# ---- block 1 ----
Figure 1. Clock wires, drivers and flops (block 1).
Bar = 20 um.
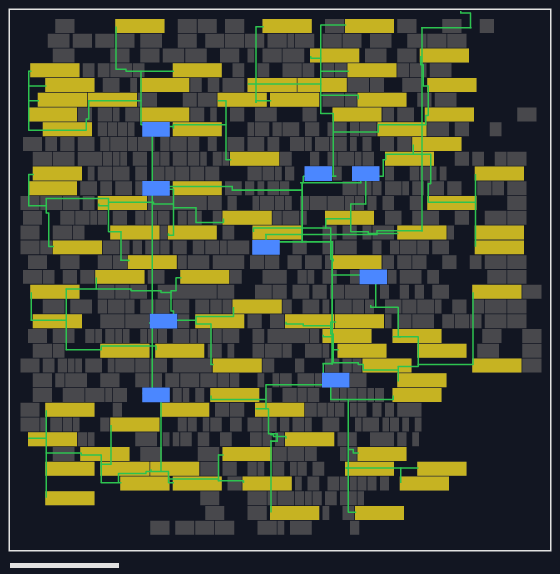
Figure 2. Clock routing (block 1).
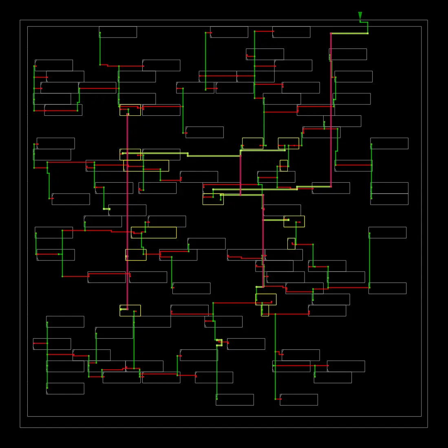
### config.mk
export PLATFORM = sky130hd
export DESIGN_NAME = timer_counter
export DESIGN_NICKNAME = d
export VERILOG_FILES = /design/src/rtl/timer_counter_pkg.sv /design/src/rtl/timer_counter.sv
export SDC_FILE = /design/constraint.sdc
export NUM_CORES = 1
export LEC_CHECK = 0
export ABC_AREA = 0
export CAP_MARGIN = 20
export CORE_MARGIN = 1.5
export CORE_UTILIZATION = 55
export DETAILED_ROUTE_END_ITERATION = 7
export PLACE_DENSITY = 0.86
export SLEW_MARGIN = 20
export SYNTH_ARGS = -nofsm -noshare
export SYNTH_HDL_FRONTEND = slang
export SYNTH_SLANG_ARGS = --single-unit
### constraint.sdc
create_clock -name clk -period 3.1 [get_ports clk]
set_input_delay 0.465 -clock clk [delete_from_list [all_inputs] [get_ports clk]]
set_output_delay 0.465 -clock clk [all_outputs]
set_load 0.01 [all_outputs]
### src/rtl/timer_counter_pkg.sv
// ---------------------------------------------------------------------------
// timer_counter_pkg
// Shared constants for the CPU bus peripherals: CP0 exception codes plus the
// timer's register map, CTRL layout, MODE codes and FSM state encoding.
// ---------------------------------------------------------------------------
package timer_counter_pkg;

   // CP0 Cause.ExcCode values
   localparam int unsigned EXCCODE_W = 5;
   localparam logic [EXCCODE_W-1:0] EXCCODE_INT     = 5'd0;
   localparam logic [EXCCODE_W-1:0] EXCCODE_ADEL    = 5'd4;
   localparam logic [EXCCODE_W-1:0] EXCCODE_ADES    = 5'd5;
   localparam logic [EXCCODE_W-1:0] EXCCODE_SYSCALL = 5'd8;
   localparam logic [EXCCODE_W-1:0] EXCCODE_RI      = 5'd10;
   localparam logic [EXCCODE_W-1:0] EXCCODE_OV      = 5'd12;

   // Bus and datapath widths
   localparam int unsigned DATA_W  = 32;
   localparam int unsigned ADDR_W  = 2;
   localparam int unsigned BE_W    = DATA_W / 8;
   localparam int unsigned PRESC_W = 16;
   localparam int unsigned CTRL_W  = 4;

   // Register word offsets (byte address [3:2])
   localparam logic [ADDR_W-1:0] ADDR_CTRL   = 2'd0;
   localparam logic [ADDR_W-1:0] ADDR_PRESET = 2'd1;
   localparam logic [ADDR_W-1:0] ADDR_COUNT  = 2'd2;
   localparam logic [ADDR_W-1:0] ADDR_RSVD   = 2'd3;

   // Timer modes; both 1x codes behave as one-shot
   typedef enum logic [1:0] {
      MODE_ONESHOT   = 2'b00,
      MODE_RELOAD    = 2'b01,
      MODE_ONESHOT_2 = 2'b10,
      MODE_ONESHOT_3 = 2'b11
   } mode_e;

   // CTRL register: [3]=IM, [2:1]=MODE, [0]=EN
   typedef struct packed {
      logic  im;
      mode_e mode;
      logic  en;
   } ctrl_t;

   // Counter FSM states
   typedef enum logic [1:0] {
      ST_IDLE = 2'd0,
      ST_LOAD = 2'd1,
      ST_CNT  = 2'd2,
      ST_INT  = 2'd3
   } state_e;

   // Apply a byte-masked store to a 32-bit register value
   function automatic logic [DATA_W-1:0] byte_merge(
      input logic [DATA_W-1:0] old_val,
      input logic [DATA_W-1:0] new_val,
      input logic [BE_W-1:0]   be
   );
      logic [DATA_W-1:0] res;
      res = old_val;
      for (int k = 0; k < int'(BE_W); k++) begin
         if (be[k]) res[8*k +: 8] = new_val[8*k +: 8];
      end
      return res;
   endfunction

endpackage : timer_counter_pkg

### src/rtl/timer_counter.sv
// ---------------------------------------------------------------------------
// timer_counter
// Memory-mapped down-counting timer with prescaler, one-shot / auto-reload
// modes and a maskable interrupt to the CP0 HWInt input.
//
// Ports
//   clk     system clock, all state changes on its rising edge
//   reset   asynchronous active-low reset
//   sel     chip select from the bus bridge
//   addr    word index: 0=CTRL, 1=PRESET, 2=COUNT, 3=reserved
//   we      write strobe (qualified by sel)
//   byteen  per-byte write enables
//   wdata   write data
//   rdata   combinational read data (0 when deselected or reserved)
//   irq     interrupt request = IM & irq_flag
// ---------------------------------------------------------------------------
module timer_counter
   import timer_counter_pkg::*;
#(
   parameter int unsigned PRESCALE = 1
) (
   input  logic              clk,
   input  logic              reset,
   input  logic              sel,
   input  logic [ADDR_W-1:0] addr,
   input  logic              we,
   input  logic [BE_W-1:0]   byteen,
   input  logic [DATA_W-1:0] wdata,
   output logic [DATA_W-1:0] rdata,
   output logic              irq
);

   localparam logic [PRESC_W-1:0] PRESC_LAST = PRESC_W'(PRESCALE - 1);

   ctrl_t               ctrl;
   logic [DATA_W-1:0]   preset;
   logic [DATA_W-1:0]   count;
   logic [PRESC_W-1:0]  presc;
   logic                irq_flag;
   state_e              state;

   logic                wr_ctrl_c;
   logic                wr_preset_c;

   // Bus write decode; COUNT and the reserved word have no write path
   assign wr_ctrl_c   = sel & we & (addr == ADDR_CTRL);
   assign wr_preset_c = sel & we & (addr == ADDR_PRESET);

   // Registers and counter FSM
   always_ff @(posedge clk or negedge reset) begin
      if (!reset) begin
         ctrl     <= '0;
         preset   <= '0;
         count    <= '0;
         presc    <= '0;
         irq_flag <= 1'b0;
         state    <= ST_IDLE;
      end else begin
         if (wr_preset_c) begin
            preset <= byte_merge(preset, wdata, byteen);
         end

         case (state)
            ST_IDLE: begin
               // Flag drops as LOAD is entered, so an auto-reload pulse
               // covers exactly the INT and IDLE cycles.
               if (ctrl.en) begin
                  irq_flag <= 1'b0;
                  state    <= ST_LOAD;
               end
            end

            ST_LOAD: begin
               count    <= preset;
               presc    <= '0;
               irq_flag <= 1'b0;
               state    <= ST_CNT;
            end

            ST_CNT: begin
               if (!ctrl.en) begin
                  state <= ST_IDLE;
               end else if (presc == PRESC_LAST) begin
                  presc <= '0;
                  if (count > DATA_W'(1)) begin
                     count <= count - DATA_W'(1);
                  end else begin
                     // Saturate at zero; PRESET=0 expires on the first wrap
                     count    <= '0;
                     irq_flag <= 1'b1;
                     state    <= ST_INT;
                  end
               end else begin
                  presc <= presc + PRESC_W'(1);
               end
            end

            ST_INT: begin
               if (ctrl.mode != MODE_RELOAD) begin
                  ctrl.en <= 1'b0;
               end
               state <= ST_IDLE;
            end

            default: state <= ST_IDLE;
         endcase

         // Bus CTRL write is last so it overrides the FSM's EN clear and
         // any flag set in the same cycle.
         if (wr_ctrl_c) begin
            if (byteen[0]) begin
               ctrl <= ctrl_t'(wdata[CTRL_W-1:0]);
            end
            irq_flag <= 1'b0;
         end
      end
   end

   // Read mux
   always_comb begin
      rdata = '0;
      if (sel) begin
         case (addr)
            ADDR_CTRL:   rdata = {{(DATA_W-CTRL_W){1'b0}}, ctrl};
            ADDR_PRESET: rdata = preset;
            ADDR_COUNT:  rdata = count;
            ADDR_RSVD:   rdata = '0;
            default:     rdata = '0;
         endcase
      end
   end

   // Interrupt is a pure function of registered state
   assign irq = ctrl.im & irq_flag;

endmodule : timer_counter

==> results_dict.tcl <==
# yosys + openroad results
set metrics [dict create \
    top_cell "dfrtp_1" \
    wl_per_cell_um 18.6 \
    tightest_slew_ps 903 \
    synthToLayoutAreaGrowth_pct 21.7 \
    synthTopLogicFamily "AND-OR/OR-AND gates" \
    cts_buffers 9 \
    maxPowerGroup "registers" \
    status "completed" \
    die_y_um 99.5 \
    synth_flops 87 \
    yosys_area_um2 5120 \
    instances_no_fill 726 \
    power-per-cell-area_nw_per_um2 718 \
    antenna_found_initial 0 \
    p_int_mw 2.69 \
    yosys_most_used_dff "dfrtp_1" \
    fp_util_pct 56.0 \
    ys_sh_simple_pct 21.1 \
    num-fill-cells 680 \
    boundaryPins 75 \
    wirelength_mm 13.5 \
    cp.arrival_ps 2390 \
    largest_area_cell "dfrtp_1" \
    ant_nets 0 \
    pg_seq_mw 1.87 \
    crit_end "rdata[2]" \
    r2r_slack_ps 410 \
    path_max_fanout 10 \
    final_core_util_pct 68.1 \
    syn_area_per_cell_um2 9.43 \
    holdBufCountCts 0 \
    grt_max_degree 53 \
    pwr-share-comb_pct 39.5 \
    cts_tree "yes" \
    dieArea_um2 9900 \
    final_nets 658 \
    synthMuxAreaShare_pct 8.48 \
    swShare_pct 39.8 \
    vias 4676 \
    setup_viol 0 \
    cap_viol_max_count 0 \
]
Notes on Figure 1 above:
Blue marks clock-net drivers, count 9. Green marks clock wires, length 1040 um. Yellow marks flip-flops, count 87.
Position of the flops: widely spread. There are 10 routed clock nets.

Notes on Figure 2 above:
skew final: 7.70 ps
clk latency of the worst-skew pair: 350 ps
Clock Power: 0.839 mW
clkbuf count: 9

## kinds of logic (layout without fill, tap and decap cells)
| group | Yosys count | in the layout |
|---|---|---|
| multiplexers | 39 | 39 |
| adder cells (fa/ha/maj) | 4 | 4 |
| AND/OR/NAND/NOR | 196 | 196 |
| XOR/XNOR | 5 | 5 |
| AND-OR/OR-AND | 153 | 153 |
| buffers and inverters | 59 | 131 |
| flip-flops | 87 | 87 |
## metal layers
layer	share of wire, %	global-route usage [%]
met3	6.1	4.57
met1	42	37.9
met4	2.7	11.6
met5	0	0
met2	49	46.3
## final cells by class
cell class,count,area [um2],area share [%]
multi-input cells,397,2710,43.4
clock buffers,9,124,1.99
repair buffers,101,953,15.3
clock inverters,5,75.1,1.20
inverters,16,60.1,0.963
flip-flops and latches,87,2180,34.9
well taps,111,139,2.23
## sequential cells by signal, indices dropped and copies added (netlist names)
signal,cells
count,32
presc,16
irq_flag,1
ctrl,4
state,2
preset,32
## worst max-delay path, cell delays in order
cell             delay [ps]
clkdlybuf4s50_1         620
nor2b_2                 270
buf_4                   210
nand2_1                  60
o21ai_0                  70
and2_1                  150
clkdlybuf4s50_1         530

# ---- block 2 ----
Figure 3. Routed metal, one colour a layer (block 2).
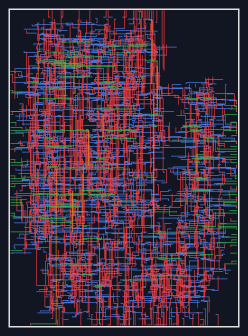
Figure 4. I/O nets highlighted (block 2).
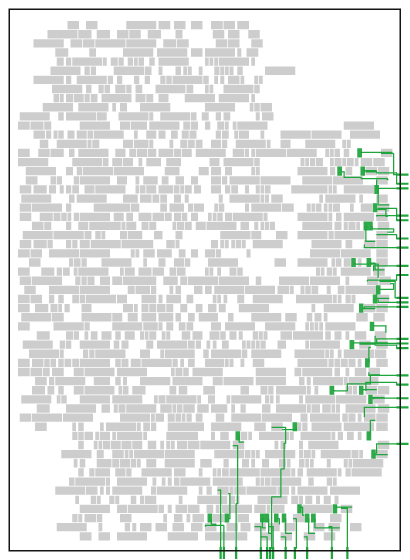
## src/rtl/online_softmax_ctrl.sv

```systemverilog
// -----------------------------------------------------------------------------
// online_softmax_ctrl
// Sequencer for a streaming (online) softmax row. For every accepted
// score/value pair it keeps the running maximum of the row and issues up to
// two operations to an exp-multiply unit: an optional rescale of the
// accumulator when the maximum grows, followed by the accumulation of the new
// value weighted by exp(score - max). After the last pair of a row it presents
// the final maximum and the element count.
//
// Ports
//   clk, rst          clock, asynchronous active-high reset
//   s_vld/s_rdy       input pair handshake (s_score, s_vec, s_last)
//   em_vld/em_rdy     operation handshake toward expmul (em_a, em_b, em_v, em_op)
//                     em_op: 0 = rescale accumulator, 1 = accumulate value
//   done_vld/done_rdy row result handshake (done_max, done_cnt)
// -----------------------------------------------------------------------------
module online_softmax_ctrl #(
    parameter int CNT_W = 8,
    parameter int INT_W = 16,
    parameter int VEC_W = 32
) (
    input  logic                    clk,
    input  logic                    rst,
    input  logic                    s_vld,
    output logic                    s_rdy,
    input  logic signed [INT_W-1:0] s_score,
    input  logic [VEC_W-1:0]        s_vec,
    input  logic                    s_last,
    output logic                    em_vld,
    input  logic                    em_rdy,
    output logic signed [INT_W-1:0] em_a,
    output logic signed [INT_W-1:0] em_b,
    output logic [VEC_W-1:0]        em_v,
    output logic                    em_op,
    output logic                    done_vld,
    input  logic                    done_rdy,
    output logic signed [INT_W-1:0] done_max,
    output logic [CNT_W-1:0]        done_cnt
);

    localparam logic signed [INT_W-1:0] INT_MIN = {1'b1, {(INT_W-1){1'b0}}};
    localparam logic [CNT_W-1:0]        CNT_MAX = {CNT_W{1'b1}};
    localparam logic [CNT_W-1:0]        CNT_ONE = {{(CNT_W-1){1'b0}}, 1'b1};

    typedef enum logic [1:0] {
        IDLE = 2'd0,
        RESC = 2'd1,
        ACC  = 2'd2,
        DONE = 2'd3
    } state_t;

    state_t                  state_r;
    logic signed [INT_W-1:0] m_r;          // running max of the current row
    logic [CNT_W-1:0]        cnt_r;        // pairs completed in the current row
    logic signed [INT_W-1:0] score_r;
    logic [VEC_W-1:0]        vec_r;
    logic                    last_r;
    logic signed [INT_W-1:0] m_new_r;      // max including the pair in flight

    logic                    first_s;
    logic signed [INT_W-1:0] m_new_s;
    logic                    resc_s;
    logic [CNT_W-1:0]        cnt_inc_s;

    // Candidate max for the incoming pair, rescale decision and saturating count.
    always_comb begin
        first_s   = (cnt_r == {CNT_W{1'b0}});
        m_new_s   = m_r;
        resc_s    = 1'b0;
        cnt_inc_s = cnt_r;
        if (first_s) begin
            m_new_s = s_score;
        end else if (s_score > m_r) begin
            m_new_s = s_score;
        end else begin
            m_new_s = m_r;
        end
        // An equal score leaves the max unchanged, so no rescale is needed.
        resc_s = !first_s && (m_new_s != m_r);
        if (cnt_r == CNT_MAX) begin
            cnt_inc_s = cnt_r;
        end else begin
            cnt_inc_s = cnt_r + CNT_ONE;
        end
    end

    // Row FSM with all handshake outputs and operands registered.
    always_ff @(posedge clk or posedge rst) begin
        if (rst) begin
            state_r  <= IDLE;
            m_r      <= INT_MIN;
            cnt_r    <= {CNT_W{1'b0}};
            score_r  <= {INT_W{1'b0}};
            vec_r    <= {VEC_W{1'b0}};
            last_r   <= 1'b0;
            m_new_r  <= {INT_W{1'b0}};
            s_rdy    <= 1'b1;
            em_vld   <= 1'b0;
            em_a     <= {INT_W{1'b0}};
            em_b     <= {INT_W{1'b0}};
            em_v     <= {VEC_W{1'b0}};
            em_op    <= 1'b0;
            done_vld <= 1'b0;
            done_max <= {INT_W{1'b0}};
            done_cnt <= {CNT_W{1'b0}};
        end else begin
            case (state_r)
                IDLE: begin
                    if (s_vld && s_rdy) begin
                        score_r <= s_score;
                        vec_r   <= s_vec;
                        last_r  <= s_last;
                        m_new_r <= m_new_s;
                        s_rdy   <= 1'b0;
                        em_vld  <= 1'b1;
                        em_b    <= m_new_s;
                        if (resc_s) begin
                            state_r <= RESC;
                            em_op   <= 1'b0;
                            em_a    <= m_r;
                            em_v    <= {VEC_W{1'b0}};
                        end else begin
                            state_r <= ACC;
                            em_op   <= 1'b1;
                            em_a    <= s_score;
                            em_v    <= s_vec;
                        end
                    end else begin
                        state_r <= IDLE;
                    end
                end
                RESC: begin
                    if (em_rdy) begin
                        state_r <= ACC;
                        em_op   <= 1'b1;
                        em_a    <= score_r;
                        em_b    <= m_new_r;
                        em_v    <= vec_r;
                    end else begin
                        state_r <= RESC;
                    end
                end
                ACC: begin
                    if (em_rdy) begin
                        m_r    <= m_new_r;
                        cnt_r  <= cnt_inc_s;
                        em_vld <= 1'b0;
                        if (last_r) begin
                            state_r  <= DONE;
                            done_vld <= 1'b1;
                            done_max <= m_new_r;
                            done_cnt <= cnt_inc_s;
                        end else begin
                            state_r <= IDLE;
                            s_rdy   <= 1'b1;
                        end
                    end else begin
                        state_r <= ACC;
                    end
                end
                DONE: begin
                    if (done_rdy) begin
                        state_r  <= IDLE;
                        done_vld <= 1'b0;
                        s_rdy    <= 1'b1;
                        cnt_r    <= {CNT_W{1'b0}};
                        m_r      <= INT_MIN;
                    end else begin
                        state_r <= DONE;
                    end
                end
                default: begin
                    state_r  <= IDLE;
                    s_rdy    <= 1'b1;
                    em_vld   <= 1'b0;
                    done_vld <= 1'b0;
                end
            endcase
        end
    end

endmodule
```

## config.mk

```make
export PLATFORM = sky130hd
export DESIGN_NAME = online_softmax_ctrl
export DESIGN_NICKNAME = d
export VERILOG_FILES = /design/src/rtl/online_softmax_ctrl.sv
export SDC_FILE = /design/constraint.sdc
export NUM_CORES = 1
export LEC_CHECK = 0
export ABC_CLOCK_PERIOD_IN_PS = 15000
export CORE_ASPECT_RATIO = 1.4
export CORE_MARGIN = 2
export CORE_UTILIZATION = 50
export CTS_BUF_LIST = sky130_fd_sc_hd__clkbuf_4 sky130_fd_sc_hd__clkbuf_8 sky130_fd_sc_hd__clkbuf_16
export DETAILED_ROUTE_END_ITERATION = 6
export PLACE_DENSITY = 0.77
export SETUP_SLACK_MARGIN = 0.2
export SYNTH_ARGS = -nofsm -noshare
export SYNTH_HDL_FRONTEND = slang
export SYNTH_SLANG_ARGS = --single-unit
```

## constraint.sdc

```tcl
create_clock -name clk -period 15 [get_ports clk]
set_input_delay 3 -clock clk [delete_from_list [all_inputs] [get_ports clk]]
set_output_delay 3 -clock clk [all_outputs]
set_load 0.005 [all_outputs]
```

==> results_dict.tcl <==
# yosys + openroad results
set metrics [dict create \
    status "completed" \
    path_max_fanout 16 \
    synthTopLogicFamily "simple AND/OR/NAND/NOR gates" \
    slowest_stage "a311oi_4" \
    comb_share_pct 35.3 \
    cellLeakagePower_nw 4.71 \
    critPathCaptureType "register" \
    min-delay-start "score_r[1]$_DFFE_PP0P_" \
    worstHoldPathType "reg2reg" \
    postSynthSeqShare_pct 52.1 \
    drive_above_1_share_pct 7.28 \
    largest_area_cell "dfrtp_1" \
    logic_area_um2 3900 \
    regToRegEndpoint "m_new_r[15]$_DFFE_PP0P_" \
    fp_util_pct 50.7 \
    inverters_excl_clock 23 \
    layout_top_cells "dfrtp_1 (181), nand2_1 (170), clkdlybuf4s50_1 (145)" \
    met2_usage_pct 42.0 \
]
Notes on Figure 3 above:
Red marks M2, wire length 11400 um. Blue marks M1, wire length 9780 um. Orange marks M4, wire length 422 um. Green marks M3, wire length 1490 um.

Notes on Figure 4 above:
Green marks s_vec, bits 32, direction input, edge 20 east, 12 south, end cells 32, buffers 32, wire 579 um.

## report_power, final
| group | internal [mW] | leakage, nW | switching [mW] |
|---|---|---|---|
| logic | 0.499 | 2.20 | 0.580 |
| clock network | 0.292 | 0.315 | 0.196 |
| registers | 0.727 | 2.20 | 0.166 |
## per-stage QoR
| stage | utilization [%] | setup WS [ps] | hold slack (ps) |
|---|---|---|---|
| 2_1_floorplan | - | 7030 | 439 |
| 3_3_place_gp | 60.0 | 8720 | 451 |
| 3_5_place_dp | 60.0 | 8600 | 457 |
| 4_1_cts | 63.7 | 9040 | 473 |
| 5_1_grt | 63.7 | 8760 | 492 |
| 6_report | 63.7 | 8930 | 468 |
## state kept, by name, indices dropped and copies added, names as in the netlist
name,count
em_v,32
vec_r,32
done_max,16
em_a,16
em_b,16
m_new_r,16
m_r,16
score_r,16
cnt_r,8
done_cnt,8
state_r,2
done_vld,1
em_op,1
em_vld,1
last_r,1
s_rdy,1
## worst reg2reg max path, stage by stage, from the launching register on
cell,delay [ps]
dfstp_2,560
inv_1,80
ha_1,460
nand4_1,130
nor4_1,700
nor2_1,220
a311oi_4,810
a31oi_1,260
a21oi_1,230

# ---- block 3 ----
Figure 5. Clock wires, drivers and flops (block 3).
Bar = 20 um.
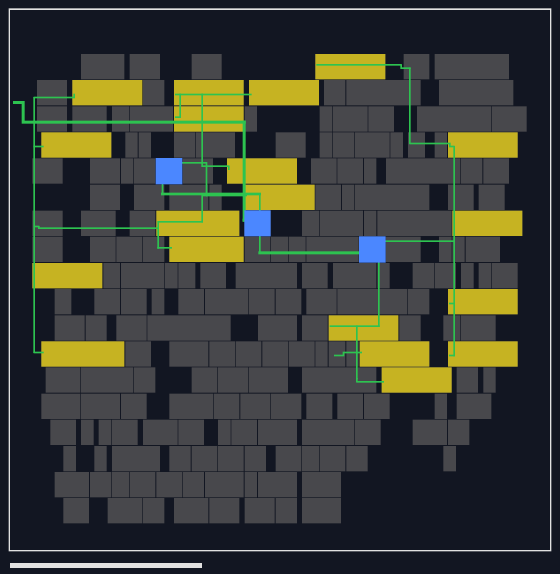
`src/rtl/patch_scheduler_if.sv`:
```
// Patch scheduler handshake bundle: frame control, patch-cache fetch,
// patchifier control and the downstream vectorized-patch handshake.
interface patch_scheduler_if #(
  parameter int GRID_W = 4,
  parameter int GRID_H = 4
);
  localparam int RW = (GRID_H > 1) ? $clog2(GRID_H) : 1;
  localparam int CW = (GRID_W > 1) ? $clog2(GRID_W) : 1;
  localparam int IW = (GRID_W * GRID_H > 1) ? $clog2(GRID_W * GRID_H) : 1;

  logic          start;
  logic          abort;
  logic          fetch_req;
  logic [RW-1:0] fetch_row;
  logic [CW-1:0] fetch_col;
  logic          fetch_ack;
  logic          pf_en;
  logic [1:0]    pf_state;
  logic          pf_output_taken;
  logic          out_valid;
  logic          out_ready;
  logic [IW-1:0] out_patch_idx;
  logic          busy;
  logic          frame_done;
  logic          error;

  // scheduler side
  modport slave (
    input  start, abort, fetch_ack, pf_state, out_ready,
    output fetch_req, fetch_row, fetch_col, pf_en, pf_output_taken,
           out_valid, out_patch_idx, busy, frame_done, error
  );

  // controller / environment side
  modport master (
    output start, abort, fetch_ack, pf_state, out_ready,
    input  fetch_req, fetch_row, fetch_col, pf_en, pf_output_taken,
           out_valid, out_patch_idx, busy, frame_done, error
  );
endinterface

```
`src/rtl/patch_scheduler.sv`:
```
// Walks a GRID_H x GRID_W patch grid in raster order: fetch each patch into
// the cache, launch the patchifier, wait for it, then hand the result
// downstream. Illegal patchifier state or a WAIT timeout flags a sticky error.
module patch_scheduler #(
  parameter int GRID_W  = 4,
  parameter int GRID_H  = 4,
  parameter int TIMEOUT = 1023
) (
  input  logic             clk,
  input  logic             reset,
  patch_scheduler_if.slave bus
);
  localparam int RW   = (GRID_H > 1) ? $clog2(GRID_H) : 1;
  localparam int CW   = (GRID_W > 1) ? $clog2(GRID_W) : 1;
  localparam int IW   = (GRID_W * GRID_H > 1) ? $clog2(GRID_W * GRID_H) : 1;
  localparam int CNTW = (TIMEOUT > 1) ? $clog2(TIMEOUT + 1) : 1;

  typedef enum logic [2:0] {
    S_IDLE, S_FETCH, S_LAUNCH, S_WAIT, S_DRAIN
  } state_t;

  state_t          state, state_n;
  logic [RW-1:0]   row, row_n;
  logic [CW-1:0]   col, col_n;
  logic [CNTW-1:0] cnt, cnt_n;
  logic            err, err_n;
  logic            done, done_n;
  logic            hs, last_patch, pf_illegal, pf_idle, pf_done;

  assign pf_idle    = (bus.pf_state == 2'b00);
  assign pf_done    = (bus.pf_state == 2'b10);
  assign pf_illegal = (bus.pf_state == 2'b11);
  assign hs         = (state == S_DRAIN) && bus.out_ready;
  assign last_patch = (row == RW'(GRID_H - 1)) && (col == CW'(GRID_W - 1));

  // state, position, wait counter and status registers
  always_ff @(posedge clk) begin
    if (reset) begin
      state <= S_IDLE;
      row   <= '0;
      col   <= '0;
      cnt   <= '0;
      err   <= 1'b0;
      done  <= 1'b0;
    end else begin
      state <= state_n;
      row   <= row_n;
      col   <= col_n;
      cnt   <= cnt_n;
      err   <= err_n;
      done  <= done_n;
    end
  end

  // next-state: abort beats everything, then illegal patchifier state
  always_comb begin
    state_n = state;
    row_n   = row;
    col_n   = col;
    cnt_n   = cnt;
    err_n   = err;
    done_n  = 1'b0;
    if (bus.abort) begin
      state_n = S_IDLE;
    end else if (state != S_IDLE && pf_illegal) begin
      err_n   = 1'b1;
      state_n = S_IDLE;
    end else begin
      case (state)
        S_IDLE: if (bus.start) begin
          row_n   = '0;
          col_n   = '0;
          err_n   = 1'b0;
          state_n = S_FETCH;
        end
        S_FETCH: if (bus.fetch_ack) state_n = S_LAUNCH;
        S_LAUNCH: if (pf_idle) begin
          cnt_n   = '0;
          state_n = S_WAIT;
        end
        S_WAIT: begin
          cnt_n = cnt + 1'b1;
          // done wins over a timeout landing in the same cycle
          if (pf_done) state_n = S_DRAIN;
          else if (cnt == CNTW'(TIMEOUT - 1)) begin
            err_n   = 1'b1;
            state_n = S_IDLE;
          end
        end
        S_DRAIN: if (bus.out_ready) begin
          if (last_patch) begin
            done_n  = 1'b1;
            state_n = S_IDLE;
          end else begin
            state_n = S_FETCH;
            if (col == CW'(GRID_W - 1)) begin
              col_n = '0;
              row_n = row + 1'b1;
            end else begin
              col_n = col + 1'b1;
            end
          end
        end
        default: state_n = S_IDLE;
      endcase
    end
  end

  assign bus.busy          = (state != S_IDLE);
  assign bus.fetch_req     = (state == S_FETCH);
  assign bus.fetch_row     = row;
  assign bus.fetch_col     = col;
  // no launch into a frame that is being cancelled this cycle
  assign bus.pf_en         = (state == S_LAUNCH) && pf_idle && !bus.abort;
  assign bus.out_valid     = (state == S_DRAIN);
  assign bus.out_patch_idx = IW'(row) * IW'(GRID_W) + IW'(col);
  // an abort still releases a finished patchifier result so it is not left hanging
  assign bus.pf_output_taken = hs || (bus.abort && (state != S_IDLE) && pf_done);
  assign bus.error         = err;
  assign bus.frame_done    = done;
endmodule

```
`src/flat_wrapper.sv`:
```
// flat-port wrapper written by rule: the top's interface ports become plain ports
module patch_scheduler_flat 
#(
  parameter int GRID_W  = 4,
  parameter int GRID_H  = 4,
  parameter int TIMEOUT = 1023
)
  (clk, reset, bus_start, bus_abort, bus_fetch_ack, bus_pf_state, bus_out_ready, bus_fetch_req, bus_fetch_row, bus_fetch_col, bus_pf_en, bus_pf_output_taken, bus_out_valid, bus_out_patch_idx, bus_busy, bus_frame_done, bus_error);
  patch_scheduler_if #(.GRID_W(GRID_W), .GRID_H(GRID_H)) bus_i ();
  input  logic clk;
  input  logic reset;
  input wire logic [$bits(bus_i.start)-1:0] bus_start;
  input wire logic [$bits(bus_i.abort)-1:0] bus_abort;
  input wire logic [$bits(bus_i.fetch_ack)-1:0] bus_fetch_ack;
  input wire logic [$bits(bus_i.pf_state)-1:0] bus_pf_state;
  input wire logic [$bits(bus_i.out_ready)-1:0] bus_out_ready;
  output wire logic [$bits(bus_i.fetch_req)-1:0] bus_fetch_req;
  output wire logic [$bits(bus_i.fetch_row)-1:0] bus_fetch_row;
  output wire logic [$bits(bus_i.fetch_col)-1:0] bus_fetch_col;
  output wire logic [$bits(bus_i.pf_en)-1:0] bus_pf_en;
  output wire logic [$bits(bus_i.pf_output_taken)-1:0] bus_pf_output_taken;
  output wire logic [$bits(bus_i.out_valid)-1:0] bus_out_valid;
  output wire logic [$bits(bus_i.out_patch_idx)-1:0] bus_out_patch_idx;
  output wire logic [$bits(bus_i.busy)-1:0] bus_busy;
  output wire logic [$bits(bus_i.frame_done)-1:0] bus_frame_done;
  output wire logic [$bits(bus_i.error)-1:0] bus_error;
  assign bus_i.start = bus_start;
  assign bus_i.abort = bus_abort;
  assign bus_i.fetch_ack = bus_fetch_ack;
  assign bus_i.pf_state = bus_pf_state;
  assign bus_i.out_ready = bus_out_ready;
  assign bus_fetch_req = bus_i.fetch_req;
  assign bus_fetch_row = bus_i.fetch_row;
  assign bus_fetch_col = bus_i.fetch_col;
  assign bus_pf_en = bus_i.pf_en;
  assign bus_pf_output_taken = bus_i.pf_output_taken;
  assign bus_out_valid = bus_i.out_valid;
  assign bus_out_patch_idx = bus_i.out_patch_idx;
  assign bus_busy = bus_i.busy;
  assign bus_frame_done = bus_i.frame_done;
  assign bus_error = bus_i.error;
  patch_scheduler #(.GRID_W(GRID_W), .GRID_H(GRID_H), .TIMEOUT(TIMEOUT)) u_core (.clk(clk), .reset(reset), .bus(bus_i));
endmodule
```
`config.mk`:
```
export PLATFORM = sky130hd
export DESIGN_NAME = patch_scheduler_flat
export DESIGN_NICKNAME = d
export VERILOG_FILES = /design/src/rtl/patch_scheduler_if.sv /design/src/rtl/patch_scheduler.sv /design/src/flat_wrapper.sv
export SDC_FILE = /design/constraint.sdc
export NUM_CORES = 1
export LEC_CHECK = 0
export CORE_MARGIN = 2
export CORE_UTILIZATION = 47
export CTS_CLUSTER_DIAMETER = 40
export DETAILED_ROUTE_END_ITERATION = 12
export GPL_ROUTABILITY_DRIVEN = 0
export PLACE_DENSITY = 0.75
export RECOVER_POWER = 50
export SYNTH_ARGS = -nofsm -noshare
export SYNTH_HDL_FRONTEND = slang
export SYNTH_SLANG_ARGS = --single-unit
```
`constraint.sdc`:
```
create_clock -name clk -period 1.6 [get_ports clk]
set_input_delay 0.32 -clock clk [delete_from_list [all_inputs] [get_ports clk]]
set_output_delay 0.32 -clock clk [all_outputs]
set_load 0.02 [all_outputs]
```
==> results_dict.tcl <==
# yosys + openroad results
set metrics [dict create \
    dr_wl_met3_um 100 \
    grt_max_degree 16 \
    crit_start "u_core.state[1]$_SDFFE_PP0P_" \
    highest_layer "met4" \
    setup_viol 15 \
    syn_nets 162 \
    wl_per_cell_um 16.1 \
    design_area_um2 1930 \
    violations "setup timing" \
    wl_met1_mm 1.56 \
    largest_area_cell "dfxtp_1" \
    finalWorstSetupSlack_ps -91.0 \
    clock_area_share_pct 1.43 \
    met2_wirelength_mm 1.96 \
    synth-edff-count 0 \
    worst_hold_slack_ps 492 \
    well_tap_count 30 \
    r2r_start "u_core.state[2]$_SDFFE_PP0P_" \
    final_nets 212 \
    postSynthSeqShare_pct 29.7 \
    tightest_slew_ps 373 \
    num-nonclk-buffers 57 \
    r2r_slack_ps -80 \
    rsz0062_at_grt "yes" \
    syn_area_per_cell_um2 8.54 \
    die_y_um 56.2 \
    grt.busiest_layer "met2" \
    ant_nets 0 \
    vias 1325 \
    yosys.area.top_type_share_pct 29.7 \
    layout_top_cells "buf_4 (32), dfxtp_1 (16), nand2_1 (13)" \
    status "complete, but fails checks" \
    die_x_um 56.2 \
    openroad.warnings 29 \
    logic_area_um2 957 \
    slew_headroom_pct 75.0 \
    dominant_cells "multi-input combinational cells" \
    regToRegEndpoint "u_core.cnt[1]$_SDFFE_PP0P_" \
    cts.sinks 19 \
    inverters_excl_clock 8 \
    htree_levels 1 \
    io_buffers 22 \
    crit_end "bus_busy" \
]
## Picture notes: Figure 5
Blue marks clock-net drivers, count 3. Yellow marks flip-flops, count 19. Green marks clock wires, length 236 um.
There are 4 routed clock nets.

report_power, final:
group | leakage (nW) | switching [mW] | total (mW) | internal [mW]
Clock | 0.0177 | 0.153 | 0.246 | 0.0932
Sequential | 0.155 | 0.00254 | 0.474 | 0.472
Combinational | 0.634 | 0.0880 | 0.176 | 0.0879
Total | 0.806 | 0.244 | 0.897 | 0.653
registers in the layout, summed over array words and instances, names as in the netlist:
signal	flops
u_core.bus.error	1
u_core.bus.fetch_row	2
u_core.cnt	10
u_core.bus.fetch_col	2
u_core.state	3
u_core.bus.frame_done	1
synth_stat cells (2+ instances only):
library cell	instances
a21boi_1	2
a21oi_1	4
a311oi_1	2
a31o_2	2
a31oi_1	3
buf_2	5
buf_4	6
dfxtp_1	19
ha_1	4
inv_1	8
mux2i_1	8
nand2_1	14
nand2b_1	10
nand3_1	5
nand3b_1	2
nand4_1	3
nand4bb_1	2
nor2_1	8
nor2b_1	2
nor3_1	2
nor3b_1	3
nor4_1	2
nor4_2	7
o21a_1	2
o21ai_0	3
or3_1	4
or4_1	3
critical path, cell delays in order (launching register included):
cell     delay [ps]
dfxtp_4         390
or3_4           420
buf_6           140
buf_6           120

# ---- block 4 ----
**src/rtl/fetch_ctrl.sv**
```systemverilog
// fetch_ctrl: instruction-fetch sequencer.
// Owns the PC, drives a combinational-read instruction memory, checks each
// fetch against the PMP execute permission, and hands instructions to decode.
// Optional build macro FETCH_STAT_EN adds saturating fetch/fault counters.
//
// Handshake: out_valid/out_instr/out_pc are held stable from the edge that
// raises out_valid until an edge where out_ready=1 (transfer), or until a
// redirect or reset drops them. out_valid never depends on out_ready
// combinationally.
module fetch_ctrl #(
  parameter int unsigned         ADDR_W    = 8,
  parameter logic [ADDR_W-1:0]   RESET_PC  = '0,
  parameter logic [31:0]         NOP_INSTR = 32'h00000013
) (
  input  logic              clk,
  input  logic              rst,
  output logic [ADDR_W-1:0] imem_addr,
  input  logic [31:0]       imem_instr,
  input  logic              pmp_x_ok,
  input  logic              halt,
  input  logic              redirect_valid,
  input  logic [ADDR_W-1:0] redirect_pc,
  output logic              out_valid,
  input  logic              out_ready,
  output logic [31:0]       out_instr,
  output logic [ADDR_W-1:0] out_pc,
  output logic              fault_valid,
  output logic [ADDR_W-1:0] fault_pc,
  input  logic              fault_ack,
`ifdef FETCH_STAT_EN
  output logic [15:0]       fetch_cnt,
  output logic [7:0]        fault_cnt,
`endif
  output logic [1:0]        dbg_state
);

  typedef enum logic [1:0] {
    S_FETCH = 2'd0,
    S_VALID = 2'd1,
    S_FAULT = 2'd2
  } state_t;

  state_t            state_q, state_d;
  logic [ADDR_W-1:0] pc_q, pc_d;
  logic [ADDR_W-1:0] out_pc_d, fault_pc_d;
  logic [31:0]       out_instr_d;
  logic              out_valid_d, fault_valid_d;
  logic              attempt, bad_fetch;

  // The memory address is the PC register itself, never an input path.
  assign imem_addr = pc_q;
  assign dbg_state = state_q;

  // Next-state and next-output selection; redirect outranks everything but reset.
  always_comb begin
    state_d       = state_q;
    pc_d          = pc_q;
    out_valid_d   = out_valid;
    out_instr_d   = out_instr;
    out_pc_d      = out_pc;
    fault_valid_d = fault_valid;
    fault_pc_d    = fault_pc;
    attempt       = 1'b0;
    bad_fetch     = (pc_q[1:0] != 2'b00) || !pmp_x_ok;

    if (redirect_valid) begin
      // Any handshake on this edge is accepted; the old PC is not fetched.
      pc_d          = redirect_pc;
      out_valid_d   = 1'b0;
      out_instr_d   = NOP_INSTR;
      fault_valid_d = 1'b0;
      state_d       = S_FETCH;
    end else begin
      unique case (state_q)
        S_FETCH: attempt = !halt;
        S_VALID: begin
          if (out_ready) begin
            if (halt) begin
              out_valid_d = 1'b0;
              out_instr_d = NOP_INSTR;
              state_d     = S_FETCH;
            end else begin
              attempt = 1'b1;
            end
          end
        end
        S_FAULT: begin
          if (fault_ack) fault_valid_d = 1'b0;
        end
        default: state_d = S_FETCH;
      endcase

      if (attempt) begin
        if (bad_fetch) begin
          fault_valid_d = 1'b1;
          fault_pc_d    = pc_q;
          out_valid_d   = 1'b0;
          out_instr_d   = NOP_INSTR;
          state_d       = S_FAULT;
        end else begin
          out_instr_d = imem_instr;
          out_pc_d    = pc_q;
          out_valid_d = 1'b1;
          pc_d        = pc_q + ADDR_W'(4);
          state_d     = S_VALID;
        end
      end
    end
  end

  // State, PC and output registers.
  always_ff @(posedge clk) begin
    if (rst) begin
      state_q     <= S_FETCH;
      pc_q        <= RESET_PC;
      out_valid   <= 1'b0;
      out_instr   <= NOP_INSTR;
      out_pc      <= '0;
      fault_valid <= 1'b0;
      fault_pc    <= '0;
    end else begin
      state_q     <= state_d;
      pc_q        <= pc_d;
      out_valid   <= out_valid_d;
      out_instr   <= out_instr_d;
      out_pc      <= out_pc_d;
      fault_valid <= fault_valid_d;
      fault_pc    <= fault_pc_d;
    end
  end

`ifdef FETCH_STAT_EN
  logic handshake, fault_entry;

  assign handshake   = out_valid && out_ready;
  assign fault_entry = (state_d == S_FAULT) && (state_q != S_FAULT);

  // Saturating statistics counters.
  always_ff @(posedge clk) begin
    if (rst) begin
      fetch_cnt <= '0;
      fault_cnt <= '0;
    end else begin
      if (handshake && (fetch_cnt != 16'hFFFF)) fetch_cnt <= fetch_cnt + 16'd1;
      if (fault_entry && (fault_cnt != 8'hFF)) fault_cnt <= fault_cnt + 8'd1;
    end
  end
`endif

endmodule

```
**config.mk**
```make
export PLATFORM = sky130hd
export DESIGN_NAME = fetch_ctrl
export DESIGN_NICKNAME = d
export VERILOG_FILES = /design/src/rtl/fetch_ctrl.sv
export SDC_FILE = /design/constraint.sdc
export NUM_CORES = 1
export LEC_CHECK = 0
export CORE_ASPECT_RATIO = 0.7
export CORE_UTILIZATION = 43
export CTS_CLUSTER_SIZE = 30
export DETAILED_ROUTE_END_ITERATION = 8
export GPL_TIMING_DRIVEN = 0
export PLACE_DENSITY = 0.84
export SYNTH_ARGS = -nofsm -noshare
export SYNTH_HDL_FRONTEND = slang
export SYNTH_SLANG_ARGS = --single-unit
```
**constraint.sdc**
```tcl
create_clock -name clk -period 2.9 [get_ports clk]
set_input_delay 0.725 -clock clk [delete_from_list [all_inputs] [get_ports clk]]
set_output_delay 0.725 -clock clk [all_outputs]
set_load 0.01 [all_outputs]
```
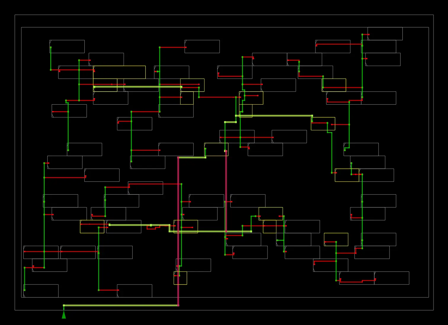
Figure 6: block 4, clock routing.
Clock Power: 0.766 mW
clk sinks: 60
flop count: 60
skew final: 5.42 ps
clkbuf count: 11

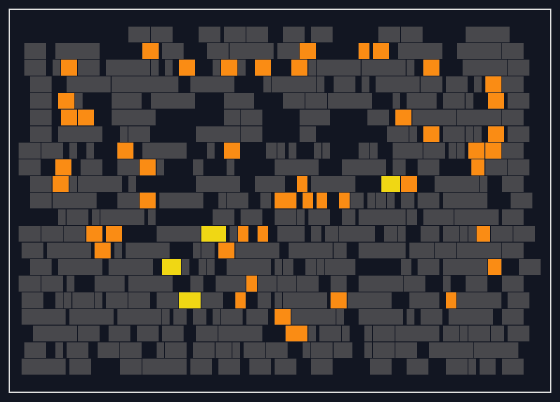
Figure 7: block 4, selected gate families.
Orange marks aoi and oai cells, cells 47, most used a22oi_1. Yellow marks non-inverting ao/oa cells, cells 4, most used a211o_1.

==> results_dict.tcl <==
# yosys + openroad results
set metrics [dict create \
    synth_cells 231 \
    boundaryPins 107 \
    finalCritPeriodShare_pct 84.3 \
    comb_cells 148 \
    status "completed" \
    nonClkBufAreaFrac_pct 31.4 \
    yosys.area.top_type_share_pct 53.5 \
    clock.latency.late_pin_ps 330 \
    critPathBufInv 2 \
    io_buffers 105 \
    grt_remaining_overflow 0 \
    regMostFlops "out_instr" \
    hold_depth 1 \
    p_total_mw 1.88 \
    path_delay_family "simple AND/OR/NAND/NOR gates" \
    ys_top_cells_by_count "dfxtp_1 (60), nor2_1 (46), a22oi_1 (29), mux2i_1 (14), clkbuf_1 (10)" \
]
routing by layer:
metal	vias to the layer above	track usage, %	part of all wire, %	routed length [um]
met3	8	8.45	9.5	583
met4	0	6.65	1.3	82
met2	94	36.3	46	2820
met1	1005	30.2	43	2670
li1	1052	-	-	-
met5	-	0	0	0
power by group through the flow:
stage	clock network (mW)	registers [mW]	logic [mW]
after CTS	0.778	0.869	0.245
after detailed placement	0	0.888	0.243
after global routing	0.822	0.872	0.263
after floorplan	0	0.893	0.0995
final	0.766	0.870	0.243
after global placement	0	0.886	0.238
metrics by stage:
step / hold WS [ps] / worst slack [ps] / util [%] / area [um2]
floorplan: 495 / 847 / - / 2250
global placement: 461 / 108 / 68.9 / 3380
detailed placement: 468 / 128 / 68.9 / 3380
CTS: 476 / 483 / 73.2 / 3600
global route: 491 / 372 / 73.2 / 3600
finish: 473 / 456 / 73.2 / 3600
kinds of logic (layout without fill, tap and decap cells):
family,after synthesis,after routing,synth area share (%)
simple gates,80,80,18.2
fa+ha+maj,1,1,0.557
flops,60,60,53.5
compound gates,51,51,16.4
mux,14,14,6.24
xor+xnor,2,2,0.780
buf+inv,23,144,4.45

# ---- block 5 ----
Figure 8. Routed metal, one colour a layer (block 5).
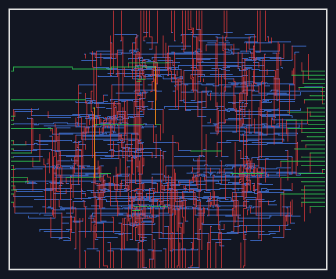
Figure 9. Clock routing (block 5).
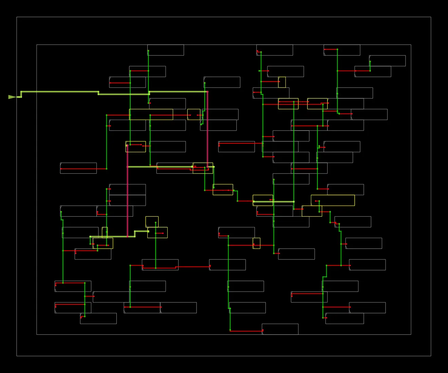
Figure 10. I/O nets highlighted (block 5).
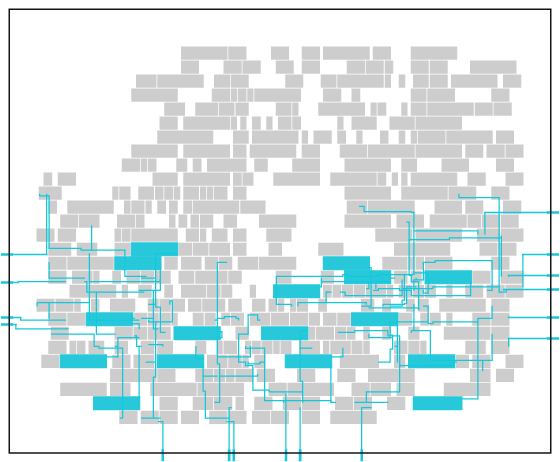
[config.mk]
export PLATFORM = sky130hd
export DESIGN_NAME = instr_fetch_unit
export DESIGN_NICKNAME = d
export VERILOG_FILES = /design/src/rtl/cpu_fetch_pkg.sv /design/src/rtl/register_8bit.sv /design/src/rtl/instr_fetch_unit.sv
export SDC_FILE = /design/constraint.sdc
export NUM_CORES = 1
export LEC_CHECK = 0
export CORE_ASPECT_RATIO = 0.8
export CORE_MARGIN = 5
export CORE_UTILIZATION = 40
export CTS_CLUSTER_DIAMETER = 100
export DETAILED_ROUTE_END_ITERATION = 16
export PLACE_DENSITY = 0.79
export SLEW_MARGIN = 0
export SYNTH_ARGS = -nofsm -noshare
export SYNTH_HDL_FRONTEND = slang
export SYNTH_SLANG_ARGS = --single-unit
[constraint.sdc]
create_clock -name clk -period 1.59 [get_ports clk]
set_input_delay 0.159 -clock clk [delete_from_list [all_inputs] [get_ports clk]]
set_output_delay 0.159 -clock clk [all_outputs]
set_load 0.01 [all_outputs]
[src/rtl/cpu_fetch_pkg.sv]
// +------------------------------------------------------------------+
// | cpu_fetch_pkg: shared types and opcode-length decode for fetch    |
// | Revision: 1.0                                                     |
// +------------------------------------------------------------------+
`default_nettype none

package cpu_fetch_pkg;

  typedef enum logic [2:0] {
    IDLE     = 3'd0,
    FETCH_OP = 3'd1,
    FETCH_LO = 3'd2,
    FETCH_HI = 3'd3,
    HOLD     = 3'd4
  } fetch_state_t;

  localparam logic [1:0] OPC_LEN_1A = 2'b00;
  localparam logic [1:0] OPC_LEN_2  = 2'b01;
  localparam logic [1:0] OPC_LEN_3  = 2'b10;
  localparam logic [1:0] OPC_LEN_1B = 2'b11;

  // Instruction length in bytes is encoded in the two opcode MSBs.
  function automatic logic [1:0] instr_len_f(input logic [7:0] opcode);
    logic [1:0] len;
    len = 2'd1;
    case (opcode[7:6])
      OPC_LEN_1A: len = 2'd1;
      OPC_LEN_2:  len = 2'd2;
      OPC_LEN_3:  len = 2'd3;
      OPC_LEN_1B: len = 2'd1;
    endcase
    return len;
  endfunction

endpackage

`default_nettype wire

[src/rtl/register_8bit.sv]
// +------------------------------------------------------------------+
// | register_8bit: byte register with load enable, async reset to 0   |
// | Revision: 1.0                                                     |
// +------------------------------------------------------------------+
`default_nettype none

module register_8bit (
  input  logic       clk,
  input  logic       reset,
  input  logic       load_en,
  input  logic [7:0] d,
  output logic [7:0] q
);

  always_ff @(posedge clk or posedge reset) begin
    if (reset) begin
      q <= 8'h00;
    end else if (load_en) begin
      q <= d;
    end
  end

endmodule

`default_nettype wire

[src/rtl/instr_fetch_unit.sv]
// +------------------------------------------------------------------+
// | instr_fetch_unit: PC owner, byte fetcher and instruction assembler|
// | Revision: 1.0                                                     |
// +------------------------------------------------------------------+
`default_nettype none

module instr_fetch_unit
  import cpu_fetch_pkg::*;
#(
  parameter logic [15:0] RESET_VECTOR = 16'h0000
) (
  input  logic        clk,
  input  logic        reset,
  output logic        mem_req,
  output logic [15:0] mem_addr,
  input  logic        mem_ack,
  input  logic [7:0]  mem_rdata,
  input  logic        jump_en,
  input  logic [15:0] jump_addr,
  output logic        instr_valid,
  input  logic        instr_ready,
  output logic [7:0]  instr_opcode,
  output logic [15:0] instr_operand,
  output logic [1:0]  instr_len,
  output logic [15:0] instr_pc,
  output logic [15:0] pc
);

  fetch_state_t state;
  logic         xfer;
  logic         op_load;
  logic         lo_load;
  logic         hi_load;
  logic [7:0]   byte1;
  logic [7:0]   byte2;
  logic [1:0]   len_new;

  assign mem_req     = (state == FETCH_OP) || (state == FETCH_LO) || (state == FETCH_HI);
  assign mem_addr    = pc;
  assign instr_valid = (state == HOLD);

  // A byte accepted in the same cycle as a redirect is thrown away.
  assign xfer    = mem_req && mem_ack && !jump_en;
  assign op_load = xfer && (state == FETCH_OP);
  assign lo_load = xfer && (state == FETCH_LO);
  assign hi_load = xfer && (state == FETCH_HI);
  assign len_new = instr_len_f(mem_rdata);

  register_8bit u_opcode (
    .clk     (clk),
    .reset   (reset),
    .load_en (op_load),
    .d       (mem_rdata),
    .q       (instr_opcode)
  );

  // Operand bytes are cleared on each opcode so shorter instructions read zero.
  register_8bit u_byte1 (
    .clk     (clk),
    .reset   (reset),
    .load_en (op_load || lo_load),
    .d       (lo_load ? mem_rdata : 8'h00),
    .q       (byte1)
  );

  register_8bit u_byte2 (
    .clk     (clk),
    .reset   (reset),
    .load_en (op_load || hi_load),
    .d       (hi_load ? mem_rdata : 8'h00),
    .q       (byte2)
  );

  assign instr_operand = {byte2, byte1};

  always_ff @(posedge clk or posedge reset) begin
    if (reset) begin
      state     <= IDLE;
      pc        <= RESET_VECTOR;
      instr_len <= 2'd0;
      instr_pc  <= 16'h0000;
    end else if (jump_en) begin
      state <= FETCH_OP;
      pc    <= jump_addr;
    end else begin
      case (state)
        IDLE: state <= FETCH_OP;
        FETCH_OP: begin
          if (xfer) begin
            instr_len <= len_new;
            instr_pc  <= pc;
            pc        <= pc + 16'd1;
            state     <= (len_new == 2'd1) ? HOLD : FETCH_LO;
          end
        end
        FETCH_LO: begin
          if (xfer) begin
            pc    <= pc + 16'd1;
            state <= (instr_len == 2'd2) ? HOLD : FETCH_HI;
          end
        end
        FETCH_HI: begin
          if (xfer) begin
            pc    <= pc + 16'd1;
            state <= HOLD;
          end
        end
        HOLD: begin
          if (instr_ready) state <= FETCH_OP;
        end
        default: state <= IDLE;
      endcase
    end
  end

endmodule

`default_nettype wire

==> results_dict.tcl <==
# yosys + openroad results
set metrics [dict create \
    postCtsSetupBuffers 1 \
    path_max_fanout 6 \
    status "complete, but fails checks" \
    gr-usage-all-layers_pct 17.5 \
    layout.cells.most_common "clkdlybuf4s50_1" \
    critPathCaptureType "register" \
    aoi_share_pct 11.4 \
    yosys_area_um2 2880 \
    htree_levels 3 \
    violations "setup timing" \
    drive_above_1_share_pct 20.5 \
    rr_worst_depth 5 \
    ys_sh_adder_pct 0.869 \
    p_clk_mw 1.48 \
    placedCellCount 463 \
    swShare_pct 28.1 \
    clkPwrFrac_pct 28.9 \
    setup_viol 1 \
    postSynthSeqShare_pct 53.0 \
    pwr-share-seq_pct 39.4 \
    ant_nets 0 \
    finalWorstSetupSlack_ps -16.2 \
    layout_top_cells "clkdlybuf4s50_1 (96), dfrtp_1 (60), buf_4 (36)" \
    async_flop_share_pct 100 \
    p_sw_mw 1.44 \
    dieArea_um2 9010 \
    highest_layer "met4" \
    yosys.area.top_type_share_pct 53.0 \
    cts_tree "yes" \
]
About Figure 8:
Green marks M3, wire length 474 um. Blue marks M1, wire length 3430 um. Orange marks M4, wire length 42.2 um. Red marks M2, wire length 3750 um.

About Figure 9:
cts bufs inserted: 9
skew final: 7.90 ps
clkbuf count: 10
clk latency of the worst-skew pair: 330 ps

About Figure 10:
Cyan marks mem_addr, bits 16, direction output, edge 6 south, 6 east, 4 west, end cells 16, buffers 27, wire 1080 um.

## per-stage QoR
step / setup TNS [ps] / cell area (um2) / power (mW)
floorplan: -865 / 2930 / 2.74
global placement: -6370 / 4210 / 3.61
detailed placement: -8710 / 4210 / 3.68
CTS: 0 / 4430 / 5.19
global route: -242 / 4470 / 5.39
finish: -16.2 / 4470 / 5.12
## worst max-delay path, cell delays in order (launching register included)
cell and delay [ps]:
dfrtp_1 400, nor2b_2 150, buf_6 130, nand4_1 240, or3_1 410, a31oi_1 180
## cell type report
| class | instances | area, um2 | share of cell area, % |
|---|---|---|---|
| sequential | 61 | 1530 | 34.2 |
| timing repair buffer | 145 | 1400 | 31.4 |
| multi-input combinational | 167 | 1180 | 26.5 |
| clock buffer | 10 | 128 | 2.86 |
| tap | 87 | 109 | 2.44 |
| clock inverter | 6 | 87.6 | 1.96 |
| inverter | 6 | 26.3 | 0.588 |
## registers in the layout, indices dropped and copies added (netlist names)
name	cells
instr_len	2
instr_pc	16
mem_addr	16
state	3
u_byte1.q	8
u_byte2.q	8
u_opcode.q	8

# ---- block 6 ----
File: config.mk
export PLATFORM = sky130hd
export DESIGN_NAME = hazard_control_unit
export DESIGN_NICKNAME = d
export VERILOG_FILES = /design/src/rtl/hazard_control_unit_pkg.sv /design/src/rtl/hazard_control_unit_sat_counter16.sv /design/src/rtl/hazard_control_unit.sv
export SDC_FILE = /design/constraint.sdc
export NUM_CORES = 1
export LEC_CHECK = 0
export ABC_CLOCK_PERIOD_IN_PS = 2000
export CORE_ASPECT_RATIO = 1.5
export CORE_MARGIN = 8
export CORE_UTILIZATION = 35
export DETAILED_ROUTE_END_ITERATION = 16
export PLACE_DENSITY = 0.65
export SLEW_MARGIN = 0
export SYNTH_ARGS = -nofsm -noshare
export SYNTH_HDL_FRONTEND = slang
export SYNTH_SLANG_ARGS = --single-unit
export TNS_END_PERCENT = 30
File: constraint.sdc
create_clock -name Clk -period 2 [get_ports Clk]
set_input_delay 0.4 -clock Clk [delete_from_list [all_inputs] [get_ports Clk]]
set_output_delay 0.4 -clock Clk [all_outputs]
set_load 0.005 [all_outputs]
File: src/rtl/hazard_control_unit_pkg.sv
// Shared pipeline definitions: control-mux select codes, hazard FSM states,
// and the load-use hazard detection function.
package hazard_control_unit_pkg;

    // Select for the 9-bit control mux in front of ID/EX.
    typedef enum logic [1:0] {
        SEL_CTRL   = 2'd0,  // pass the main controller's bits
        SEL_BUBBLE = 2'd1   // all-zero bubble
    } ctrl_sel_t;

    // Hazard unit FSM states.
    typedef enum logic {
        RUN   = 1'b0,
        STALL = 1'b1
    } hcu_state_t;

    localparam logic [15:0] COUNT_MAX = 16'hFFFF;

    // A load in EX whose destination is a source of the ID instruction.
    // Register $0 is hard-wired to zero, so it can never create a dependence.
    function automatic logic load_use_hazard(
        input logic       mem_read,
        input logic [4:0] ex_write_reg,
        input logic [4:0] id_rs,
        input logic [4:0] id_rt,
        input logic       id_uses_rt
    );
        return mem_read && (ex_write_reg != 5'd0) &&
               ((ex_write_reg == id_rs) || (id_uses_rt && (ex_write_reg == id_rt)));
    endfunction

endpackage

File: src/rtl/hazard_control_unit_sat_counter16.sv
// 16-bit up-counter with enable and synchronous clear that sticks at all-ones.
module sat_counter16
    import hazard_control_unit_pkg::*;
(
    input  logic        clk_i,
    input  logic        clr_i,
    input  logic        en_i,
    output logic [15:0] count_o
);

    logic [15:0] count_q;
    logic [15:0] count_d;

    // Next count: clear wins, otherwise step while enabled and not saturated.
    always_comb begin
        count_d = count_q;
        if (clr_i) begin
            count_d = 16'd0;
        end else if (en_i && (count_q != COUNT_MAX)) begin
            count_d = count_q + 16'd1;
        end
    end

    // Count register.
    always_ff @(posedge clk_i) begin
        count_q <= count_d;
    end

    assign count_o = count_q;

endmodule

File: src/rtl/hazard_control_unit.sv
// Pipeline hazard control: load-use stalls (LOAD_USE_STALL bubbles each, 1..3)
// and taken-branch flushes, with saturating event counters.
module hazard_control_unit
    import hazard_control_unit_pkg::*;
#(
    parameter int LOAD_USE_STALL = 1
) (
    input  logic        Clk,
    input  logic        Rst,
    input  logic [4:0]  IDrs,
    input  logic [4:0]  IDrt,
    input  logic        IDUsesRt,
    input  logic        EXMemRead,
    input  logic [4:0]  EXWriteReg,
    input  logic        EXBranchTaken,
    output logic [1:0]  CtrlSel,
    output logic        PCWrite,
    output logic        IFIDWrite,
    output logic        IFIDFlush,
    output logic [15:0] StallCount,
    output logic [15:0] FlushCount
);

    // Remaining stall cycles loaded after the first bubble has been issued.
    localparam logic [1:0] STALL_INIT = 2'(LOAD_USE_STALL - 1);

    hcu_state_t state_q, state_d;
    logic [1:0] cnt_q, cnt_d;
    ctrl_sel_t  sel_d;
    logic       pc_write_d;
    logic       ifid_write_d;
    logic       ifid_flush_d;
    logic       lu_hazard;

    assign lu_hazard = load_use_hazard(EXMemRead, EXWriteReg, IDrs, IDrt, IDUsesRt);

    // Next-state and zero-latency outputs; reset forces the free-running
    // outputs, and a taken branch overrides any stall (the load gets flushed).
    always_comb begin
        state_d      = state_q;
        cnt_d        = cnt_q;
        sel_d        = SEL_CTRL;
        pc_write_d   = 1'b1;
        ifid_write_d = 1'b1;
        ifid_flush_d = 1'b0;
        if (Rst) begin
            state_d = RUN;
            cnt_d   = 2'd0;
        end else if (EXBranchTaken) begin
            sel_d        = SEL_BUBBLE;
            ifid_flush_d = 1'b1;
            state_d      = RUN;
            cnt_d        = 2'd0;
        end else if (state_q == STALL) begin
            sel_d        = SEL_BUBBLE;
            pc_write_d   = 1'b0;
            ifid_write_d = 1'b0;
            if (cnt_q <= 2'd1) begin
                state_d = RUN;
                cnt_d   = 2'd0;
            end else begin
                cnt_d = cnt_q - 2'd1;
            end
        end else if (lu_hazard) begin
            sel_d        = SEL_BUBBLE;
            pc_write_d   = 1'b0;
            ifid_write_d = 1'b0;
            if (LOAD_USE_STALL > 1) begin
                state_d = STALL;
                cnt_d   = STALL_INIT;
            end
        end
    end

    // FSM state and stall down-counter.
    always_ff @(posedge Clk) begin
        if (Rst) begin
            state_q <= RUN;
            cnt_q   <= 2'd0;
        end else begin
            state_q <= state_d;
            cnt_q   <= cnt_d;
        end
    end

    assign CtrlSel   = sel_d;
    assign PCWrite   = pc_write_d;
    assign IFIDWrite = ifid_write_d;
    assign IFIDFlush = ifid_flush_d;

    // Stall cycles are exactly the cycles where the PC is frozen.
    sat_counter16 u_stall_cnt (
        .clk_i   (Clk),
        .clr_i   (Rst),
        .en_i    (~pc_write_d),
        .count_o (StallCount)
    );

    sat_counter16 u_flush_cnt (
        .clk_i   (Clk),
        .clr_i   (Rst),
        .en_i    (ifid_flush_d),
        .count_o (FlushCount)
    );

endmodule

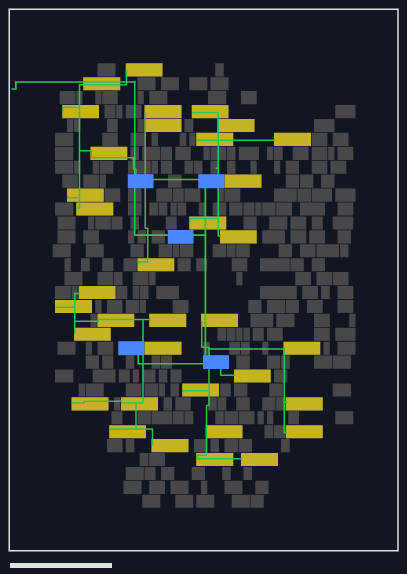
Figure 11: block 6, clock wires, drivers and flops.
Bar = 20 um.
Yellow marks flip-flops, count 35. Blue marks clock-net drivers, count 5. Green marks clock wires, length 446 um.
There are 6 routed clock nets.

==> results_dict.tcl <==
# yosys + openroad results
set metrics [dict create \
    finalClockSkew_ps 8.96 \
    worstPathCellList "buf_6, or4_4, o21a_1, a21oi_2, buf_4, nand2b_4, buf_6" \
    synth_flops 35 \
    seq_share_pct 25.1 \
    setup_viol 3 \
    aoi_share_pct 14.6 \
    p_sw_mw 0.302 \
    num-fill-cells 529 \
    worstHoldPathType "reg2reg" \
    io_buffers 55 \
    min-delay-start "cnt_q[1]$_SDFFE_PP0P_" \
    fp_util_pct 36.2 \
    dominant_cells "multi-input combinational cells" \
    ys_types 43 \
    die_x_um 75.7 \
    nonClkBufAreaFrac_pct 28.6 \
    violations "setup timing" \
    status "complete, but fails checks" \
    slowest_stage "or4_4" \
    wl_per_cell_um 13.4 \
    clkPwrFrac_pct 36.1 \
    crit_start "EXWriteReg[4]" \
    finalWorstSetupSlack_ps -100 \
    htree_levels 2 \
]
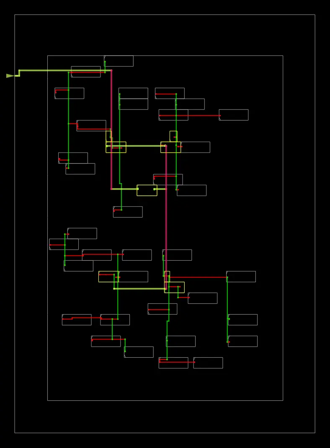
Figure 12: block 6, clock routing.
clk latency of the worst-skew pair: 280 ps
cts bufs inserted: 5
clkbuf count: 7
clk sinks: 35

==> registers in the layout, summed over array words and instances, names as in the netlist <==
register / cells
cnt_q: 2
state_q: 1
u_flush_cnt.count_o: 16
u_stall_cnt.count_o: 16
==> power by group through the flow <==
stage / Combinational, mW / Sequential, mW / Clock, mW
6_report: 0.142 / 0.705 / 0.479
5_1_grt: 0.157 / 0.705 / 0.526
4_1_cts: 0.142 / 0.705 / 0.499
3_5_place_dp: 0.147 / 0.721 / 0
3_3_place_gp: 0.146 / 0.721 / 0
2_1_floorplan: 0.0551 / 0.721 / 0
==> through the flow <==
stage / power (mW) / hold slack, ps / utilization (%) / area, um2
finish: 1.33 / 441 / 54.0 / 2790
global route: 1.39 / 466 / 54.0 / 2790
global placement: 0.867 / 424 / 51.8 / 2670
CTS: 1.35 / 446 / 53.9 / 2790
detailed placement: 0.867 / 436 / 51.8 / 2670
floorplan: 0.777 / 412 / - / 1870
==> metal layers <==
layer	GRT usage (%)	vias to the layer above	wire, um
li1	-	960	-
met1	14.6	862	2190
met2	22.6	45	2440
met3	3.70	5	329
met4	4.14	0	65
met5	0	-	0

# ---- block 7 ----
===== config.mk =====
export PLATFORM = sky130hd
export DESIGN_NAME = mult8_seq_ctrl_flat
export DESIGN_NICKNAME = d
export VERILOG_FILES = /design/src/rtl/mult8_seq_ctrl_if.sv /design/src/rtl/mult8_seq_ctrl.sv /design/src/flat_wrapper.sv
export SDC_FILE = /design/constraint.sdc
export NUM_CORES = 1
export LEC_CHECK = 0
export CAP_MARGIN = 25
export CORE_MARGIN = 2
export CORE_UTILIZATION = 60
export CTS_CLUSTER_SIZE = 25
export DETAILED_ROUTE_END_ITERATION = 7
export PLACE_DENSITY = 0.9
export SLEW_MARGIN = 20
export SYNTH_ARGS = -nofsm -noshare
export SYNTH_HDL_FRONTEND = slang
export SYNTH_HIERARCHICAL = 1
export SYNTH_SLANG_ARGS = --single-unit
export TNS_END_PERCENT = 5

===== constraint.sdc =====
create_clock -name clk -period 9.59 [get_ports clk]
set_clock_uncertainty 0.2 [all_clocks]
set_input_delay 1.4385 -clock clk [delete_from_list [all_inputs] [get_ports clk]]
set_output_delay 1.4385 -clock clk [all_outputs]
set_load 0.05 [all_outputs]

===== src/rtl/mult8_seq_ctrl_if.sv =====
// Handshake and operand/result bundle for the sequential 8x8 multiplier.
// The master side issues start/a/b; the slave side reports ready/busy/done/product.
interface mult8_seq_ctrl_if;
    logic        start;
    logic [7:0]  a;
    logic [7:0]  b;
    logic        ready;
    logic        busy;
    logic        done;
    logic [15:0] product;

    modport master (
        output start, a, b,
        input  ready, busy, done, product
    );

    modport slave (
        input  start, a, b,
        output ready, busy, done, product
    );
endinterface


===== src/rtl/mult8_seq_ctrl.sv =====
// Unsigned 8x8 -> 16 multiplier built by sequencing one 4x4 Wallace core over the
// four nibble partial products, with a start/ready/done handshake.

module wallace_4bit (
    input  logic [3:0] a,
    input  logic [3:0] b,
    output logic [7:0] p
);
    function automatic logic [1:0] fa(input logic x, input logic y, input logic z);
        return {(x & y) | (x & z) | (y & z), x ^ y ^ z};
    endfunction

    function automatic logic [1:0] ha(input logic x, input logic y);
        return {x & y, x ^ y};
    endfunction

    logic [3:0] pp [4];
    logic [1:0] h3, h4;
    logic [1:0] f2, f3, f4, f5;
    logic [7:0] row_x, row_y;

    always_comb begin
        for (int i = 0; i < 4; i++) begin
            pp[i] = a & {4{b[i]}};
        end
        // Reduce column heights 4 -> 3 -> 2, then one carry-propagate add.
        h3 = ha(pp[0][3], pp[1][2]);
        h4 = ha(pp[1][3], pp[2][2]);
        f2 = fa(pp[0][2], pp[1][1], pp[2][0]);
        f3 = fa(pp[2][1], pp[3][0], h3[0]);
        f4 = fa(pp[3][1], h3[1], h4[0]);
        f5 = fa(pp[2][3], pp[3][2], h4[1]);
        row_x = {1'b0, pp[3][3], f5[0], f4[0], f3[0], f2[0], pp[0][1], pp[0][0]};
        row_y = {1'b0, f5[1], f4[1], f3[1], f2[1], 1'b0, pp[1][0], 1'b0};
        p = row_x + row_y;
    end
endmodule

module mult8_seq_ctrl #(
    parameter bit SKIP_ZERO = 1'b0
) (
    input  logic             clk,
    input  logic             rst,
    mult8_seq_ctrl_if.slave  bus
);
    typedef enum logic [2:0] {
        StIdle,
        StPp0,
        StPp1,
        StPp2,
        StPp3,
        StZero,
        StDone
    } state_t;

    state_t      state_q, state_d;
    logic [7:0]  a_q, a_d;
    logic [7:0]  b_q, b_d;
    logic [15:0] acc_q, acc_d;
    logic [15:0] product_q, product_d;

    logic [3:0]  mul_a, mul_b;
    logic [7:0]  mul_p;

    wallace_4bit u_mul (
        .a (mul_a),
        .b (mul_b),
        .p (mul_p)
    );

    // Operand nibble select; idle states hold the core inputs at zero.
    always_comb begin
        mul_a = 4'h0;
        mul_b = 4'h0;
        unique case (state_q)
            StPp0: begin mul_a = a_q[3:0]; mul_b = b_q[3:0]; end
            StPp1: begin mul_a = a_q[7:4]; mul_b = b_q[3:0]; end
            StPp2: begin mul_a = a_q[3:0]; mul_b = b_q[7:4]; end
            StPp3: begin mul_a = a_q[7:4]; mul_b = b_q[7:4]; end
            default: ;
        endcase
    end

    always_comb begin
        state_d   = state_q;
        a_d       = a_q;
        b_d       = b_q;
        acc_d     = acc_q;
        product_d = product_q;
        unique case (state_q)
            StIdle: begin
                if (bus.start) begin
                    a_d   = bus.a;
                    b_d   = bus.b;
                    acc_d = 16'h0000;
                    if (SKIP_ZERO && (bus.a == 8'h00 || bus.b == 8'h00)) begin
                        state_d = StZero;
                    end else begin
                        state_d = StPp0;
                    end
                end
            end
            StPp0: begin
                acc_d   = acc_q + {8'h00, mul_p};
                state_d = StPp1;
            end
            StPp1: begin
                acc_d   = acc_q + {4'h0, mul_p, 4'h0};
                state_d = StPp2;
            end
            StPp2: begin
                acc_d   = acc_q + {4'h0, mul_p, 4'h0};
                state_d = StPp3;
            end
            StPp3: begin
                product_d = acc_q + {mul_p, 8'h00};
                state_d   = StDone;
            end
            StZero: begin
                product_d = 16'h0000;
                state_d   = StDone;
            end
            StDone: state_d = StIdle;
            default: state_d = StIdle;
        endcase
    end

    always_ff @(posedge clk or posedge rst) begin
        if (rst) begin
            state_q   <= StIdle;
            a_q       <= 8'h00;
            b_q       <= 8'h00;
            acc_q     <= 16'h0000;
            product_q <= 16'h0000;
        end else begin
            state_q   <= state_d;
            a_q       <= a_d;
            b_q       <= b_d;
            acc_q     <= acc_d;
            product_q <= product_d;
        end
    end

    assign bus.ready   = (state_q == StIdle);
    assign bus.busy    = (state_q != StIdle);
    assign bus.done    = (state_q == StDone);
    assign bus.product = product_q;
endmodule

===== src/flat_wrapper.sv =====
// flat-port wrapper written by rule: the top's interface ports become plain ports
module mult8_seq_ctrl_flat 
#(
    parameter bit SKIP_ZERO = 1'b0
)
  (clk, rst, bus_start, bus_a, bus_b, bus_ready, bus_busy, bus_done, bus_product);
  mult8_seq_ctrl_if bus_i ();
  input  logic clk;
  input  logic rst;
  input wire logic [$bits(bus_i.start)-1:0] bus_start;
  input wire logic [$bits(bus_i.a)-1:0] bus_a;
  input wire logic [$bits(bus_i.b)-1:0] bus_b;
  output wire logic [$bits(bus_i.ready)-1:0] bus_ready;
  output wire logic [$bits(bus_i.busy)-1:0] bus_busy;
  output wire logic [$bits(bus_i.done)-1:0] bus_done;
  output wire logic [$bits(bus_i.product)-1:0] bus_product;
  assign bus_i.start = bus_start;
  assign bus_i.a = bus_a;
  assign bus_i.b = bus_b;
  assign bus_ready = bus_i.ready;
  assign bus_busy = bus_i.busy;
  assign bus_done = bus_i.done;
  assign bus_product = bus_i.product;
  mult8_seq_ctrl #(.SKIP_ZERO(SKIP_ZERO)) u_core (.clk(clk), .rst(rst), .bus(bus_i));
endmodule

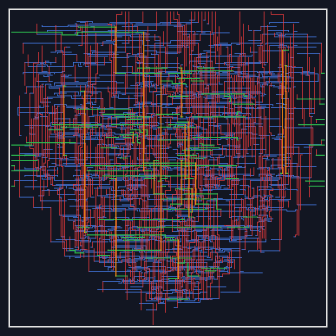
Figure 13: block 7, routed metal, one colour a layer.
Green marks M3, wire length 712 um. Red marks M2, wire length 4990 um. Orange marks M4, wire length 341 um. Blue marks M1, wire length 4070 um.

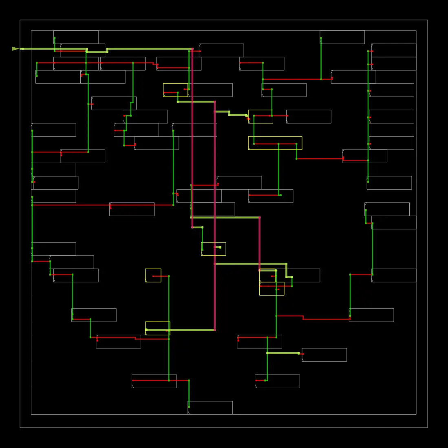
Figure 14: block 7, clock routing.
cts bufs inserted: 5
clk sinks: 51

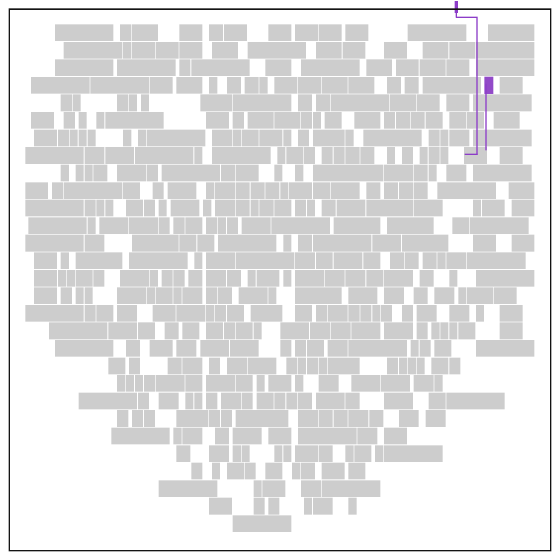
Figure 15: block 7, I/O nets highlighted.
Purple marks rst, bits 1, direction input, edge north, end cells 1, buffers 1, wire 37.2 um.

==> results_dict.tcl <==
# yosys + openroad results
set metrics [dict create \
    path_delay_family "simple AND/OR/NAND/NOR gates" \
    cp_common_cell "ha_1" \
    seq_cells 51 \
    post_cts_resized 0 \
    layout_top_cells "nand2_1 (52), dfrtp_1 (51), clkdlybuf4s50_1 (37)" \
    final_nets 499 \
    core_area_um2 6240 \
    wl_per_cell_um 19.4 \
    met2_wirelength_mm 4.99 \
    yosys_warnings 6 \
    slowest_stage "dfrtp_1" \
    yosys_cells 416 \
    place.gp.congestion 0.950 \
    fp_util_pct 61.2 \
    rr_worst_depth 17 \
    top_cell "nand2_1" \
    dominant_cells "multi-input combinational cells" \
    regToRegEndpoint "u_core/acc_q[9]$_DFFE_PP0P_" \
    viasPerCell 6.54 \
    wl_met1_mm 4.07 \
    cts_tree "yes" \
    tns_ps 0 \
    setup_viol 0 \
    final_core_util_pct 69.5 \
    status "completed" \
    inverters_excl_clock 18 \
    hold_violations 0 \
]
## how the worst max path moves through the flow
stage | start | to | slack (ps) | cells past startpoint
after floorplan | u_core/state_q[0]$_DFFE_PP0P_ | u_core/acc_q[15]$_DFFE_PP0P_ | 4860 | 19
after global placement | u_core/state_q[2]$_DFFE_PP0P_ | u_core/acc_q[15]$_DFFE_PP0P_ | 3800 | 17
after detailed placement | u_core/state_q[2]$_DFFE_PP0P_ | u_core/acc_q[15]$_DFFE_PP0P_ | 3540 | 17
after CTS | u_core/state_q[2]$_DFFE_PP0P_ | u_core/acc_q[15]$_DFFE_PP0P_ | 3490 | 17
after global routing | u_core/state_q[2]$_DFFE_PP0P_ | u_core/acc_q[12]$_DFFE_PP0P_ | 3270 | 18
final | u_core/state_q[2]$_DFFE_PP0P_ | u_core/acc_q[9]$_DFFE_PP0P_ | 3690 | 17
## kinds of logic after synthesis
logic type               count (synthesis)
multiplexers                            24
buffers and inverters                   37
adder cells (fa/ha/maj)                 38
AND-OR/OR-AND                          117
XOR/XNOR                                17
flip-flops                              51
AND/OR/NAND/NOR                        132

# ---- block 8 ----
<file path="src/rtl/ps2_pkg.sv">
// ps2_pkg: scancodes, key classes and FSM state encodings for the PS/2 entry path.
// Shared by ps2_prefix_dec and ps2_entry_ctrl (PS2_ENTRY_SIGNED_EN adds keypad minus).
package ps2_pkg;

  localparam logic [7:0] KC_0 = 8'h45;
  localparam logic [7:0] KC_1 = 8'h16;
  localparam logic [7:0] KC_2 = 8'h1E;
  localparam logic [7:0] KC_3 = 8'h26;
  localparam logic [7:0] KC_4 = 8'h25;
  localparam logic [7:0] KC_5 = 8'h2E;
  localparam logic [7:0] KC_6 = 8'h36;
  localparam logic [7:0] KC_7 = 8'h3D;
  localparam logic [7:0] KC_8 = 8'h3E;
  localparam logic [7:0] KC_9 = 8'h46;
  localparam logic [7:0] KC_A = 8'h1C;
  localparam logic [7:0] KC_B = 8'h32;
  localparam logic [7:0] KC_C = 8'h21;
  localparam logic [7:0] KC_D = 8'h23;
  localparam logic [7:0] KC_E = 8'h24;
  localparam logic [7:0] KC_F = 8'h2B;
  localparam logic [7:0] KC_ENTER = 8'h5A;
  localparam logic [7:0] KC_BKSP  = 8'h66;
  localparam logic [7:0] KC_TAB   = 8'h0D;
  localparam logic [7:0] KC_MINUS = 8'h7B;

  typedef enum logic [4:0] {
    LK_ENTER = 5'd16,
    LK_BKSP  = 5'd17,
    LK_TAB   = 5'd18,
    LK_OTHER = 5'd31
  } lk_special_e;

  typedef logic [1:0] pstate_t;
  localparam pstate_t P_IDLE   = 2'd0;
  localparam pstate_t P_EXT    = 2'd1;
  localparam pstate_t P_BRK    = 2'd2;
  localparam pstate_t P_EXTBRK = 2'd3;

  typedef logic [1:0] mstate_t;
  localparam mstate_t ST_EDIT = 2'd0;
  localparam mstate_t ST_BUSY = 2'd1;
  localparam mstate_t ST_WAIT = 2'd2;

  function automatic logic [4:0] key_class(input logic [7:0] c);
    case (c)
      KC_0: key_class = 5'd0;
      KC_1: key_class = 5'd1;
      KC_2: key_class = 5'd2;
      KC_3: key_class = 5'd3;
      KC_4: key_class = 5'd4;
      KC_5: key_class = 5'd5;
      KC_6: key_class = 5'd6;
      KC_7: key_class = 5'd7;
      KC_8: key_class = 5'd8;
      KC_9: key_class = 5'd9;
      KC_A: key_class = 5'd10;
      KC_B: key_class = 5'd11;
      KC_C: key_class = 5'd12;
      KC_D: key_class = 5'd13;
      KC_E: key_class = 5'd14;
      KC_F: key_class = 5'd15;
      KC_ENTER: key_class = LK_ENTER;
      KC_BKSP:  key_class = LK_BKSP;
      KC_TAB:   key_class = LK_TAB;
      default:  key_class = LK_OTHER;
    endcase
  endfunction

endpackage

</file>
<file path="src/rtl/ps2_prefix_dec.sv">
// ps2_prefix_dec: E0/F0 prefix sequencing plus typematic repeat filter.
// Strobes are combinational in the byte_valid cycle; held tracks the key down.
module ps2_prefix_dec
  import ps2_pkg::*;
#(
  parameter logic [7:0] BRK_CODE = 8'hF0,
  parameter logic [7:0] EXT_CODE = 8'hE0
) (
  input  logic       clk,
  input  logic       rst,
  input  logic [7:0] byte_in,
  input  logic       byte_valid,
  input  logic       byte_err,
  output logic       make_stb,
  output logic       brk_stb,
  output logic       ext,
  output logic [7:0] code
);

  pstate_t    ps, ps_nxt;
  logic [7:0] held;
  logic       make_raw;

  assign code = byte_in;

  always_comb begin
    ps_nxt   = ps;
    make_raw = 1'b0;
    brk_stb  = 1'b0;
    ext      = 1'b0;
    case (ps)
      P_IDLE: begin
        if (byte_in == BRK_CODE)      ps_nxt = P_BRK;
        else if (byte_in == EXT_CODE) ps_nxt = P_EXT;
        else                          make_raw = 1'b1;
      end
      P_EXT: begin
        ext = 1'b1;
        if (byte_in == BRK_CODE) ps_nxt = P_EXTBRK;
        else begin
          make_raw = 1'b1;
          ps_nxt   = P_IDLE;
        end
      end
      P_BRK: begin
        brk_stb = 1'b1;
        ps_nxt  = P_IDLE;
      end
      default: begin
        brk_stb = 1'b1;
        ext     = 1'b1;
        ps_nxt  = P_IDLE;
      end
    endcase
    if (!byte_valid || byte_err) begin
      make_raw = 1'b0;
      brk_stb  = 1'b0;
      ps_nxt   = byte_valid ? P_IDLE : ps;
    end
  end

  assign make_stb = make_raw && (byte_in != held);

  always_ff @(posedge clk) begin
    if (rst) begin
      ps   <= P_IDLE;
      held <= 8'h00;
    end else begin
      ps <= ps_nxt;
      if (make_stb)                          held <= byte_in;
      else if (brk_stb && byte_in == held)   held <= 8'h00;
    end
  end

endmodule

</file>
<file path="src/rtl/ps2_entry_ctrl.sv">
// ps2_entry_ctrl: key events -> nibble buffer -> binary value with valid/ready.
// Define PS2_ENTRY_SIGNED_EN for keypad-minus negation in decimal mode.
module ps2_entry_ctrl
  import ps2_pkg::*;
#(
  parameter int         MAX_DIGITS = 8,
  parameter logic [7:0] BRK_CODE   = 8'hF0,
  parameter logic [7:0] EXT_CODE   = 8'hE0
) (
  input  logic                    clk,
  input  logic                    rst,
  input  logic [7:0]              byte_in,
  input  logic                    byte_valid,
  input  logic                    byte_err,
  input  logic                    hex_mode,
  output logic [31:0]             value,
  output logic                    value_valid,
  input  logic                    value_ready,
  output logic [4*MAX_DIGITS-1:0] entry,
  output logic [3:0]              digit_cnt,
  output logic [4:0]              last_key,
  output logic                    drop
`ifdef PS2_ENTRY_SIGNED_EN
  , output logic                  neg
`endif
);

  localparam int W = 4 * MAX_DIGITS;

  logic        make_stb, brk_stb, ext;
  logic [7:0]  code;
  mstate_t     st;
  logic        key_vld;
  logic [4:0]  key_cls;
  logic [31:0] acc, acc_nxt, commit_val;
  logic [3:0]  idx;
  logic        rhex;
  logic [5:0]  sa;
  logic [W-1:0] sh;
`ifdef PS2_ENTRY_SIGNED_EN
  logic        key_min;
`endif

  ps2_prefix_dec #(
    .BRK_CODE (BRK_CODE),
    .EXT_CODE (EXT_CODE)
  ) u_pre (
    .clk        (clk),
    .rst        (rst),
    .byte_in    (byte_in),
    .byte_valid (byte_valid),
    .byte_err   (byte_err),
    .make_stb   (make_stb),
    .brk_stb    (brk_stb),
    .ext        (ext),
    .code       (code)
  );

  // Oldest digit first: nibble[idx-1] is the most significant remaining.
  always_comb begin
    sa = {idx - 4'd1, 2'b00};
    sh = entry >> sa;
    acc_nxt = rhex ? {acc[27:0], 4'h0}
                   : (acc << 3) + (acc << 1);
    acc_nxt = acc_nxt + {28'h0, sh[3:0]};
`ifdef PS2_ENTRY_SIGNED_EN
    commit_val = (neg && !rhex) ? (~acc_nxt + 32'd1) : acc_nxt;
`else
    commit_val = acc_nxt;
`endif
  end

  always_ff @(posedge clk) begin
    if (rst) begin
      value       <= 32'h0;
      value_valid <= 1'b0;
      entry       <= '0;
      digit_cnt   <= 4'd0;
      last_key    <= LK_OTHER;
      drop        <= 1'b0;
      st          <= ST_EDIT;
      key_vld     <= 1'b0;
      key_cls     <= LK_OTHER;
      acc         <= 32'h0;
      idx         <= 4'd0;
      rhex        <= 1'b0;
`ifdef PS2_ENTRY_SIGNED_EN
      key_min     <= 1'b0;
      neg         <= 1'b0;
`endif
    end else begin
      key_vld <= 1'b0;
      if (byte_valid && byte_err) drop <= 1'b1;
      if (make_stb) begin
        if (st != ST_EDIT) drop <= 1'b1;
        else begin
          last_key <= ext ? LK_OTHER : key_class(code);
          key_vld  <= !ext;
          key_cls  <= key_class(code);
`ifdef PS2_ENTRY_SIGNED_EN
          key_min  <= (code == KC_MINUS);
`endif
        end
      end
      case (st)
        ST_EDIT: if (key_vld) begin
          unique case (1'b1)
            !key_cls[4]: begin
              if ((key_cls < 5'd10 || hex_mode) &&
                  digit_cnt < 4'(MAX_DIGITS)) begin
                entry     <= (entry << 4) | W'(key_cls[3:0]);
                digit_cnt <= digit_cnt + 4'd1;
              end
            end
            key_cls == LK_BKSP: begin
              if (digit_cnt != 4'd0) begin
                entry     <= entry >> 4;
                digit_cnt <= digit_cnt - 4'd1;
              end
            end
            key_cls == LK_TAB: begin
              entry     <= '0;
              digit_cnt <= 4'd0;
              drop      <= 1'b0;
`ifdef PS2_ENTRY_SIGNED_EN
              neg       <= 1'b0;
`endif
            end
            key_cls == LK_ENTER: begin
              rhex <= hex_mode;
              acc  <= 32'h0;
              idx  <= digit_cnt;
              if (digit_cnt == 4'd0) begin
                value       <= 32'h0;
                value_valid <= 1'b1;
                st          <= ST_WAIT;
              end else begin
                st <= ST_BUSY;
              end
            end
            default: begin
`ifdef PS2_ENTRY_SIGNED_EN
              if (key_min && !hex_mode) neg <= ~neg;
`endif
            end
          endcase
        end
        ST_BUSY: begin
          if (key_vld) drop <= 1'b1;
          acc <= acc_nxt;
          idx <= idx - 4'd1;
          if (idx == 4'd1) begin
            value       <= commit_val;
            value_valid <= 1'b1;
            st          <= ST_WAIT;
          end
        end
        default: begin
          if (key_vld) drop <= 1'b1;
          if (value_ready) begin
            value_valid <= 1'b0;
            entry       <= '0;
            digit_cnt   <= 4'd0;
            st          <= ST_EDIT;
`ifdef PS2_ENTRY_SIGNED_EN
            neg         <= 1'b0;
`endif
          end
        end
      endcase
    end
  end

endmodule
</file>
<file path="config.mk">
export PLATFORM = sky130hd
export DESIGN_NAME = ps2_entry_ctrl
export DESIGN_NICKNAME = d
export VERILOG_FILES = /design/src/rtl/ps2_pkg.sv /design/src/rtl/ps2_prefix_dec.sv /design/src/rtl/ps2_entry_ctrl.sv
export SDC_FILE = /design/constraint.sdc
export NUM_CORES = 1
export LEC_CHECK = 0
export CORE_ASPECT_RATIO = 0.8
export CORE_MARGIN = 1
export CORE_UTILIZATION = 55
export CTS_BUF_LIST = sky130_fd_sc_hd__clkbuf_4
export CTS_CLUSTER_SIZE = 10
export DETAILED_ROUTE_END_ITERATION = 8
export DONT_BUFFER_PORTS = 1
export MAX_ROUTING_LAYER = met4
export PLACE_DENSITY = 0.7
export SLEW_MARGIN = 10
export SYNTH_ARGS = -nofsm -noshare
export SYNTH_HDL_FRONTEND = slang
export SYNTH_SLANG_ARGS = --single-unit
</file>
<file path="constraint.sdc">
create_clock -name clk -period 5.4 [get_ports clk]
set_input_delay 1.62 -clock clk [delete_from_list [all_inputs] [get_ports clk]]
set_output_delay 1.62 -clock clk [all_outputs]
set_load 0.01 [all_outputs]
</file>
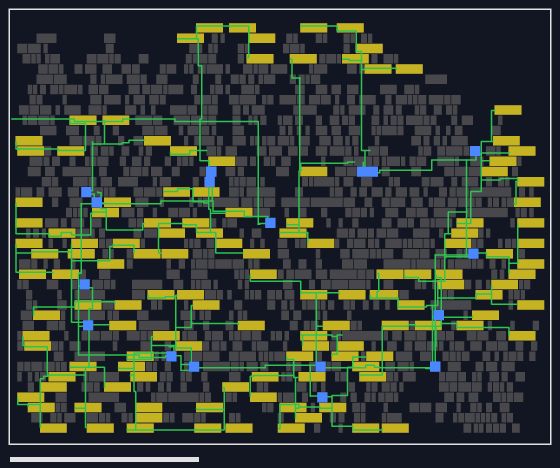
Figure 16: block 8, clock wires, drivers and flops.
Bar = 50 um.
Yellow marks flip-flops, count 129. Green marks clock wires, length 1750 um. Blue marks clock-net drivers, count 17.
There are 18 routed clock nets.

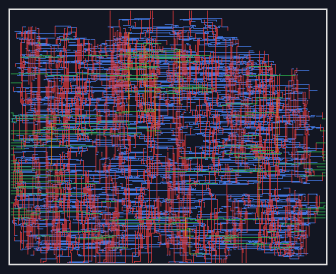
Figure 17: block 8, routed metal, one colour a layer.
Red marks M2, wire length 10100 um. Blue marks M1, wire length 11900 um. Green marks M3, wire length 1670 um. Orange marks M4, wire length 212 um.

==> results_dict.tcl <==
# yosys + openroad results
set metrics [dict create \
    status "completed" \
    comb_power_mw 0.0575 \
    finalCritPeriodShare_pct 76.2 \
    grt_pass1_vias 7278 \
    yosys.area.top_type_share_pct 29.5 \
    comb_cells 912 \
    highest_layer "met4" \
    finalWorstSetupSlack_ps 1280 \
    num-fill-cells 1440 \
    die_x_um 143 \
    first_iter_violations 697 \
    ys_sh_simple_pct 28.1 \
    synth_flops 129 \
    r2r_start "acc[2]$_SDFFE_PP0P_" \
    vias 8282 \
    critPathCaptureType "register" \
    syn_area_per_cell_um2 7.73 \
    setup_viol 0 \
    dieArea_um2 16400 \
    die_y_um 115 \
    ant_nets 0 \
    path_max_fanout 7 \
    yosys_warnings 0 \
    reg_top3 "entry x32, value x32, acc x31" \
    met2_usage_pct 43.6 \
    grt.busiest_layer "met2" \
    worstHoldPathType "reg2reg" \
    drcViolationCount 0 \
    openroad.warnings 29 \
    postCtsSetupBuffers 0 \
    wl_met1_mm 11.9 \
    pwr-share-comb_pct 3.2 \
    slew_headroom_pct 29.9 \
    yosys_area_um2 8760 \
    yosys_cells 1133 \
    cap_viol_max_count 0 \
    yosys_most_used_dff "dfxtp_1" \
    clk_path_buf_depth 2 \
    pwr-share-seq_pct 54.5 \
    dr_wl_met3_mm 1.67 \
    clock.latency.late_pin_ps 570 \
    fp_util_pct 57.4 \
    holdBufCountCts 0 \
    p_int_mw 1.35 \
]
## Yosys cell counts, drive strengths merged (4+ instances only)
| cell type | instances |
|---|---|
| nor3 | 53 |
| a21boi | 4 |
| a21oi | 105 |
| nor2 | 152 |
| clkbuf | 65 |
| a221o | 5 |
| nor4b | 5 |
| o211ai | 12 |
| a221oi | 27 |
| nor4 | 10 |
| a21o | 14 |
| mux4 | 8 |
| nand3b | 5 |
| o31ai | 4 |
| nand3 | 48 |
| buf | 14 |
| a211o | 10 |
| a211oi | 8 |
| inv | 12 |
| nor3b | 12 |
| and2 | 7 |
| a22oi | 24 |
| a311o | 5 |
| and3 | 11 |
| or3 | 10 |
| xnor2 | 17 |
| dfxtp | 129 |
| xor2 | 23 |
| nor2b | 13 |
| mux2i | 18 |
| o21a | 10 |
| ha | 35 |
| o21ai | 44 |
| nand4 | 20 |
| o21bai | 5 |
| nand2b | 11 |
| nand2 | 125 |
## critical path, cell delays in order, from the launching register on
cell and delay, ps:
dfxtp_1 370, ha_1 240, fa_1 420, a211oi_2 400, o21a_1 250, o221ai_1 230
nor3_1 340, nand4_1 280, nor4b_4 520, nand4_4 240, nor3_2 310, nor3_1 80
a311o_1 330

# ---- block 9 ----
<file path="src/rtl/gprs_wr_sched_if.sv">
// Port bundle for the GPR write-port scheduler: WB, issue, MDU/LSU returns,
// debug register access and the register-file side.
interface gprs_wr_sched_if #(
  parameter int unsigned DATA_WIDTH = 32,
  parameter int unsigned RD_WIDTH   = 5
);
  logic                       wb_valid;
  logic [RD_WIDTH-1:0]        wb_rd;
  logic [DATA_WIDTH-1:0]      wb_data;
  logic                       iss_valid;
  logic [RD_WIDTH-1:0]        iss_rd;
  logic                       mdu_valid;
  logic [RD_WIDTH-1:0]        mdu_rd;
  logic [DATA_WIDTH-1:0]      mdu_data;
  logic                       mdu_ready;
  logic                       lsu_valid;
  logic [RD_WIDTH-1:0]        lsu_rd;
  logic [DATA_WIDTH-1:0]      lsu_data;
  logic                       lsu_ready;
  logic                       dbg_req;
  logic                       dbg_wr1_rd0;
  logic [RD_WIDTH-1:0]        dbg_regno;
  logic [DATA_WIDTH-1:0]      dbg_wdata;
  logic                       dbg_ack;
  logic [DATA_WIDTH-1:0]      dbg_rdata;
  logic [RD_WIDTH-1:0]        rf_dbg_ridx;
  logic [DATA_WIDTH-1:0]      rf_dbg_rdata;
  logic                       rf_wr_valid;
  logic [RD_WIDTH-1:0]        rf_wr_rd;
  logic [DATA_WIDTH-1:0]      rf_wr_data;
  logic [(1<<RD_WIDTH)-1:0]   busy;

  modport master (
    output wb_valid, wb_rd, wb_data, iss_valid, iss_rd,
    output mdu_valid, mdu_rd, mdu_data, lsu_valid, lsu_rd, lsu_data,
    output dbg_req, dbg_wr1_rd0, dbg_regno, dbg_wdata, rf_dbg_rdata,
    input  mdu_ready, lsu_ready, dbg_ack, dbg_rdata, rf_dbg_ridx,
    input  rf_wr_valid, rf_wr_rd, rf_wr_data, busy
  );

  modport slave (
    input  wb_valid, wb_rd, wb_data, iss_valid, iss_rd,
    input  mdu_valid, mdu_rd, mdu_data, lsu_valid, lsu_rd, lsu_data,
    input  dbg_req, dbg_wr1_rd0, dbg_regno, dbg_wdata, rf_dbg_rdata,
    output mdu_ready, lsu_ready, dbg_ack, dbg_rdata, rf_dbg_ridx,
    output rf_wr_valid, rf_wr_rd, rf_wr_data, busy
  );
endinterface

</file>
<file path="src/rtl/gprs_wr_sched.sv">
// Single GPR write-port scheduler: WB > MDU/LSU holds (round-robin) > debug write,
// with a pending-write scoreboard and a debug register-access FSM.
module gprs_wr_sched #(
  parameter int unsigned DATA_WIDTH = 32,
  parameter int unsigned RD_WIDTH   = 5
) (
  input logic            clk,
  input logic            rstn,
  gprs_wr_sched_if.slave bus
);
  localparam int unsigned NumRegs = 1 << RD_WIDTH;

  typedef enum logic [1:0] {StIdle, StWrWait, StRdWait, StAck} dbg_state_e;

  dbg_state_e            state_q, state_d;
  logic                  mdu_hv_q, mdu_hv_d, lsu_hv_q, lsu_hv_d;
  logic [RD_WIDTH-1:0]   mdu_hrd_q, mdu_hrd_d, lsu_hrd_q, lsu_hrd_d;
  logic [DATA_WIDTH-1:0] mdu_hdata_q, mdu_hdata_d, lsu_hdata_q, lsu_hdata_d;
  logic                  rr_q, rr_d;  // 0: MDU wins a tie
  logic [NumRegs-1:0]    busy_q, busy_d;
  logic [DATA_WIDTH-1:0] rdata_q, rdata_d;

  logic wb_write, mdu_gnt, lsu_gnt, dbg_wr_gnt, rd_clear;

  always_comb begin
    wb_write = bus.wb_valid && (bus.wb_rd != '0);
    mdu_gnt  = 1'b0;
    lsu_gnt  = 1'b0;
    // Any wb_valid, even to x0, blocks the holds and debug.
    if (!bus.wb_valid) begin
      if (mdu_hv_q && lsu_hv_q) begin
        mdu_gnt = !rr_q;
        lsu_gnt = rr_q;
      end else begin
        mdu_gnt = mdu_hv_q;
        lsu_gnt = lsu_hv_q;
      end
    end
    dbg_wr_gnt = (state_q == StWrWait) && (bus.dbg_regno != '0) && !bus.wb_valid &&
                 !mdu_hv_q && !lsu_hv_q;
  end

  assign bus.mdu_ready = !mdu_hv_q || mdu_gnt;
  assign bus.lsu_ready = !lsu_hv_q || lsu_gnt;

  always_comb begin
    bus.rf_wr_valid = 1'b0;
    bus.rf_wr_rd    = '0;
    bus.rf_wr_data  = '0;
    if (wb_write) begin
      bus.rf_wr_valid = 1'b1;
      bus.rf_wr_rd    = bus.wb_rd;
      bus.rf_wr_data  = bus.wb_data;
    end else if (mdu_gnt) begin
      bus.rf_wr_valid = 1'b1;
      bus.rf_wr_rd    = mdu_hrd_q;
      bus.rf_wr_data  = mdu_hdata_q;
    end else if (lsu_gnt) begin
      bus.rf_wr_valid = 1'b1;
      bus.rf_wr_rd    = lsu_hrd_q;
      bus.rf_wr_data  = lsu_hdata_q;
    end else if (dbg_wr_gnt) begin
      bus.rf_wr_valid = 1'b1;
      bus.rf_wr_rd    = bus.dbg_regno;
      bus.rf_wr_data  = bus.dbg_wdata;
    end
  end

  // Holds, round-robin pointer and scoreboard next state.
  always_comb begin
    mdu_hv_d    = mdu_hv_q && !mdu_gnt;
    mdu_hrd_d   = mdu_hrd_q;
    mdu_hdata_d = mdu_hdata_q;
    lsu_hv_d    = lsu_hv_q && !lsu_gnt;
    lsu_hrd_d   = lsu_hrd_q;
    lsu_hdata_d = lsu_hdata_q;
    if (bus.mdu_valid && bus.mdu_ready) begin
      mdu_hv_d    = (bus.mdu_rd != '0);
      mdu_hrd_d   = bus.mdu_rd;
      mdu_hdata_d = bus.mdu_data;
    end
    if (bus.lsu_valid && bus.lsu_ready) begin
      lsu_hv_d    = (bus.lsu_rd != '0);
      lsu_hrd_d   = bus.lsu_rd;
      lsu_hdata_d = bus.lsu_data;
    end
    rr_d   = rr_q ^ (mdu_gnt || lsu_gnt);
    busy_d = busy_q;
    if (mdu_gnt) busy_d[mdu_hrd_q] = 1'b0;
    if (lsu_gnt) busy_d[lsu_hrd_q] = 1'b0;
    if (bus.iss_valid) busy_d[bus.iss_rd] = 1'b1;  // set after clear: set wins
    busy_d[0] = 1'b0;
  end

  always_comb begin
    state_d         = state_q;
    rdata_d         = rdata_q;
    bus.dbg_ack     = 1'b0;
    bus.rf_dbg_ridx = '0;
    rd_clear = !busy_q[bus.dbg_regno] &&
               !(mdu_hv_q && (mdu_hrd_q == bus.dbg_regno)) &&
               !(lsu_hv_q && (lsu_hrd_q == bus.dbg_regno)) &&
               !(wb_write && (bus.wb_rd == bus.dbg_regno));
    unique case (state_q)
      StIdle: begin
        if (bus.dbg_req) state_d = bus.dbg_wr1_rd0 ? StWrWait : StRdWait;
      end
      StWrWait: begin
        if (bus.dbg_regno == '0 || dbg_wr_gnt) state_d = StAck;
      end
      StRdWait: begin
        bus.rf_dbg_ridx = bus.dbg_regno;
        if (rd_clear) begin
          rdata_d = bus.rf_dbg_rdata;
          state_d = StAck;
        end
      end
      StAck: begin
        bus.dbg_ack = 1'b1;
        state_d     = StIdle;
      end
      default: state_d = StIdle;
    endcase
  end

  assign bus.dbg_rdata = rdata_q;
  assign bus.busy      = busy_q;

  always_ff @(posedge clk or negedge rstn) begin
    if (!rstn) begin
      state_q     <= StIdle;
      mdu_hv_q    <= 1'b0;
      mdu_hrd_q   <= '0;
      mdu_hdata_q <= '0;
      lsu_hv_q    <= 1'b0;
      lsu_hrd_q   <= '0;
      lsu_hdata_q <= '0;
      rr_q        <= 1'b0;
      busy_q      <= '0;
      rdata_q     <= '0;
    end else begin
      state_q     <= state_d;
      mdu_hv_q    <= mdu_hv_d;
      mdu_hrd_q   <= mdu_hrd_d;
      mdu_hdata_q <= mdu_hdata_d;
      lsu_hv_q    <= lsu_hv_d;
      lsu_hrd_q   <= lsu_hrd_d;
      lsu_hdata_q <= lsu_hdata_d;
      rr_q        <= rr_d;
      busy_q      <= busy_d;
      rdata_q     <= rdata_d;
    end
  end
endmodule

</file>
<file path="src/flat_wrapper.sv">
// flat-port wrapper written by rule: the top's interface ports become plain ports
module gprs_wr_sched_flat 
#(
  parameter int unsigned DATA_WIDTH = 32,
  parameter int unsigned RD_WIDTH   = 5
)
  (clk, rstn, bus_wb_valid, bus_wb_rd, bus_wb_data, bus_iss_valid, bus_iss_rd, bus_mdu_valid, bus_mdu_rd, bus_mdu_data, bus_lsu_valid, bus_lsu_rd, bus_lsu_data, bus_dbg_req, bus_dbg_wr1_rd0, bus_dbg_regno, bus_dbg_wdata, bus_rf_dbg_rdata, bus_mdu_ready, bus_lsu_ready, bus_dbg_ack, bus_dbg_rdata, bus_rf_dbg_ridx, bus_rf_wr_valid, bus_rf_wr_rd, bus_rf_wr_data, bus_busy);
  gprs_wr_sched_if #(.DATA_WIDTH(DATA_WIDTH), .RD_WIDTH(RD_WIDTH)) bus_i ();
  input logic clk;
  input logic rstn;
  input wire logic [$bits(bus_i.wb_valid)-1:0] bus_wb_valid;
  input wire logic [$bits(bus_i.wb_rd)-1:0] bus_wb_rd;
  input wire logic [$bits(bus_i.wb_data)-1:0] bus_wb_data;
  input wire logic [$bits(bus_i.iss_valid)-1:0] bus_iss_valid;
  input wire logic [$bits(bus_i.iss_rd)-1:0] bus_iss_rd;
  input wire logic [$bits(bus_i.mdu_valid)-1:0] bus_mdu_valid;
  input wire logic [$bits(bus_i.mdu_rd)-1:0] bus_mdu_rd;
  input wire logic [$bits(bus_i.mdu_data)-1:0] bus_mdu_data;
  input wire logic [$bits(bus_i.lsu_valid)-1:0] bus_lsu_valid;
  input wire logic [$bits(bus_i.lsu_rd)-1:0] bus_lsu_rd;
  input wire logic [$bits(bus_i.lsu_data)-1:0] bus_lsu_data;
  input wire logic [$bits(bus_i.dbg_req)-1:0] bus_dbg_req;
  input wire logic [$bits(bus_i.dbg_wr1_rd0)-1:0] bus_dbg_wr1_rd0;
  input wire logic [$bits(bus_i.dbg_regno)-1:0] bus_dbg_regno;
  input wire logic [$bits(bus_i.dbg_wdata)-1:0] bus_dbg_wdata;
  input wire logic [$bits(bus_i.rf_dbg_rdata)-1:0] bus_rf_dbg_rdata;
  output wire logic [$bits(bus_i.mdu_ready)-1:0] bus_mdu_ready;
  output wire logic [$bits(bus_i.lsu_ready)-1:0] bus_lsu_ready;
  output wire logic [$bits(bus_i.dbg_ack)-1:0] bus_dbg_ack;
  output wire logic [$bits(bus_i.dbg_rdata)-1:0] bus_dbg_rdata;
  output wire logic [$bits(bus_i.rf_dbg_ridx)-1:0] bus_rf_dbg_ridx;
  output wire logic [$bits(bus_i.rf_wr_valid)-1:0] bus_rf_wr_valid;
  output wire logic [$bits(bus_i.rf_wr_rd)-1:0] bus_rf_wr_rd;
  output wire logic [$bits(bus_i.rf_wr_data)-1:0] bus_rf_wr_data;
  output wire logic [$bits(bus_i.busy)-1:0] bus_busy;
  assign bus_i.wb_valid = bus_wb_valid;
  assign bus_i.wb_rd = bus_wb_rd;
  assign bus_i.wb_data = bus_wb_data;
  assign bus_i.iss_valid = bus_iss_valid;
  assign bus_i.iss_rd = bus_iss_rd;
  assign bus_i.mdu_valid = bus_mdu_valid;
  assign bus_i.mdu_rd = bus_mdu_rd;
  assign bus_i.mdu_data = bus_mdu_data;
  assign bus_i.lsu_valid = bus_lsu_valid;
  assign bus_i.lsu_rd = bus_lsu_rd;
  assign bus_i.lsu_data = bus_lsu_data;
  assign bus_i.dbg_req = bus_dbg_req;
  assign bus_i.dbg_wr1_rd0 = bus_dbg_wr1_rd0;
  assign bus_i.dbg_regno = bus_dbg_regno;
  assign bus_i.dbg_wdata = bus_dbg_wdata;
  assign bus_i.rf_dbg_rdata = bus_rf_dbg_rdata;
  assign bus_mdu_ready = bus_i.mdu_ready;
  assign bus_lsu_ready = bus_i.lsu_ready;
  assign bus_dbg_ack = bus_i.dbg_ack;
  assign bus_dbg_rdata = bus_i.dbg_rdata;
  assign bus_rf_dbg_ridx = bus_i.rf_dbg_ridx;
  assign bus_rf_wr_valid = bus_i.rf_wr_valid;
  assign bus_rf_wr_rd = bus_i.rf_wr_rd;
  assign bus_rf_wr_data = bus_i.rf_wr_data;
  assign bus_busy = bus_i.busy;
  gprs_wr_sched #(.DATA_WIDTH(DATA_WIDTH), .RD_WIDTH(RD_WIDTH)) u_core (.clk(clk), .rstn(rstn), .bus(bus_i));
endmodule
</file>
<file path="config.mk">
export PLATFORM = sky130hd
export DESIGN_NAME = gprs_wr_sched_flat
export DESIGN_NICKNAME = d
export VERILOG_FILES = /design/src/rtl/gprs_wr_sched_if.sv /design/src/rtl/gprs_wr_sched.sv /design/src/flat_wrapper.sv
export SDC_FILE = /design/constraint.sdc
export NUM_CORES = 1
export LEC_CHECK = 0
export CAP_MARGIN = 10
export CORE_ASPECT_RATIO = 1.1
export CORE_MARGIN = 2
export CORE_UTILIZATION = 30
export CTS_BUF_LIST = sky130_fd_sc_hd__clkbuf_4 sky130_fd_sc_hd__clkbuf_8
export CTS_CLUSTER_DIAMETER = 50
export DETAILED_ROUTE_END_ITERATION = 16
export PLACE_DENSITY = 0.68
export SYNTH_ARGS = -nofsm -noshare
export SYNTH_HDL_FRONTEND = slang
export SYNTH_SLANG_ARGS = --single-unit
</file>
<file path="constraint.sdc">
create_clock -name clk -period 3.6 [get_ports clk]
set_input_delay 0.54 -clock clk [delete_from_list [all_inputs] [get_ports clk]]
set_output_delay 0.54 -clock clk [all_outputs]
set_load 0.03 [all_outputs]
</file>
==> results_dict.tcl <==
# yosys + openroad results
set metrics [dict create \
    met1_usage_pct 24.9 \
    synthToLayoutAreaGrowth_pct 51.9 \
    pg_seq_mw 3.12 \
    syn_area_per_cell_um2 11.6 \
    swShare_pct 42.1 \
    finalCriticalPeriod_ps 3360 \
    p_int_mw 5.24 \
    pwr-share-seq_pct 34.5 \
    viasPerCell 5.41 \
    xor_share_pct 1.90 \
    status "completed" \
    ys_sh_simple_pct 11.0 \
    syn_nets 835 \
    rows 60 \
    wirelength_mm 26.7 \
    critPathRequiredTime_ps 3060 \
    rr_worst_depth 8 \
    ys_types 53 \
    dieArea_um2 25900 \
    cp_num_cells 7 \
    aoi_share_pct 15.1 \
    comb_power_mw 4.69 \
    regArea_um2 3550 \
    antenna_found_initial 1 \
    openroad.warnings 29 \
    worstHoldPathType "in2async" \
    slowest_stage "or4_1" \
    clk_path_buf_depth 2 \
    critPathCaptureType "primary output" \
    regToRegEndpoint "u_core.bus.dbg_rdata[7]$_DFFE_PN0P_" \
    maxPowerGroup "combinational logic" \
    cellLeakagePower_nw 4.56 \
    met2_wirelength_mm 12.7 \
    finalClockSkew_ps 17.2 \
    postCtsSetupBuffers 0 \
    root_buffer "clkbuf_8" \
    cap_viol_max_count 0 \
    crit_type "in2out" \
]
[final cells by class]
cell class / instances / area share [%]
inverters: 6 / 0.201
repair buffers: 329 / 29.0
flip-flops and latches: 142 / 31.6
well taps: 310 / 3.45
clock inverters: 14 / 1.10
clock buffers: 18 / 2.21
multi-input cells: 440 / 32.4
[how the worst min path moves through the flow]
stage                                                   start                                  end  cells past startpoint
after detailed placement  u_core.bus.dbg_rdata[8]$_DFFE_PN0P_  u_core.bus.dbg_rdata[8]$_DFFE_PN0P_                      1
after floorplan                                          rstn        u_core.bus.busy[10]$_DFF_PN0_                      0
after global routing                                     rstn    u_core.mdu_hdata_q[5]$_DFFE_PN0P_                      1
after global placement    u_core.bus.dbg_rdata[7]$_DFFE_PN0P_  u_core.bus.dbg_rdata[7]$_DFFE_PN0P_                      1
after CTS                                                rstn    u_core.mdu_hdata_q[5]$_DFFE_PN0P_                      1
final                                                    rstn    u_core.mdu_hdata_q[5]$_DFFE_PN0P_                      1
[repair_timing]
item	in CTS	in global routing
gates resized	0	2
endpoints found under the hold margin	0	0
endpoints found under the setup margin	0	1
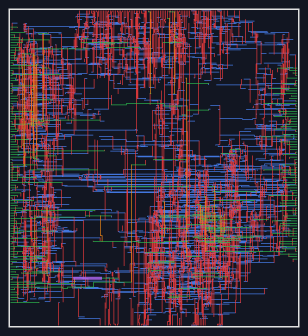
Figure 18: block 9, routed metal, one colour a layer.
Purple marks M5, wire length 13.8 um. Green marks M3, wire length 2310 um. Red marks M2, wire length 12700 um. Orange marks M4, wire length 784 um. Blue marks M1, wire length 10900 um.

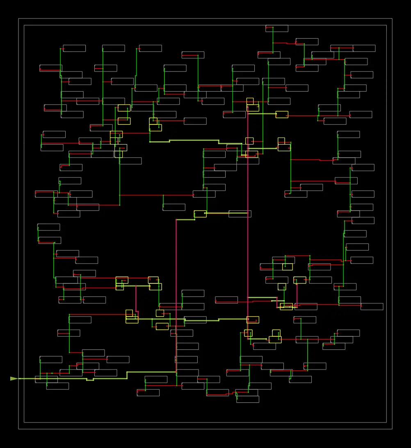
Figure 19: block 9, clock routing.
clk latency of the worst-skew pair: 460 ps
clk sinks: 142
Clock Power: 1.24 mW
cts bufs inserted: 17


# ---- block 10 ----
$ cat src/rtl/wb_pkg.sv
// Shared types and constants for the writeback stage and its load extender.
package wb_pkg;

  typedef enum logic [1:0] {
    IDLE     = 2'd0,
    WAIT_MEM = 2'd1,
    WRITE    = 2'd2
  } wb_state_e;

  localparam logic [1:0] LD_BYTE  = 2'b00;
  localparam logic [1:0] LD_HALF  = 2'b01;
  localparam logic [1:0] LD_WORD  = 2'b10;
  localparam logic [1:0] LD_DWORD = 2'b11;

  localparam logic [4:0] XZR_IDX = 5'd31;

endpackage

$ cat src/rtl/load_extend.sv
// Aligns a loaded doubleword by byte offset, then sign/zero-extends it to the load size.
module load_extend
  import wb_pkg::*;
#(
  parameter int unsigned XLEN = 64
) (
  input  logic [XLEN-1:0] data,
  input  logic [2:0]      offset,
  input  logic [1:0]      size,
  input  logic            is_signed,
  output logic [XLEN-1:0] result
);

  logic [XLEN-1:0] shifted;

  // Bytes shifted in from above the doubleword read as zero.
  assign shifted = data >> {offset, 3'b000};

  always_comb begin
    result = shifted;
    unique case (size)
      LD_BYTE:  result = {{(XLEN-8){is_signed & shifted[7]}}, shifted[7:0]};
      LD_HALF:  result = {{(XLEN-16){is_signed & shifted[15]}}, shifted[15:0]};
      LD_WORD:  result = {{(XLEN-32){is_signed & shifted[31]}}, shifted[31:0]};
      LD_DWORD: result = shifted;
      default:  result = shifted;
    endcase
  end

endmodule

$ cat src/rtl/wb_stage.sv
// Writeback stage: accepts retiring ops, waits for load data, drives the register bank port.
// Optional macro WB_BYPASS_EN exposes the registered write port as a decode bypass.
module wb_stage
  import wb_pkg::*;
#(
  parameter int unsigned XLEN   = 64,
  parameter int unsigned REG_AW = 5
) (
  input  logic              Clk,
  input  logic              Rst_n,
  input  logic              in_valid,
  output logic              in_ready,
  input  logic [REG_AW-1:0] in_rd,
  input  logic              in_regwrite,
  input  logic              in_memtoreg,
  input  logic [XLEN-1:0]   in_alu_result,
  input  logic [1:0]        in_ld_size,
  input  logic              in_ld_signed,
  input  logic              mem_rvalid,
  input  logic [XLEN-1:0]   mem_rdata,
  output logic [XLEN-1:0]   DataC,
  output logic [REG_AW-1:0] c,
  output logic              w,
  output logic              err_spurious,
  output logic              fwd_valid,
  output logic [REG_AW-1:0] fwd_rd,
  output logic [XLEN-1:0]   fwd_data
);

  localparam logic [REG_AW-1:0] Xzr = REG_AW'(XZR_IDX);

  wb_state_e         state_q, state_d;
  logic [REG_AW-1:0] rd_q, rd_d;
  logic              regwrite_q, regwrite_d;
  logic [1:0]        size_q, size_d;
  logic              signed_q, signed_d;
  logic [2:0]        off_q, off_d;
  logic [REG_AW-1:0] c_q, c_d;
  logic [XLEN-1:0]   data_q, data_d;
  logic              err_q, err_d;
  logic [XLEN-1:0]   ext_data;
  logic              accept;

  load_extend #(
    .XLEN (XLEN)
  ) u_load_extend (
    .data      (mem_rdata),
    .offset    (off_q),
    .size      (size_q),
    .is_signed (signed_q),
    .result    (ext_data)
  );

  assign in_ready = (state_q != WAIT_MEM);
  assign accept   = in_valid & in_ready;

  always_comb begin
    state_d    = state_q;
    rd_d       = rd_q;
    regwrite_d = regwrite_q;
    size_d     = size_q;
    signed_d   = signed_q;
    off_d      = off_q;
    c_d        = c_q;
    data_d     = data_q;
    err_d      = err_q;

    unique case (state_q)
      WAIT_MEM: begin
        if (mem_rvalid) begin
          if (regwrite_q && (rd_q != Xzr)) begin
            state_d = WRITE;
            c_d     = rd_q;
            data_d  = ext_data;
          end else begin
            state_d = IDLE;
          end
        end
      end
      default: begin
        // IDLE and WRITE behave identically: each may accept a new op.
        err_d   = err_q | mem_rvalid;
        state_d = IDLE;
        if (accept) begin
          if (in_memtoreg) begin
            state_d    = WAIT_MEM;
            rd_d       = in_rd;
            regwrite_d = in_regwrite;
            size_d     = in_ld_size;
            signed_d   = in_ld_signed;
            off_d      = in_alu_result[2:0];
          end else if (in_regwrite && (in_rd != Xzr)) begin
            state_d = WRITE;
            c_d     = in_rd;
            data_d  = in_alu_result;
          end
        end
      end
    endcase
  end

  always_ff @(posedge Clk or negedge Rst_n) begin
    if (!Rst_n) begin
      state_q    <= IDLE;
      rd_q       <= '0;
      regwrite_q <= 1'b0;
      size_q     <= LD_BYTE;
      signed_q   <= 1'b0;
      off_q      <= '0;
      c_q        <= '0;
      data_q     <= '0;
      err_q      <= 1'b0;
    end else begin
      state_q    <= state_d;
      rd_q       <= rd_d;
      regwrite_q <= regwrite_d;
      size_q     <= size_d;
      signed_q   <= signed_d;
      off_q      <= off_d;
      c_q        <= c_d;
      data_q     <= data_d;
      err_q      <= err_d;
    end
  end

  // WRITE lasts one cycle, so the write strobe is simply the registered state.
  assign w            = (state_q == WRITE);
  assign c            = c_q;
  assign DataC        = data_q;
  assign err_spurious = err_q;

`ifdef WB_BYPASS_EN
  assign fwd_valid = w;
  assign fwd_rd    = c_q;
  assign fwd_data  = data_q;
`else
  assign fwd_valid = 1'b0;
  assign fwd_rd    = '0;
  assign fwd_data  = '0;
`endif

endmodule

$ cat config.mk
export PLATFORM = sky130hd
export DESIGN_NAME = wb_stage
export DESIGN_NICKNAME = d
export VERILOG_FILES = /design/src/rtl/wb_pkg.sv /design/src/rtl/load_extend.sv /design/src/rtl/wb_stage.sv
export SDC_FILE = /design/constraint.sdc
export NUM_CORES = 1
export LEC_CHECK = 0
export ABC_CLOCK_PERIOD_IN_PS = 2850
export CAP_MARGIN = 20
export CELL_PAD_IN_SITES_DETAIL_PLACEMENT = 1
export CELL_PAD_IN_SITES_GLOBAL_PLACEMENT = 1
export CORE_ASPECT_RATIO = 0.6
export CORE_MARGIN = 5
export CORE_UTILIZATION = 31
export CTS_BUF_LIST = sky130_fd_sc_hd__clkbuf_2
export CTS_CLUSTER_DIAMETER = 150
export DETAILED_ROUTE_END_ITERATION = 12
export PLACE_DENSITY = 0.9
export REMOVE_ABC_BUFFERS = 1
export SLEW_MARGIN = 10
export SYNTH_ARGS = -nofsm -noshare
export SYNTH_HDL_FRONTEND = slang
export SYNTH_SLANG_ARGS = --single-unit
$ cat constraint.sdc
create_clock -name Clk -period 2.85 [get_ports Clk]
set_input_delay 0.285 -clock Clk [delete_from_list [all_inputs] [get_ports Clk]]
set_output_delay 0.285 -clock Clk [all_outputs]
set_load 0.01 [all_outputs]
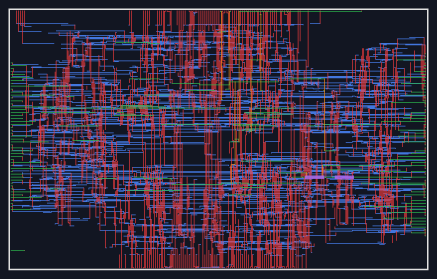
Figure 20: block 10, routed metal, one colour a layer.
Blue marks M1, wire length 12500 um. Green marks M3, wire length 1630 um. Purple marks M5, wire length 14.7 um. Orange marks M4, wire length 296 um. Red marks M2, wire length 11900 um.

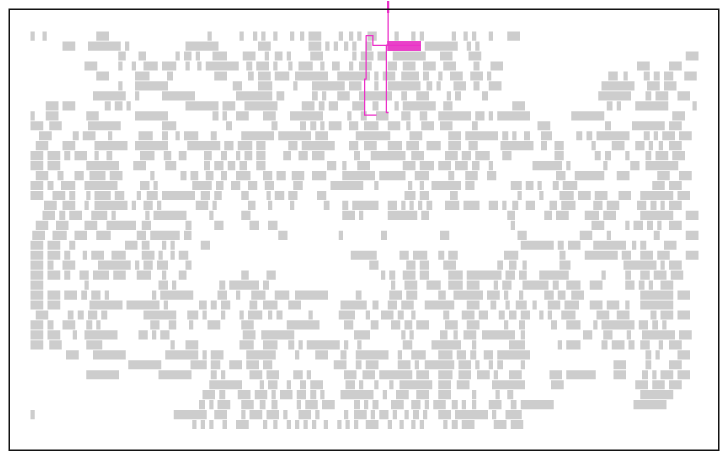
Figure 21: block 10, I/O nets highlighted.
Magenta marks err_spurious, bits 1, direction output, edge north, end cells 1, buffers 1, wire 71.6 um.

==> results_dict.tcl <==
# yosys + openroad results
set metrics [dict create \
    status "completed" \
    finalCriticalPeriod_ps 2710 \
    top_cell "dfrtp_1" \
    critPathRequiredTime_ps 2570 \
    met2_wirelength_mm 11.9 \
    ys_sh_adder_pct 0 \
    crit_type "reg2out" \
    ys_types 43 \
    antenna_found_initial 3 \
    grt_remaining_overflow 0 \
    highest_layer "met5" \
    num-nonclk-buffers 244 \
    synthToLayoutAreaGrowth_pct 38.0 \
    syn_area_um2 6250 \
    worstPathCellList "nor2b_4, clkinvlp_4, buf_4, clkdlybuf4s50_1" \
    yosys_cells 701 \
    critPathBufInv 3 \
    worst_hold_slack_ps 203 \
]
## how the worst max path moves through the flow
| stage | start | endpoint | slack (ps) | cells after the start |
|---|---|---|---|---|
| 4_1_cts | state_q[0]$_DFFE_PN0P_ | in_ready | 40 | 4 |
| 3_3_place_gp | mem_rdata[63] | DataC[16]$_DFFE_PN0P_ | 450 | 7 |
| 5_1_grt | state_q[1]$_DFFE_PN0P_ | in_ready | 70 | 4 |
| 2_1_floorplan | state_q[1]$_DFFE_PN0P_ | DataC[31]$_DFFE_PN0P_ | -4630 | 6 |
| 6_report | state_q[1]$_DFFE_PN0P_ | in_ready | 140 | 4 |
| 3_5_place_dp | mem_rdata[55] | DataC[19]$_DFFE_PN0P_ | 260 | 7 |
## power by group
part / total (mW) / leakage, nW / switching, mW / internal (mW)
logic: 3.57 / 2.36 / 1.75 / 1.82
clock network: 0.666 / 0.0649 / 0.525 / 0.141
registers: 2.08 / 0.969 / 0.377 / 1.70
total: 6.32 / 3.40 / 2.66 / 3.66
## sequential cells by signal (all words and copies together), names as in the netlist
name / count
DataC: 64
c: 5
err_spurious: 1
off_q: 3
rd_q: 5
regwrite_q: 1
signed_q: 1
size_q: 2
state_q: 2

# ---- block 11 ----
Figure 22. Clock wires, drivers and flops (block 11).
Bar = 20 um.
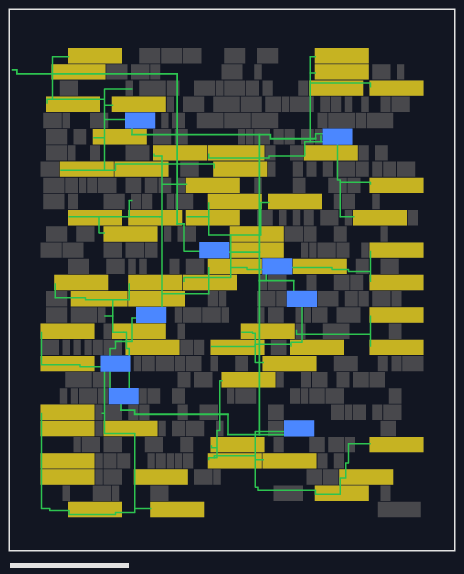
Figure 23. I/O nets highlighted (block 11).
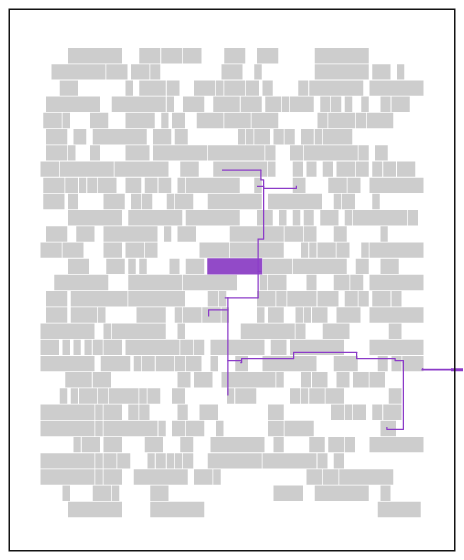
Figure 24. Selected gate families (block 11).
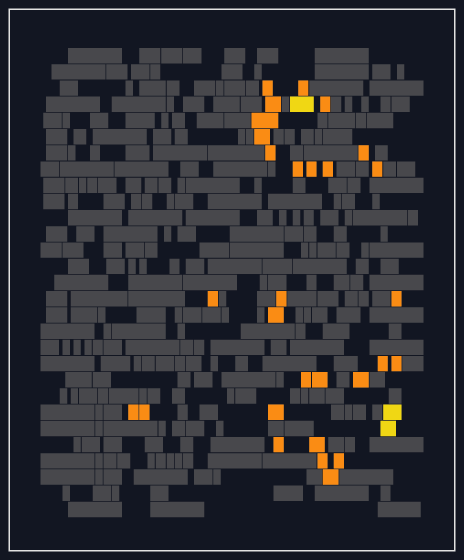
<file path="config.mk">
export PLATFORM = sky130hd
export DESIGN_NAME = dbg_step_ctrl
export DESIGN_NICKNAME = d
export VERILOG_FILES = /design/src/rtl/dbg_step_ctrl.sv
export SDC_FILE = /design/constraint.sdc
export NUM_CORES = 1
export LEC_CHECK = 0
export CORE_ASPECT_RATIO = 1.25
export CORE_MARGIN = 5
export CORE_UTILIZATION = 57
export CTS_CLUSTER_SIZE = 24
export DETAILED_ROUTE_END_ITERATION = 6
export PLACE_DENSITY_LB_ADDON = 0.08
export SLEW_MARGIN = 20
export SYNTH_ARGS = -nofsm -noshare
export SYNTH_HDL_FRONTEND = slang
export SYNTH_SLANG_ARGS = --single-unit
</file>
<file path="constraint.sdc">
create_clock -name clk -period 2.45 [get_ports clk]
set_clock_uncertainty 0.05 [all_clocks]
set_input_delay 0.49 -clock clk [delete_from_list [all_inputs] [get_ports clk]]
set_output_delay 0.49 -clock clk [all_outputs]
set_load 0.02 [all_outputs]
</file>
<file path="src/rtl/dbg_step_ctrl.sv">
// Pushbutton run/pause/single-step controller for the CPU clock enable.
// Synchronises and debounces the raw button, classifies presses, drives cpu_ce.
module dbg_step_ctrl #(
  parameter int unsigned DEBOUNCE_CYCLES   = 65535,
  parameter int unsigned LONG_PRESS_CYCLES = 4000000,
  parameter bit          START_RUNNING     = 1'b1
) (
  input  logic        clk,
  input  logic        rst_n,
  input  logic        btn_n,
  input  logic        cpu_halted,
  input  logic        instr_retired,
  output logic        cpu_ce,
  output logic [1:0]  mode,
  output logic [15:0] step_count,
  output logic        btn_level
);

  localparam int unsigned DebW  = $clog2(DEBOUNCE_CYCLES + 1);
  localparam int unsigned HoldW = $clog2(LONG_PRESS_CYCLES + 1);

  localparam logic [DebW-1:0]  DebLast  = DebW'(DEBOUNCE_CYCLES - 1);
  localparam logic [HoldW-1:0] HoldLast = HoldW'(LONG_PRESS_CYCLES - 1);
  localparam logic [HoldW-1:0] HoldMax  = HoldW'(LONG_PRESS_CYCLES);

  typedef enum logic [1:0] {
    StPaused = 2'b00,
    StRun    = 2'b01,
    StStep   = 2'b10
  } state_e;

  localparam state_e ResetState = START_RUNNING ? StRun : StPaused;

  logic [1:0]       sync_q;
  logic             pressed_sync;
  logic [DebW-1:0]  deb_cnt_q;
  logic             btn_level_q;
  logic             btn_prev_q;
  logic [HoldW-1:0] hold_cnt_q;
  logic             long_evt;
  logic             short_evt;
  state_e           state_q;
  logic [15:0]      step_cnt_q;

  always_ff @(posedge clk or negedge rst_n) begin
    if (!rst_n) begin
      sync_q <= 2'b11;
    end else begin
      sync_q <= {sync_q[0], btn_n};
    end
  end

  assign pressed_sync = ~sync_q[1];

  always_ff @(posedge clk or negedge rst_n) begin
    if (!rst_n) begin
      deb_cnt_q   <= '0;
      btn_level_q <= 1'b0;
    end else if (pressed_sync == btn_level_q) begin
      deb_cnt_q <= '0;
    end else if (deb_cnt_q == DebLast) begin
      deb_cnt_q   <= '0;
      btn_level_q <= ~btn_level_q;
    end else begin
      deb_cnt_q <= deb_cnt_q + DebW'(1);
    end
  end

  // Holding the counter at zero while released is equivalent to clearing it on
  // the rising edge; saturation at HoldMax marks a press whose long event fired.
  always_ff @(posedge clk or negedge rst_n) begin
    if (!rst_n) begin
      btn_prev_q <= 1'b0;
      hold_cnt_q <= '0;
    end else begin
      btn_prev_q <= btn_level_q;
      if (!btn_level_q) begin
        hold_cnt_q <= '0;
      end else if (hold_cnt_q != HoldMax) begin
        hold_cnt_q <= hold_cnt_q + HoldW'(1);
      end
    end
  end

  assign long_evt  = btn_level_q && (hold_cnt_q == HoldLast);
  assign short_evt = btn_prev_q && !btn_level_q && (hold_cnt_q != HoldMax);

  always_ff @(posedge clk or negedge rst_n) begin
    if (!rst_n) begin
      state_q <= ResetState;
    end else begin
      unique case (state_q)
        StPaused: begin
          if (long_evt) begin
            state_q <= StRun;
          end else if (short_evt) begin
            state_q <= StStep;
          end
        end
        StRun: begin
          if (long_evt || cpu_halted) begin
            state_q <= StPaused;
          end
        end
        StStep: begin
          if (instr_retired || long_evt || cpu_halted) begin
            state_q <= StPaused;
          end
        end
        default: state_q <= StPaused;
      endcase
    end
  end

  always_ff @(posedge clk or negedge rst_n) begin
    if (!rst_n) begin
      step_cnt_q <= '0;
    end else if (instr_retired && cpu_ce) begin
      step_cnt_q <= step_cnt_q + 16'd1;
    end
  end

  // Combinational so the enable drops in the cycle right after the retire pulse.
  assign cpu_ce     = (state_q == StRun) || (state_q == StStep);
  assign mode       = state_q;
  assign step_count = step_cnt_q;
  assign btn_level  = btn_level_q;

endmodule

</file>
==> results_dict.tcl <==
# yosys + openroad results
set metrics [dict create \
    boundaryPins 25 \
    drive_above_1_share_pct 7.88 \
    slew_headroom_pct 65.5 \
    max_stage_delay_ps 570 \
    synthTopLogicFamily "simple AND/OR/NAND/NOR gates" \
    postSynthSeqShare_pct 50.8 \
    yosys_cells 292 \
    grt_remaining_overflow 0 \
    final_core_util_pct 68.0 \
    cellLeakagePower_nw 1.39 \
    status "completed" \
    worst_hold_slack_ps 94.8 \
    slowest_stage "dfstp_2" \
    cts.sinks 60 \
    synthToLayoutAreaGrowth_pct 16.5 \
    tightest_slew_ps 517 \
    rr_worst_depth 5 \
]
About Figure 22:
Yellow marks flip-flops, count 60. Green marks clock wires, length 770 um. Blue marks clock-net drivers, count 9.
There are 10 routed clock nets.

About Figure 23:
Purple marks btn_level, bits 1, direction output, edge east, end cells 1, buffers 1, wire 115 um.

About Figure 24:
Yellow marks non-inverting ao/oa cells, cells 3. Orange marks aoi and oai cells, cells 29, most used a21oi_1.

## cell usage after synthesis, drive strengths merged, types with 2 or more instances
library cell  instances
o211ai                2
o31ai                 6
xnor2                19
dfstp                 3
nand2b                4
nor3                  7
nand3                19
nand4                18
and3                  5
or3                   4
clkbuf                3
ha                    8
xor2                 19
a21oi                14
dfrtp                57
nor2                 29
o21ai                 6
buf                   3
nand2                24
nor4                  6
or4                   9
inv                   9
and4                  8
## registers in the layout, indices dropped and copies added (netlist names)
register / flops
hold_cnt_q: 22
btn_prev_q: 1
mode: 2
sync_q: 2
btn_level: 1
deb_cnt_q: 16
step_count: 16
## per-layer routing
metal | share of wire, % | global-route usage, % | vias up
li1 | - | - | 1110
met3 | 3.5 | 5.01 | 8
met4 | 1.8 | 7.12 | 0
met2 | 49 | 29.6 | 39
met5 | 0 | 0 | -
met1 | 46 | 26.3 | 1082
## final cells by class
type,instances,share of cell area (%)
repair buffers,28,8.01
flip-flops and latches,60,43.6
inverters,9,0.979
multi-input cells,217,40.4
well taps,62,2.25
clock inverters,2,0.290
clock buffers,14,4.42
## power breakdown
part	leakage [nW]	internal, mW	switching (mW)
clock network	0.0844	0.393	0.360
registers	0.820	1.03	0.0442
logic	0.480	0.101	0.109


==> gallery <==
Clock wires, drivers and flops.
shot_01.png
Bar = 50 um.
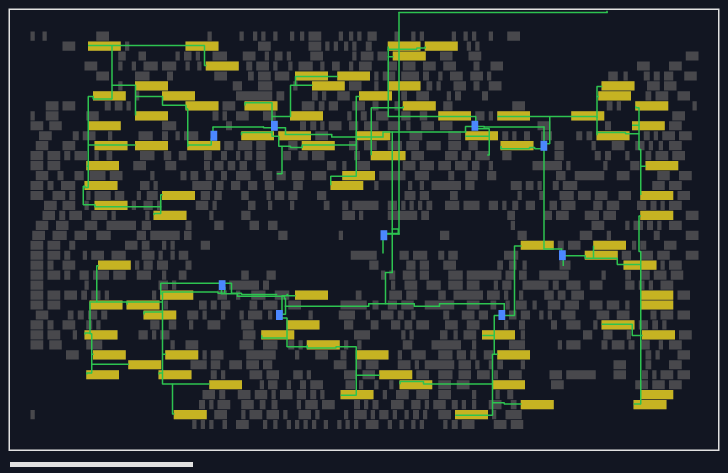
shot_02.png
Bar = 20 um.
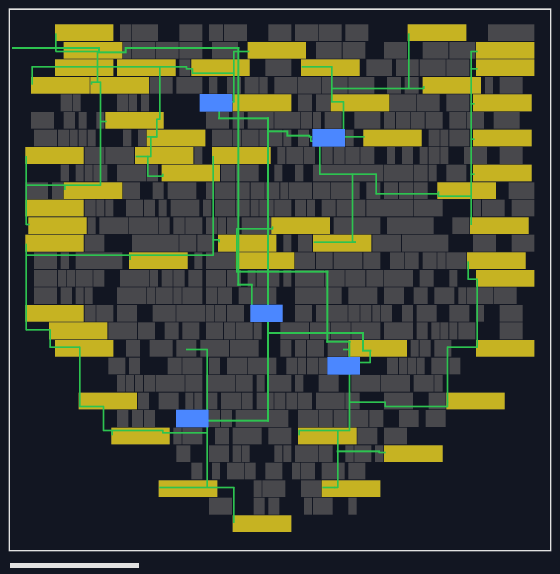
shot_03.png
Bar = 20 um.
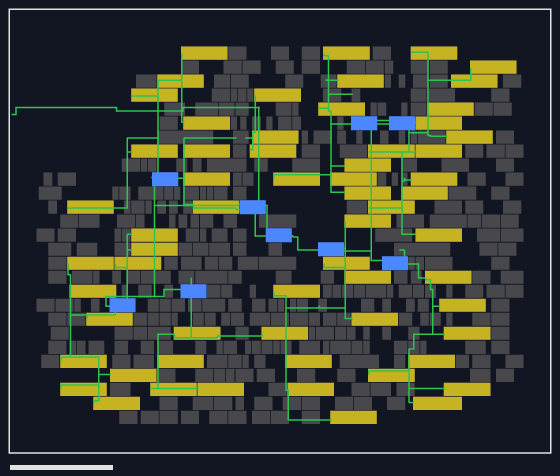
shot_04.png
Bar = 20 um.
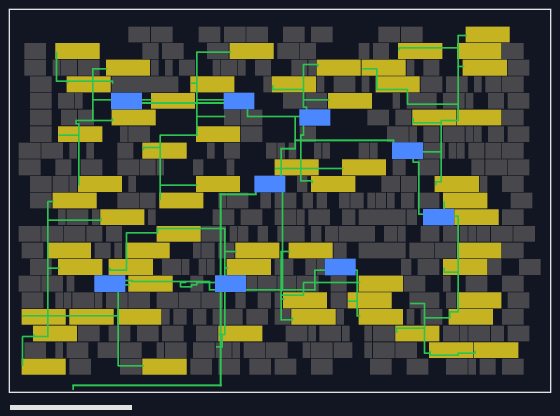
shot_05.png
Bar = 50 um.
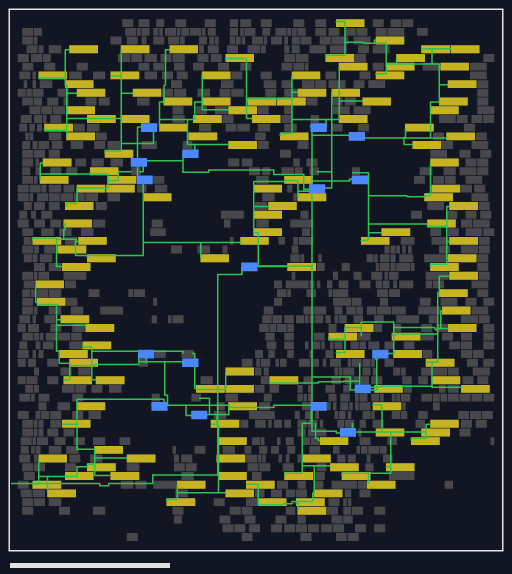
shot_06.png
Bar = 20 um.
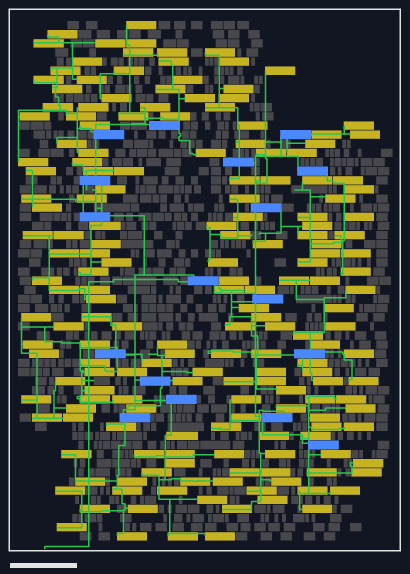
block 4: shot_04.png
block 7: shot_02.png
block 2: shot_06.png
block 10: shot_01.png
block 9: shot_05.png
block 5: shot_03.png
The one with the most sequential cells is shot_06.png.
The one with the smallest die is shot_04.png.

Key to shot_01.png:
Green marks clock wires, length 1370 um. Blue marks clock-net drivers, count 9. Yellow marks flip-flops, count 84.
Position of the flops: widely spread. There are 10 routed clock nets.


==> layout pictures side by side <==
I/O nets highlighted.
(a)
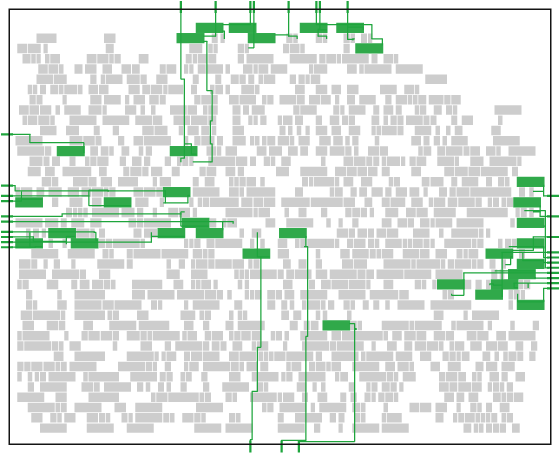
(b)
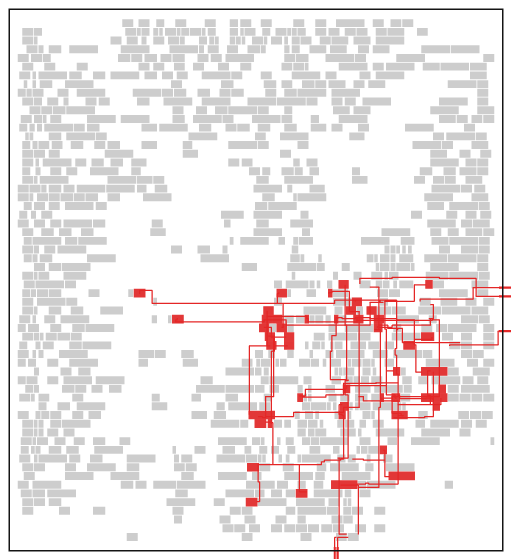
(c)
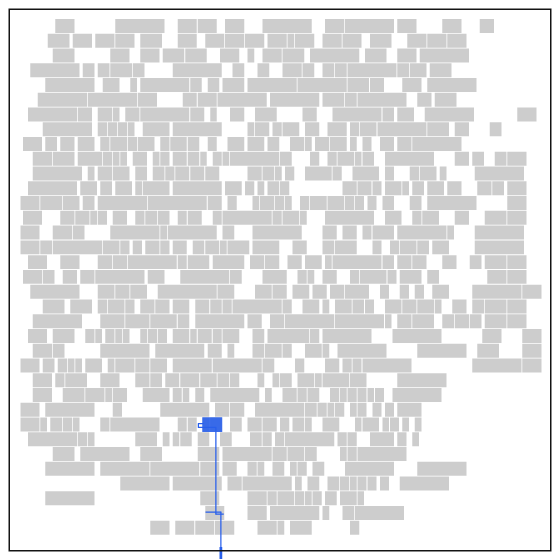
(d)
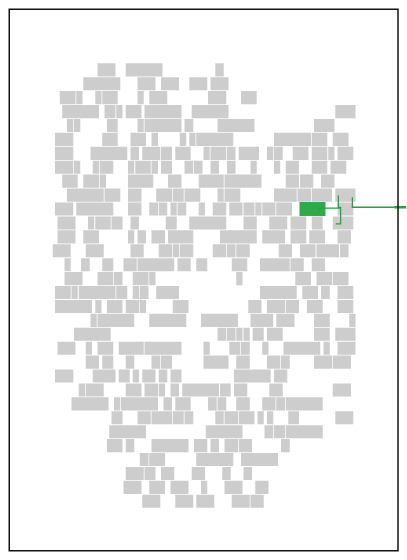
(e)
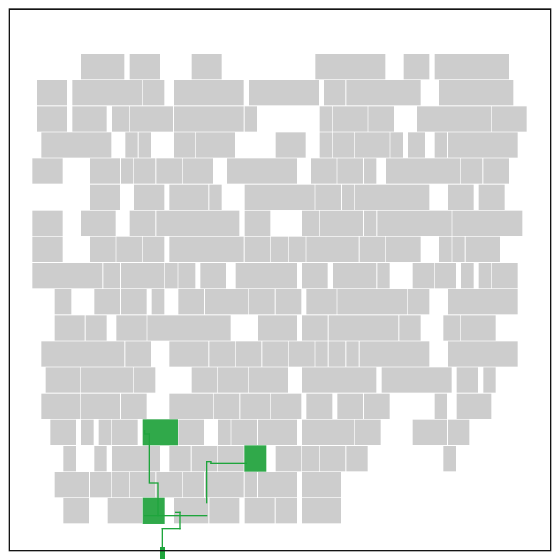
(f)
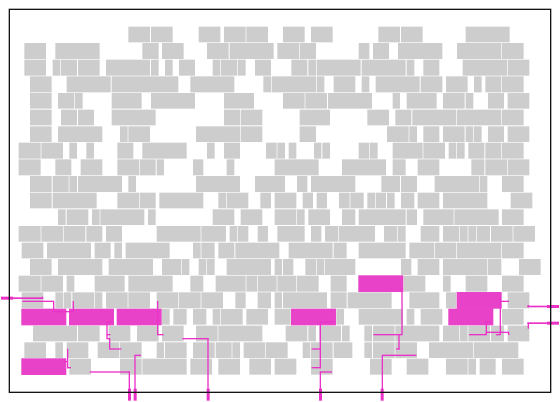
block 8 -> (a)
block 9 -> (b)
block 3 -> (e)
block 6 -> (d)
block 1 -> (c)
block 4 -> (f)

Power is estimated from default activity; no workload was simulated.
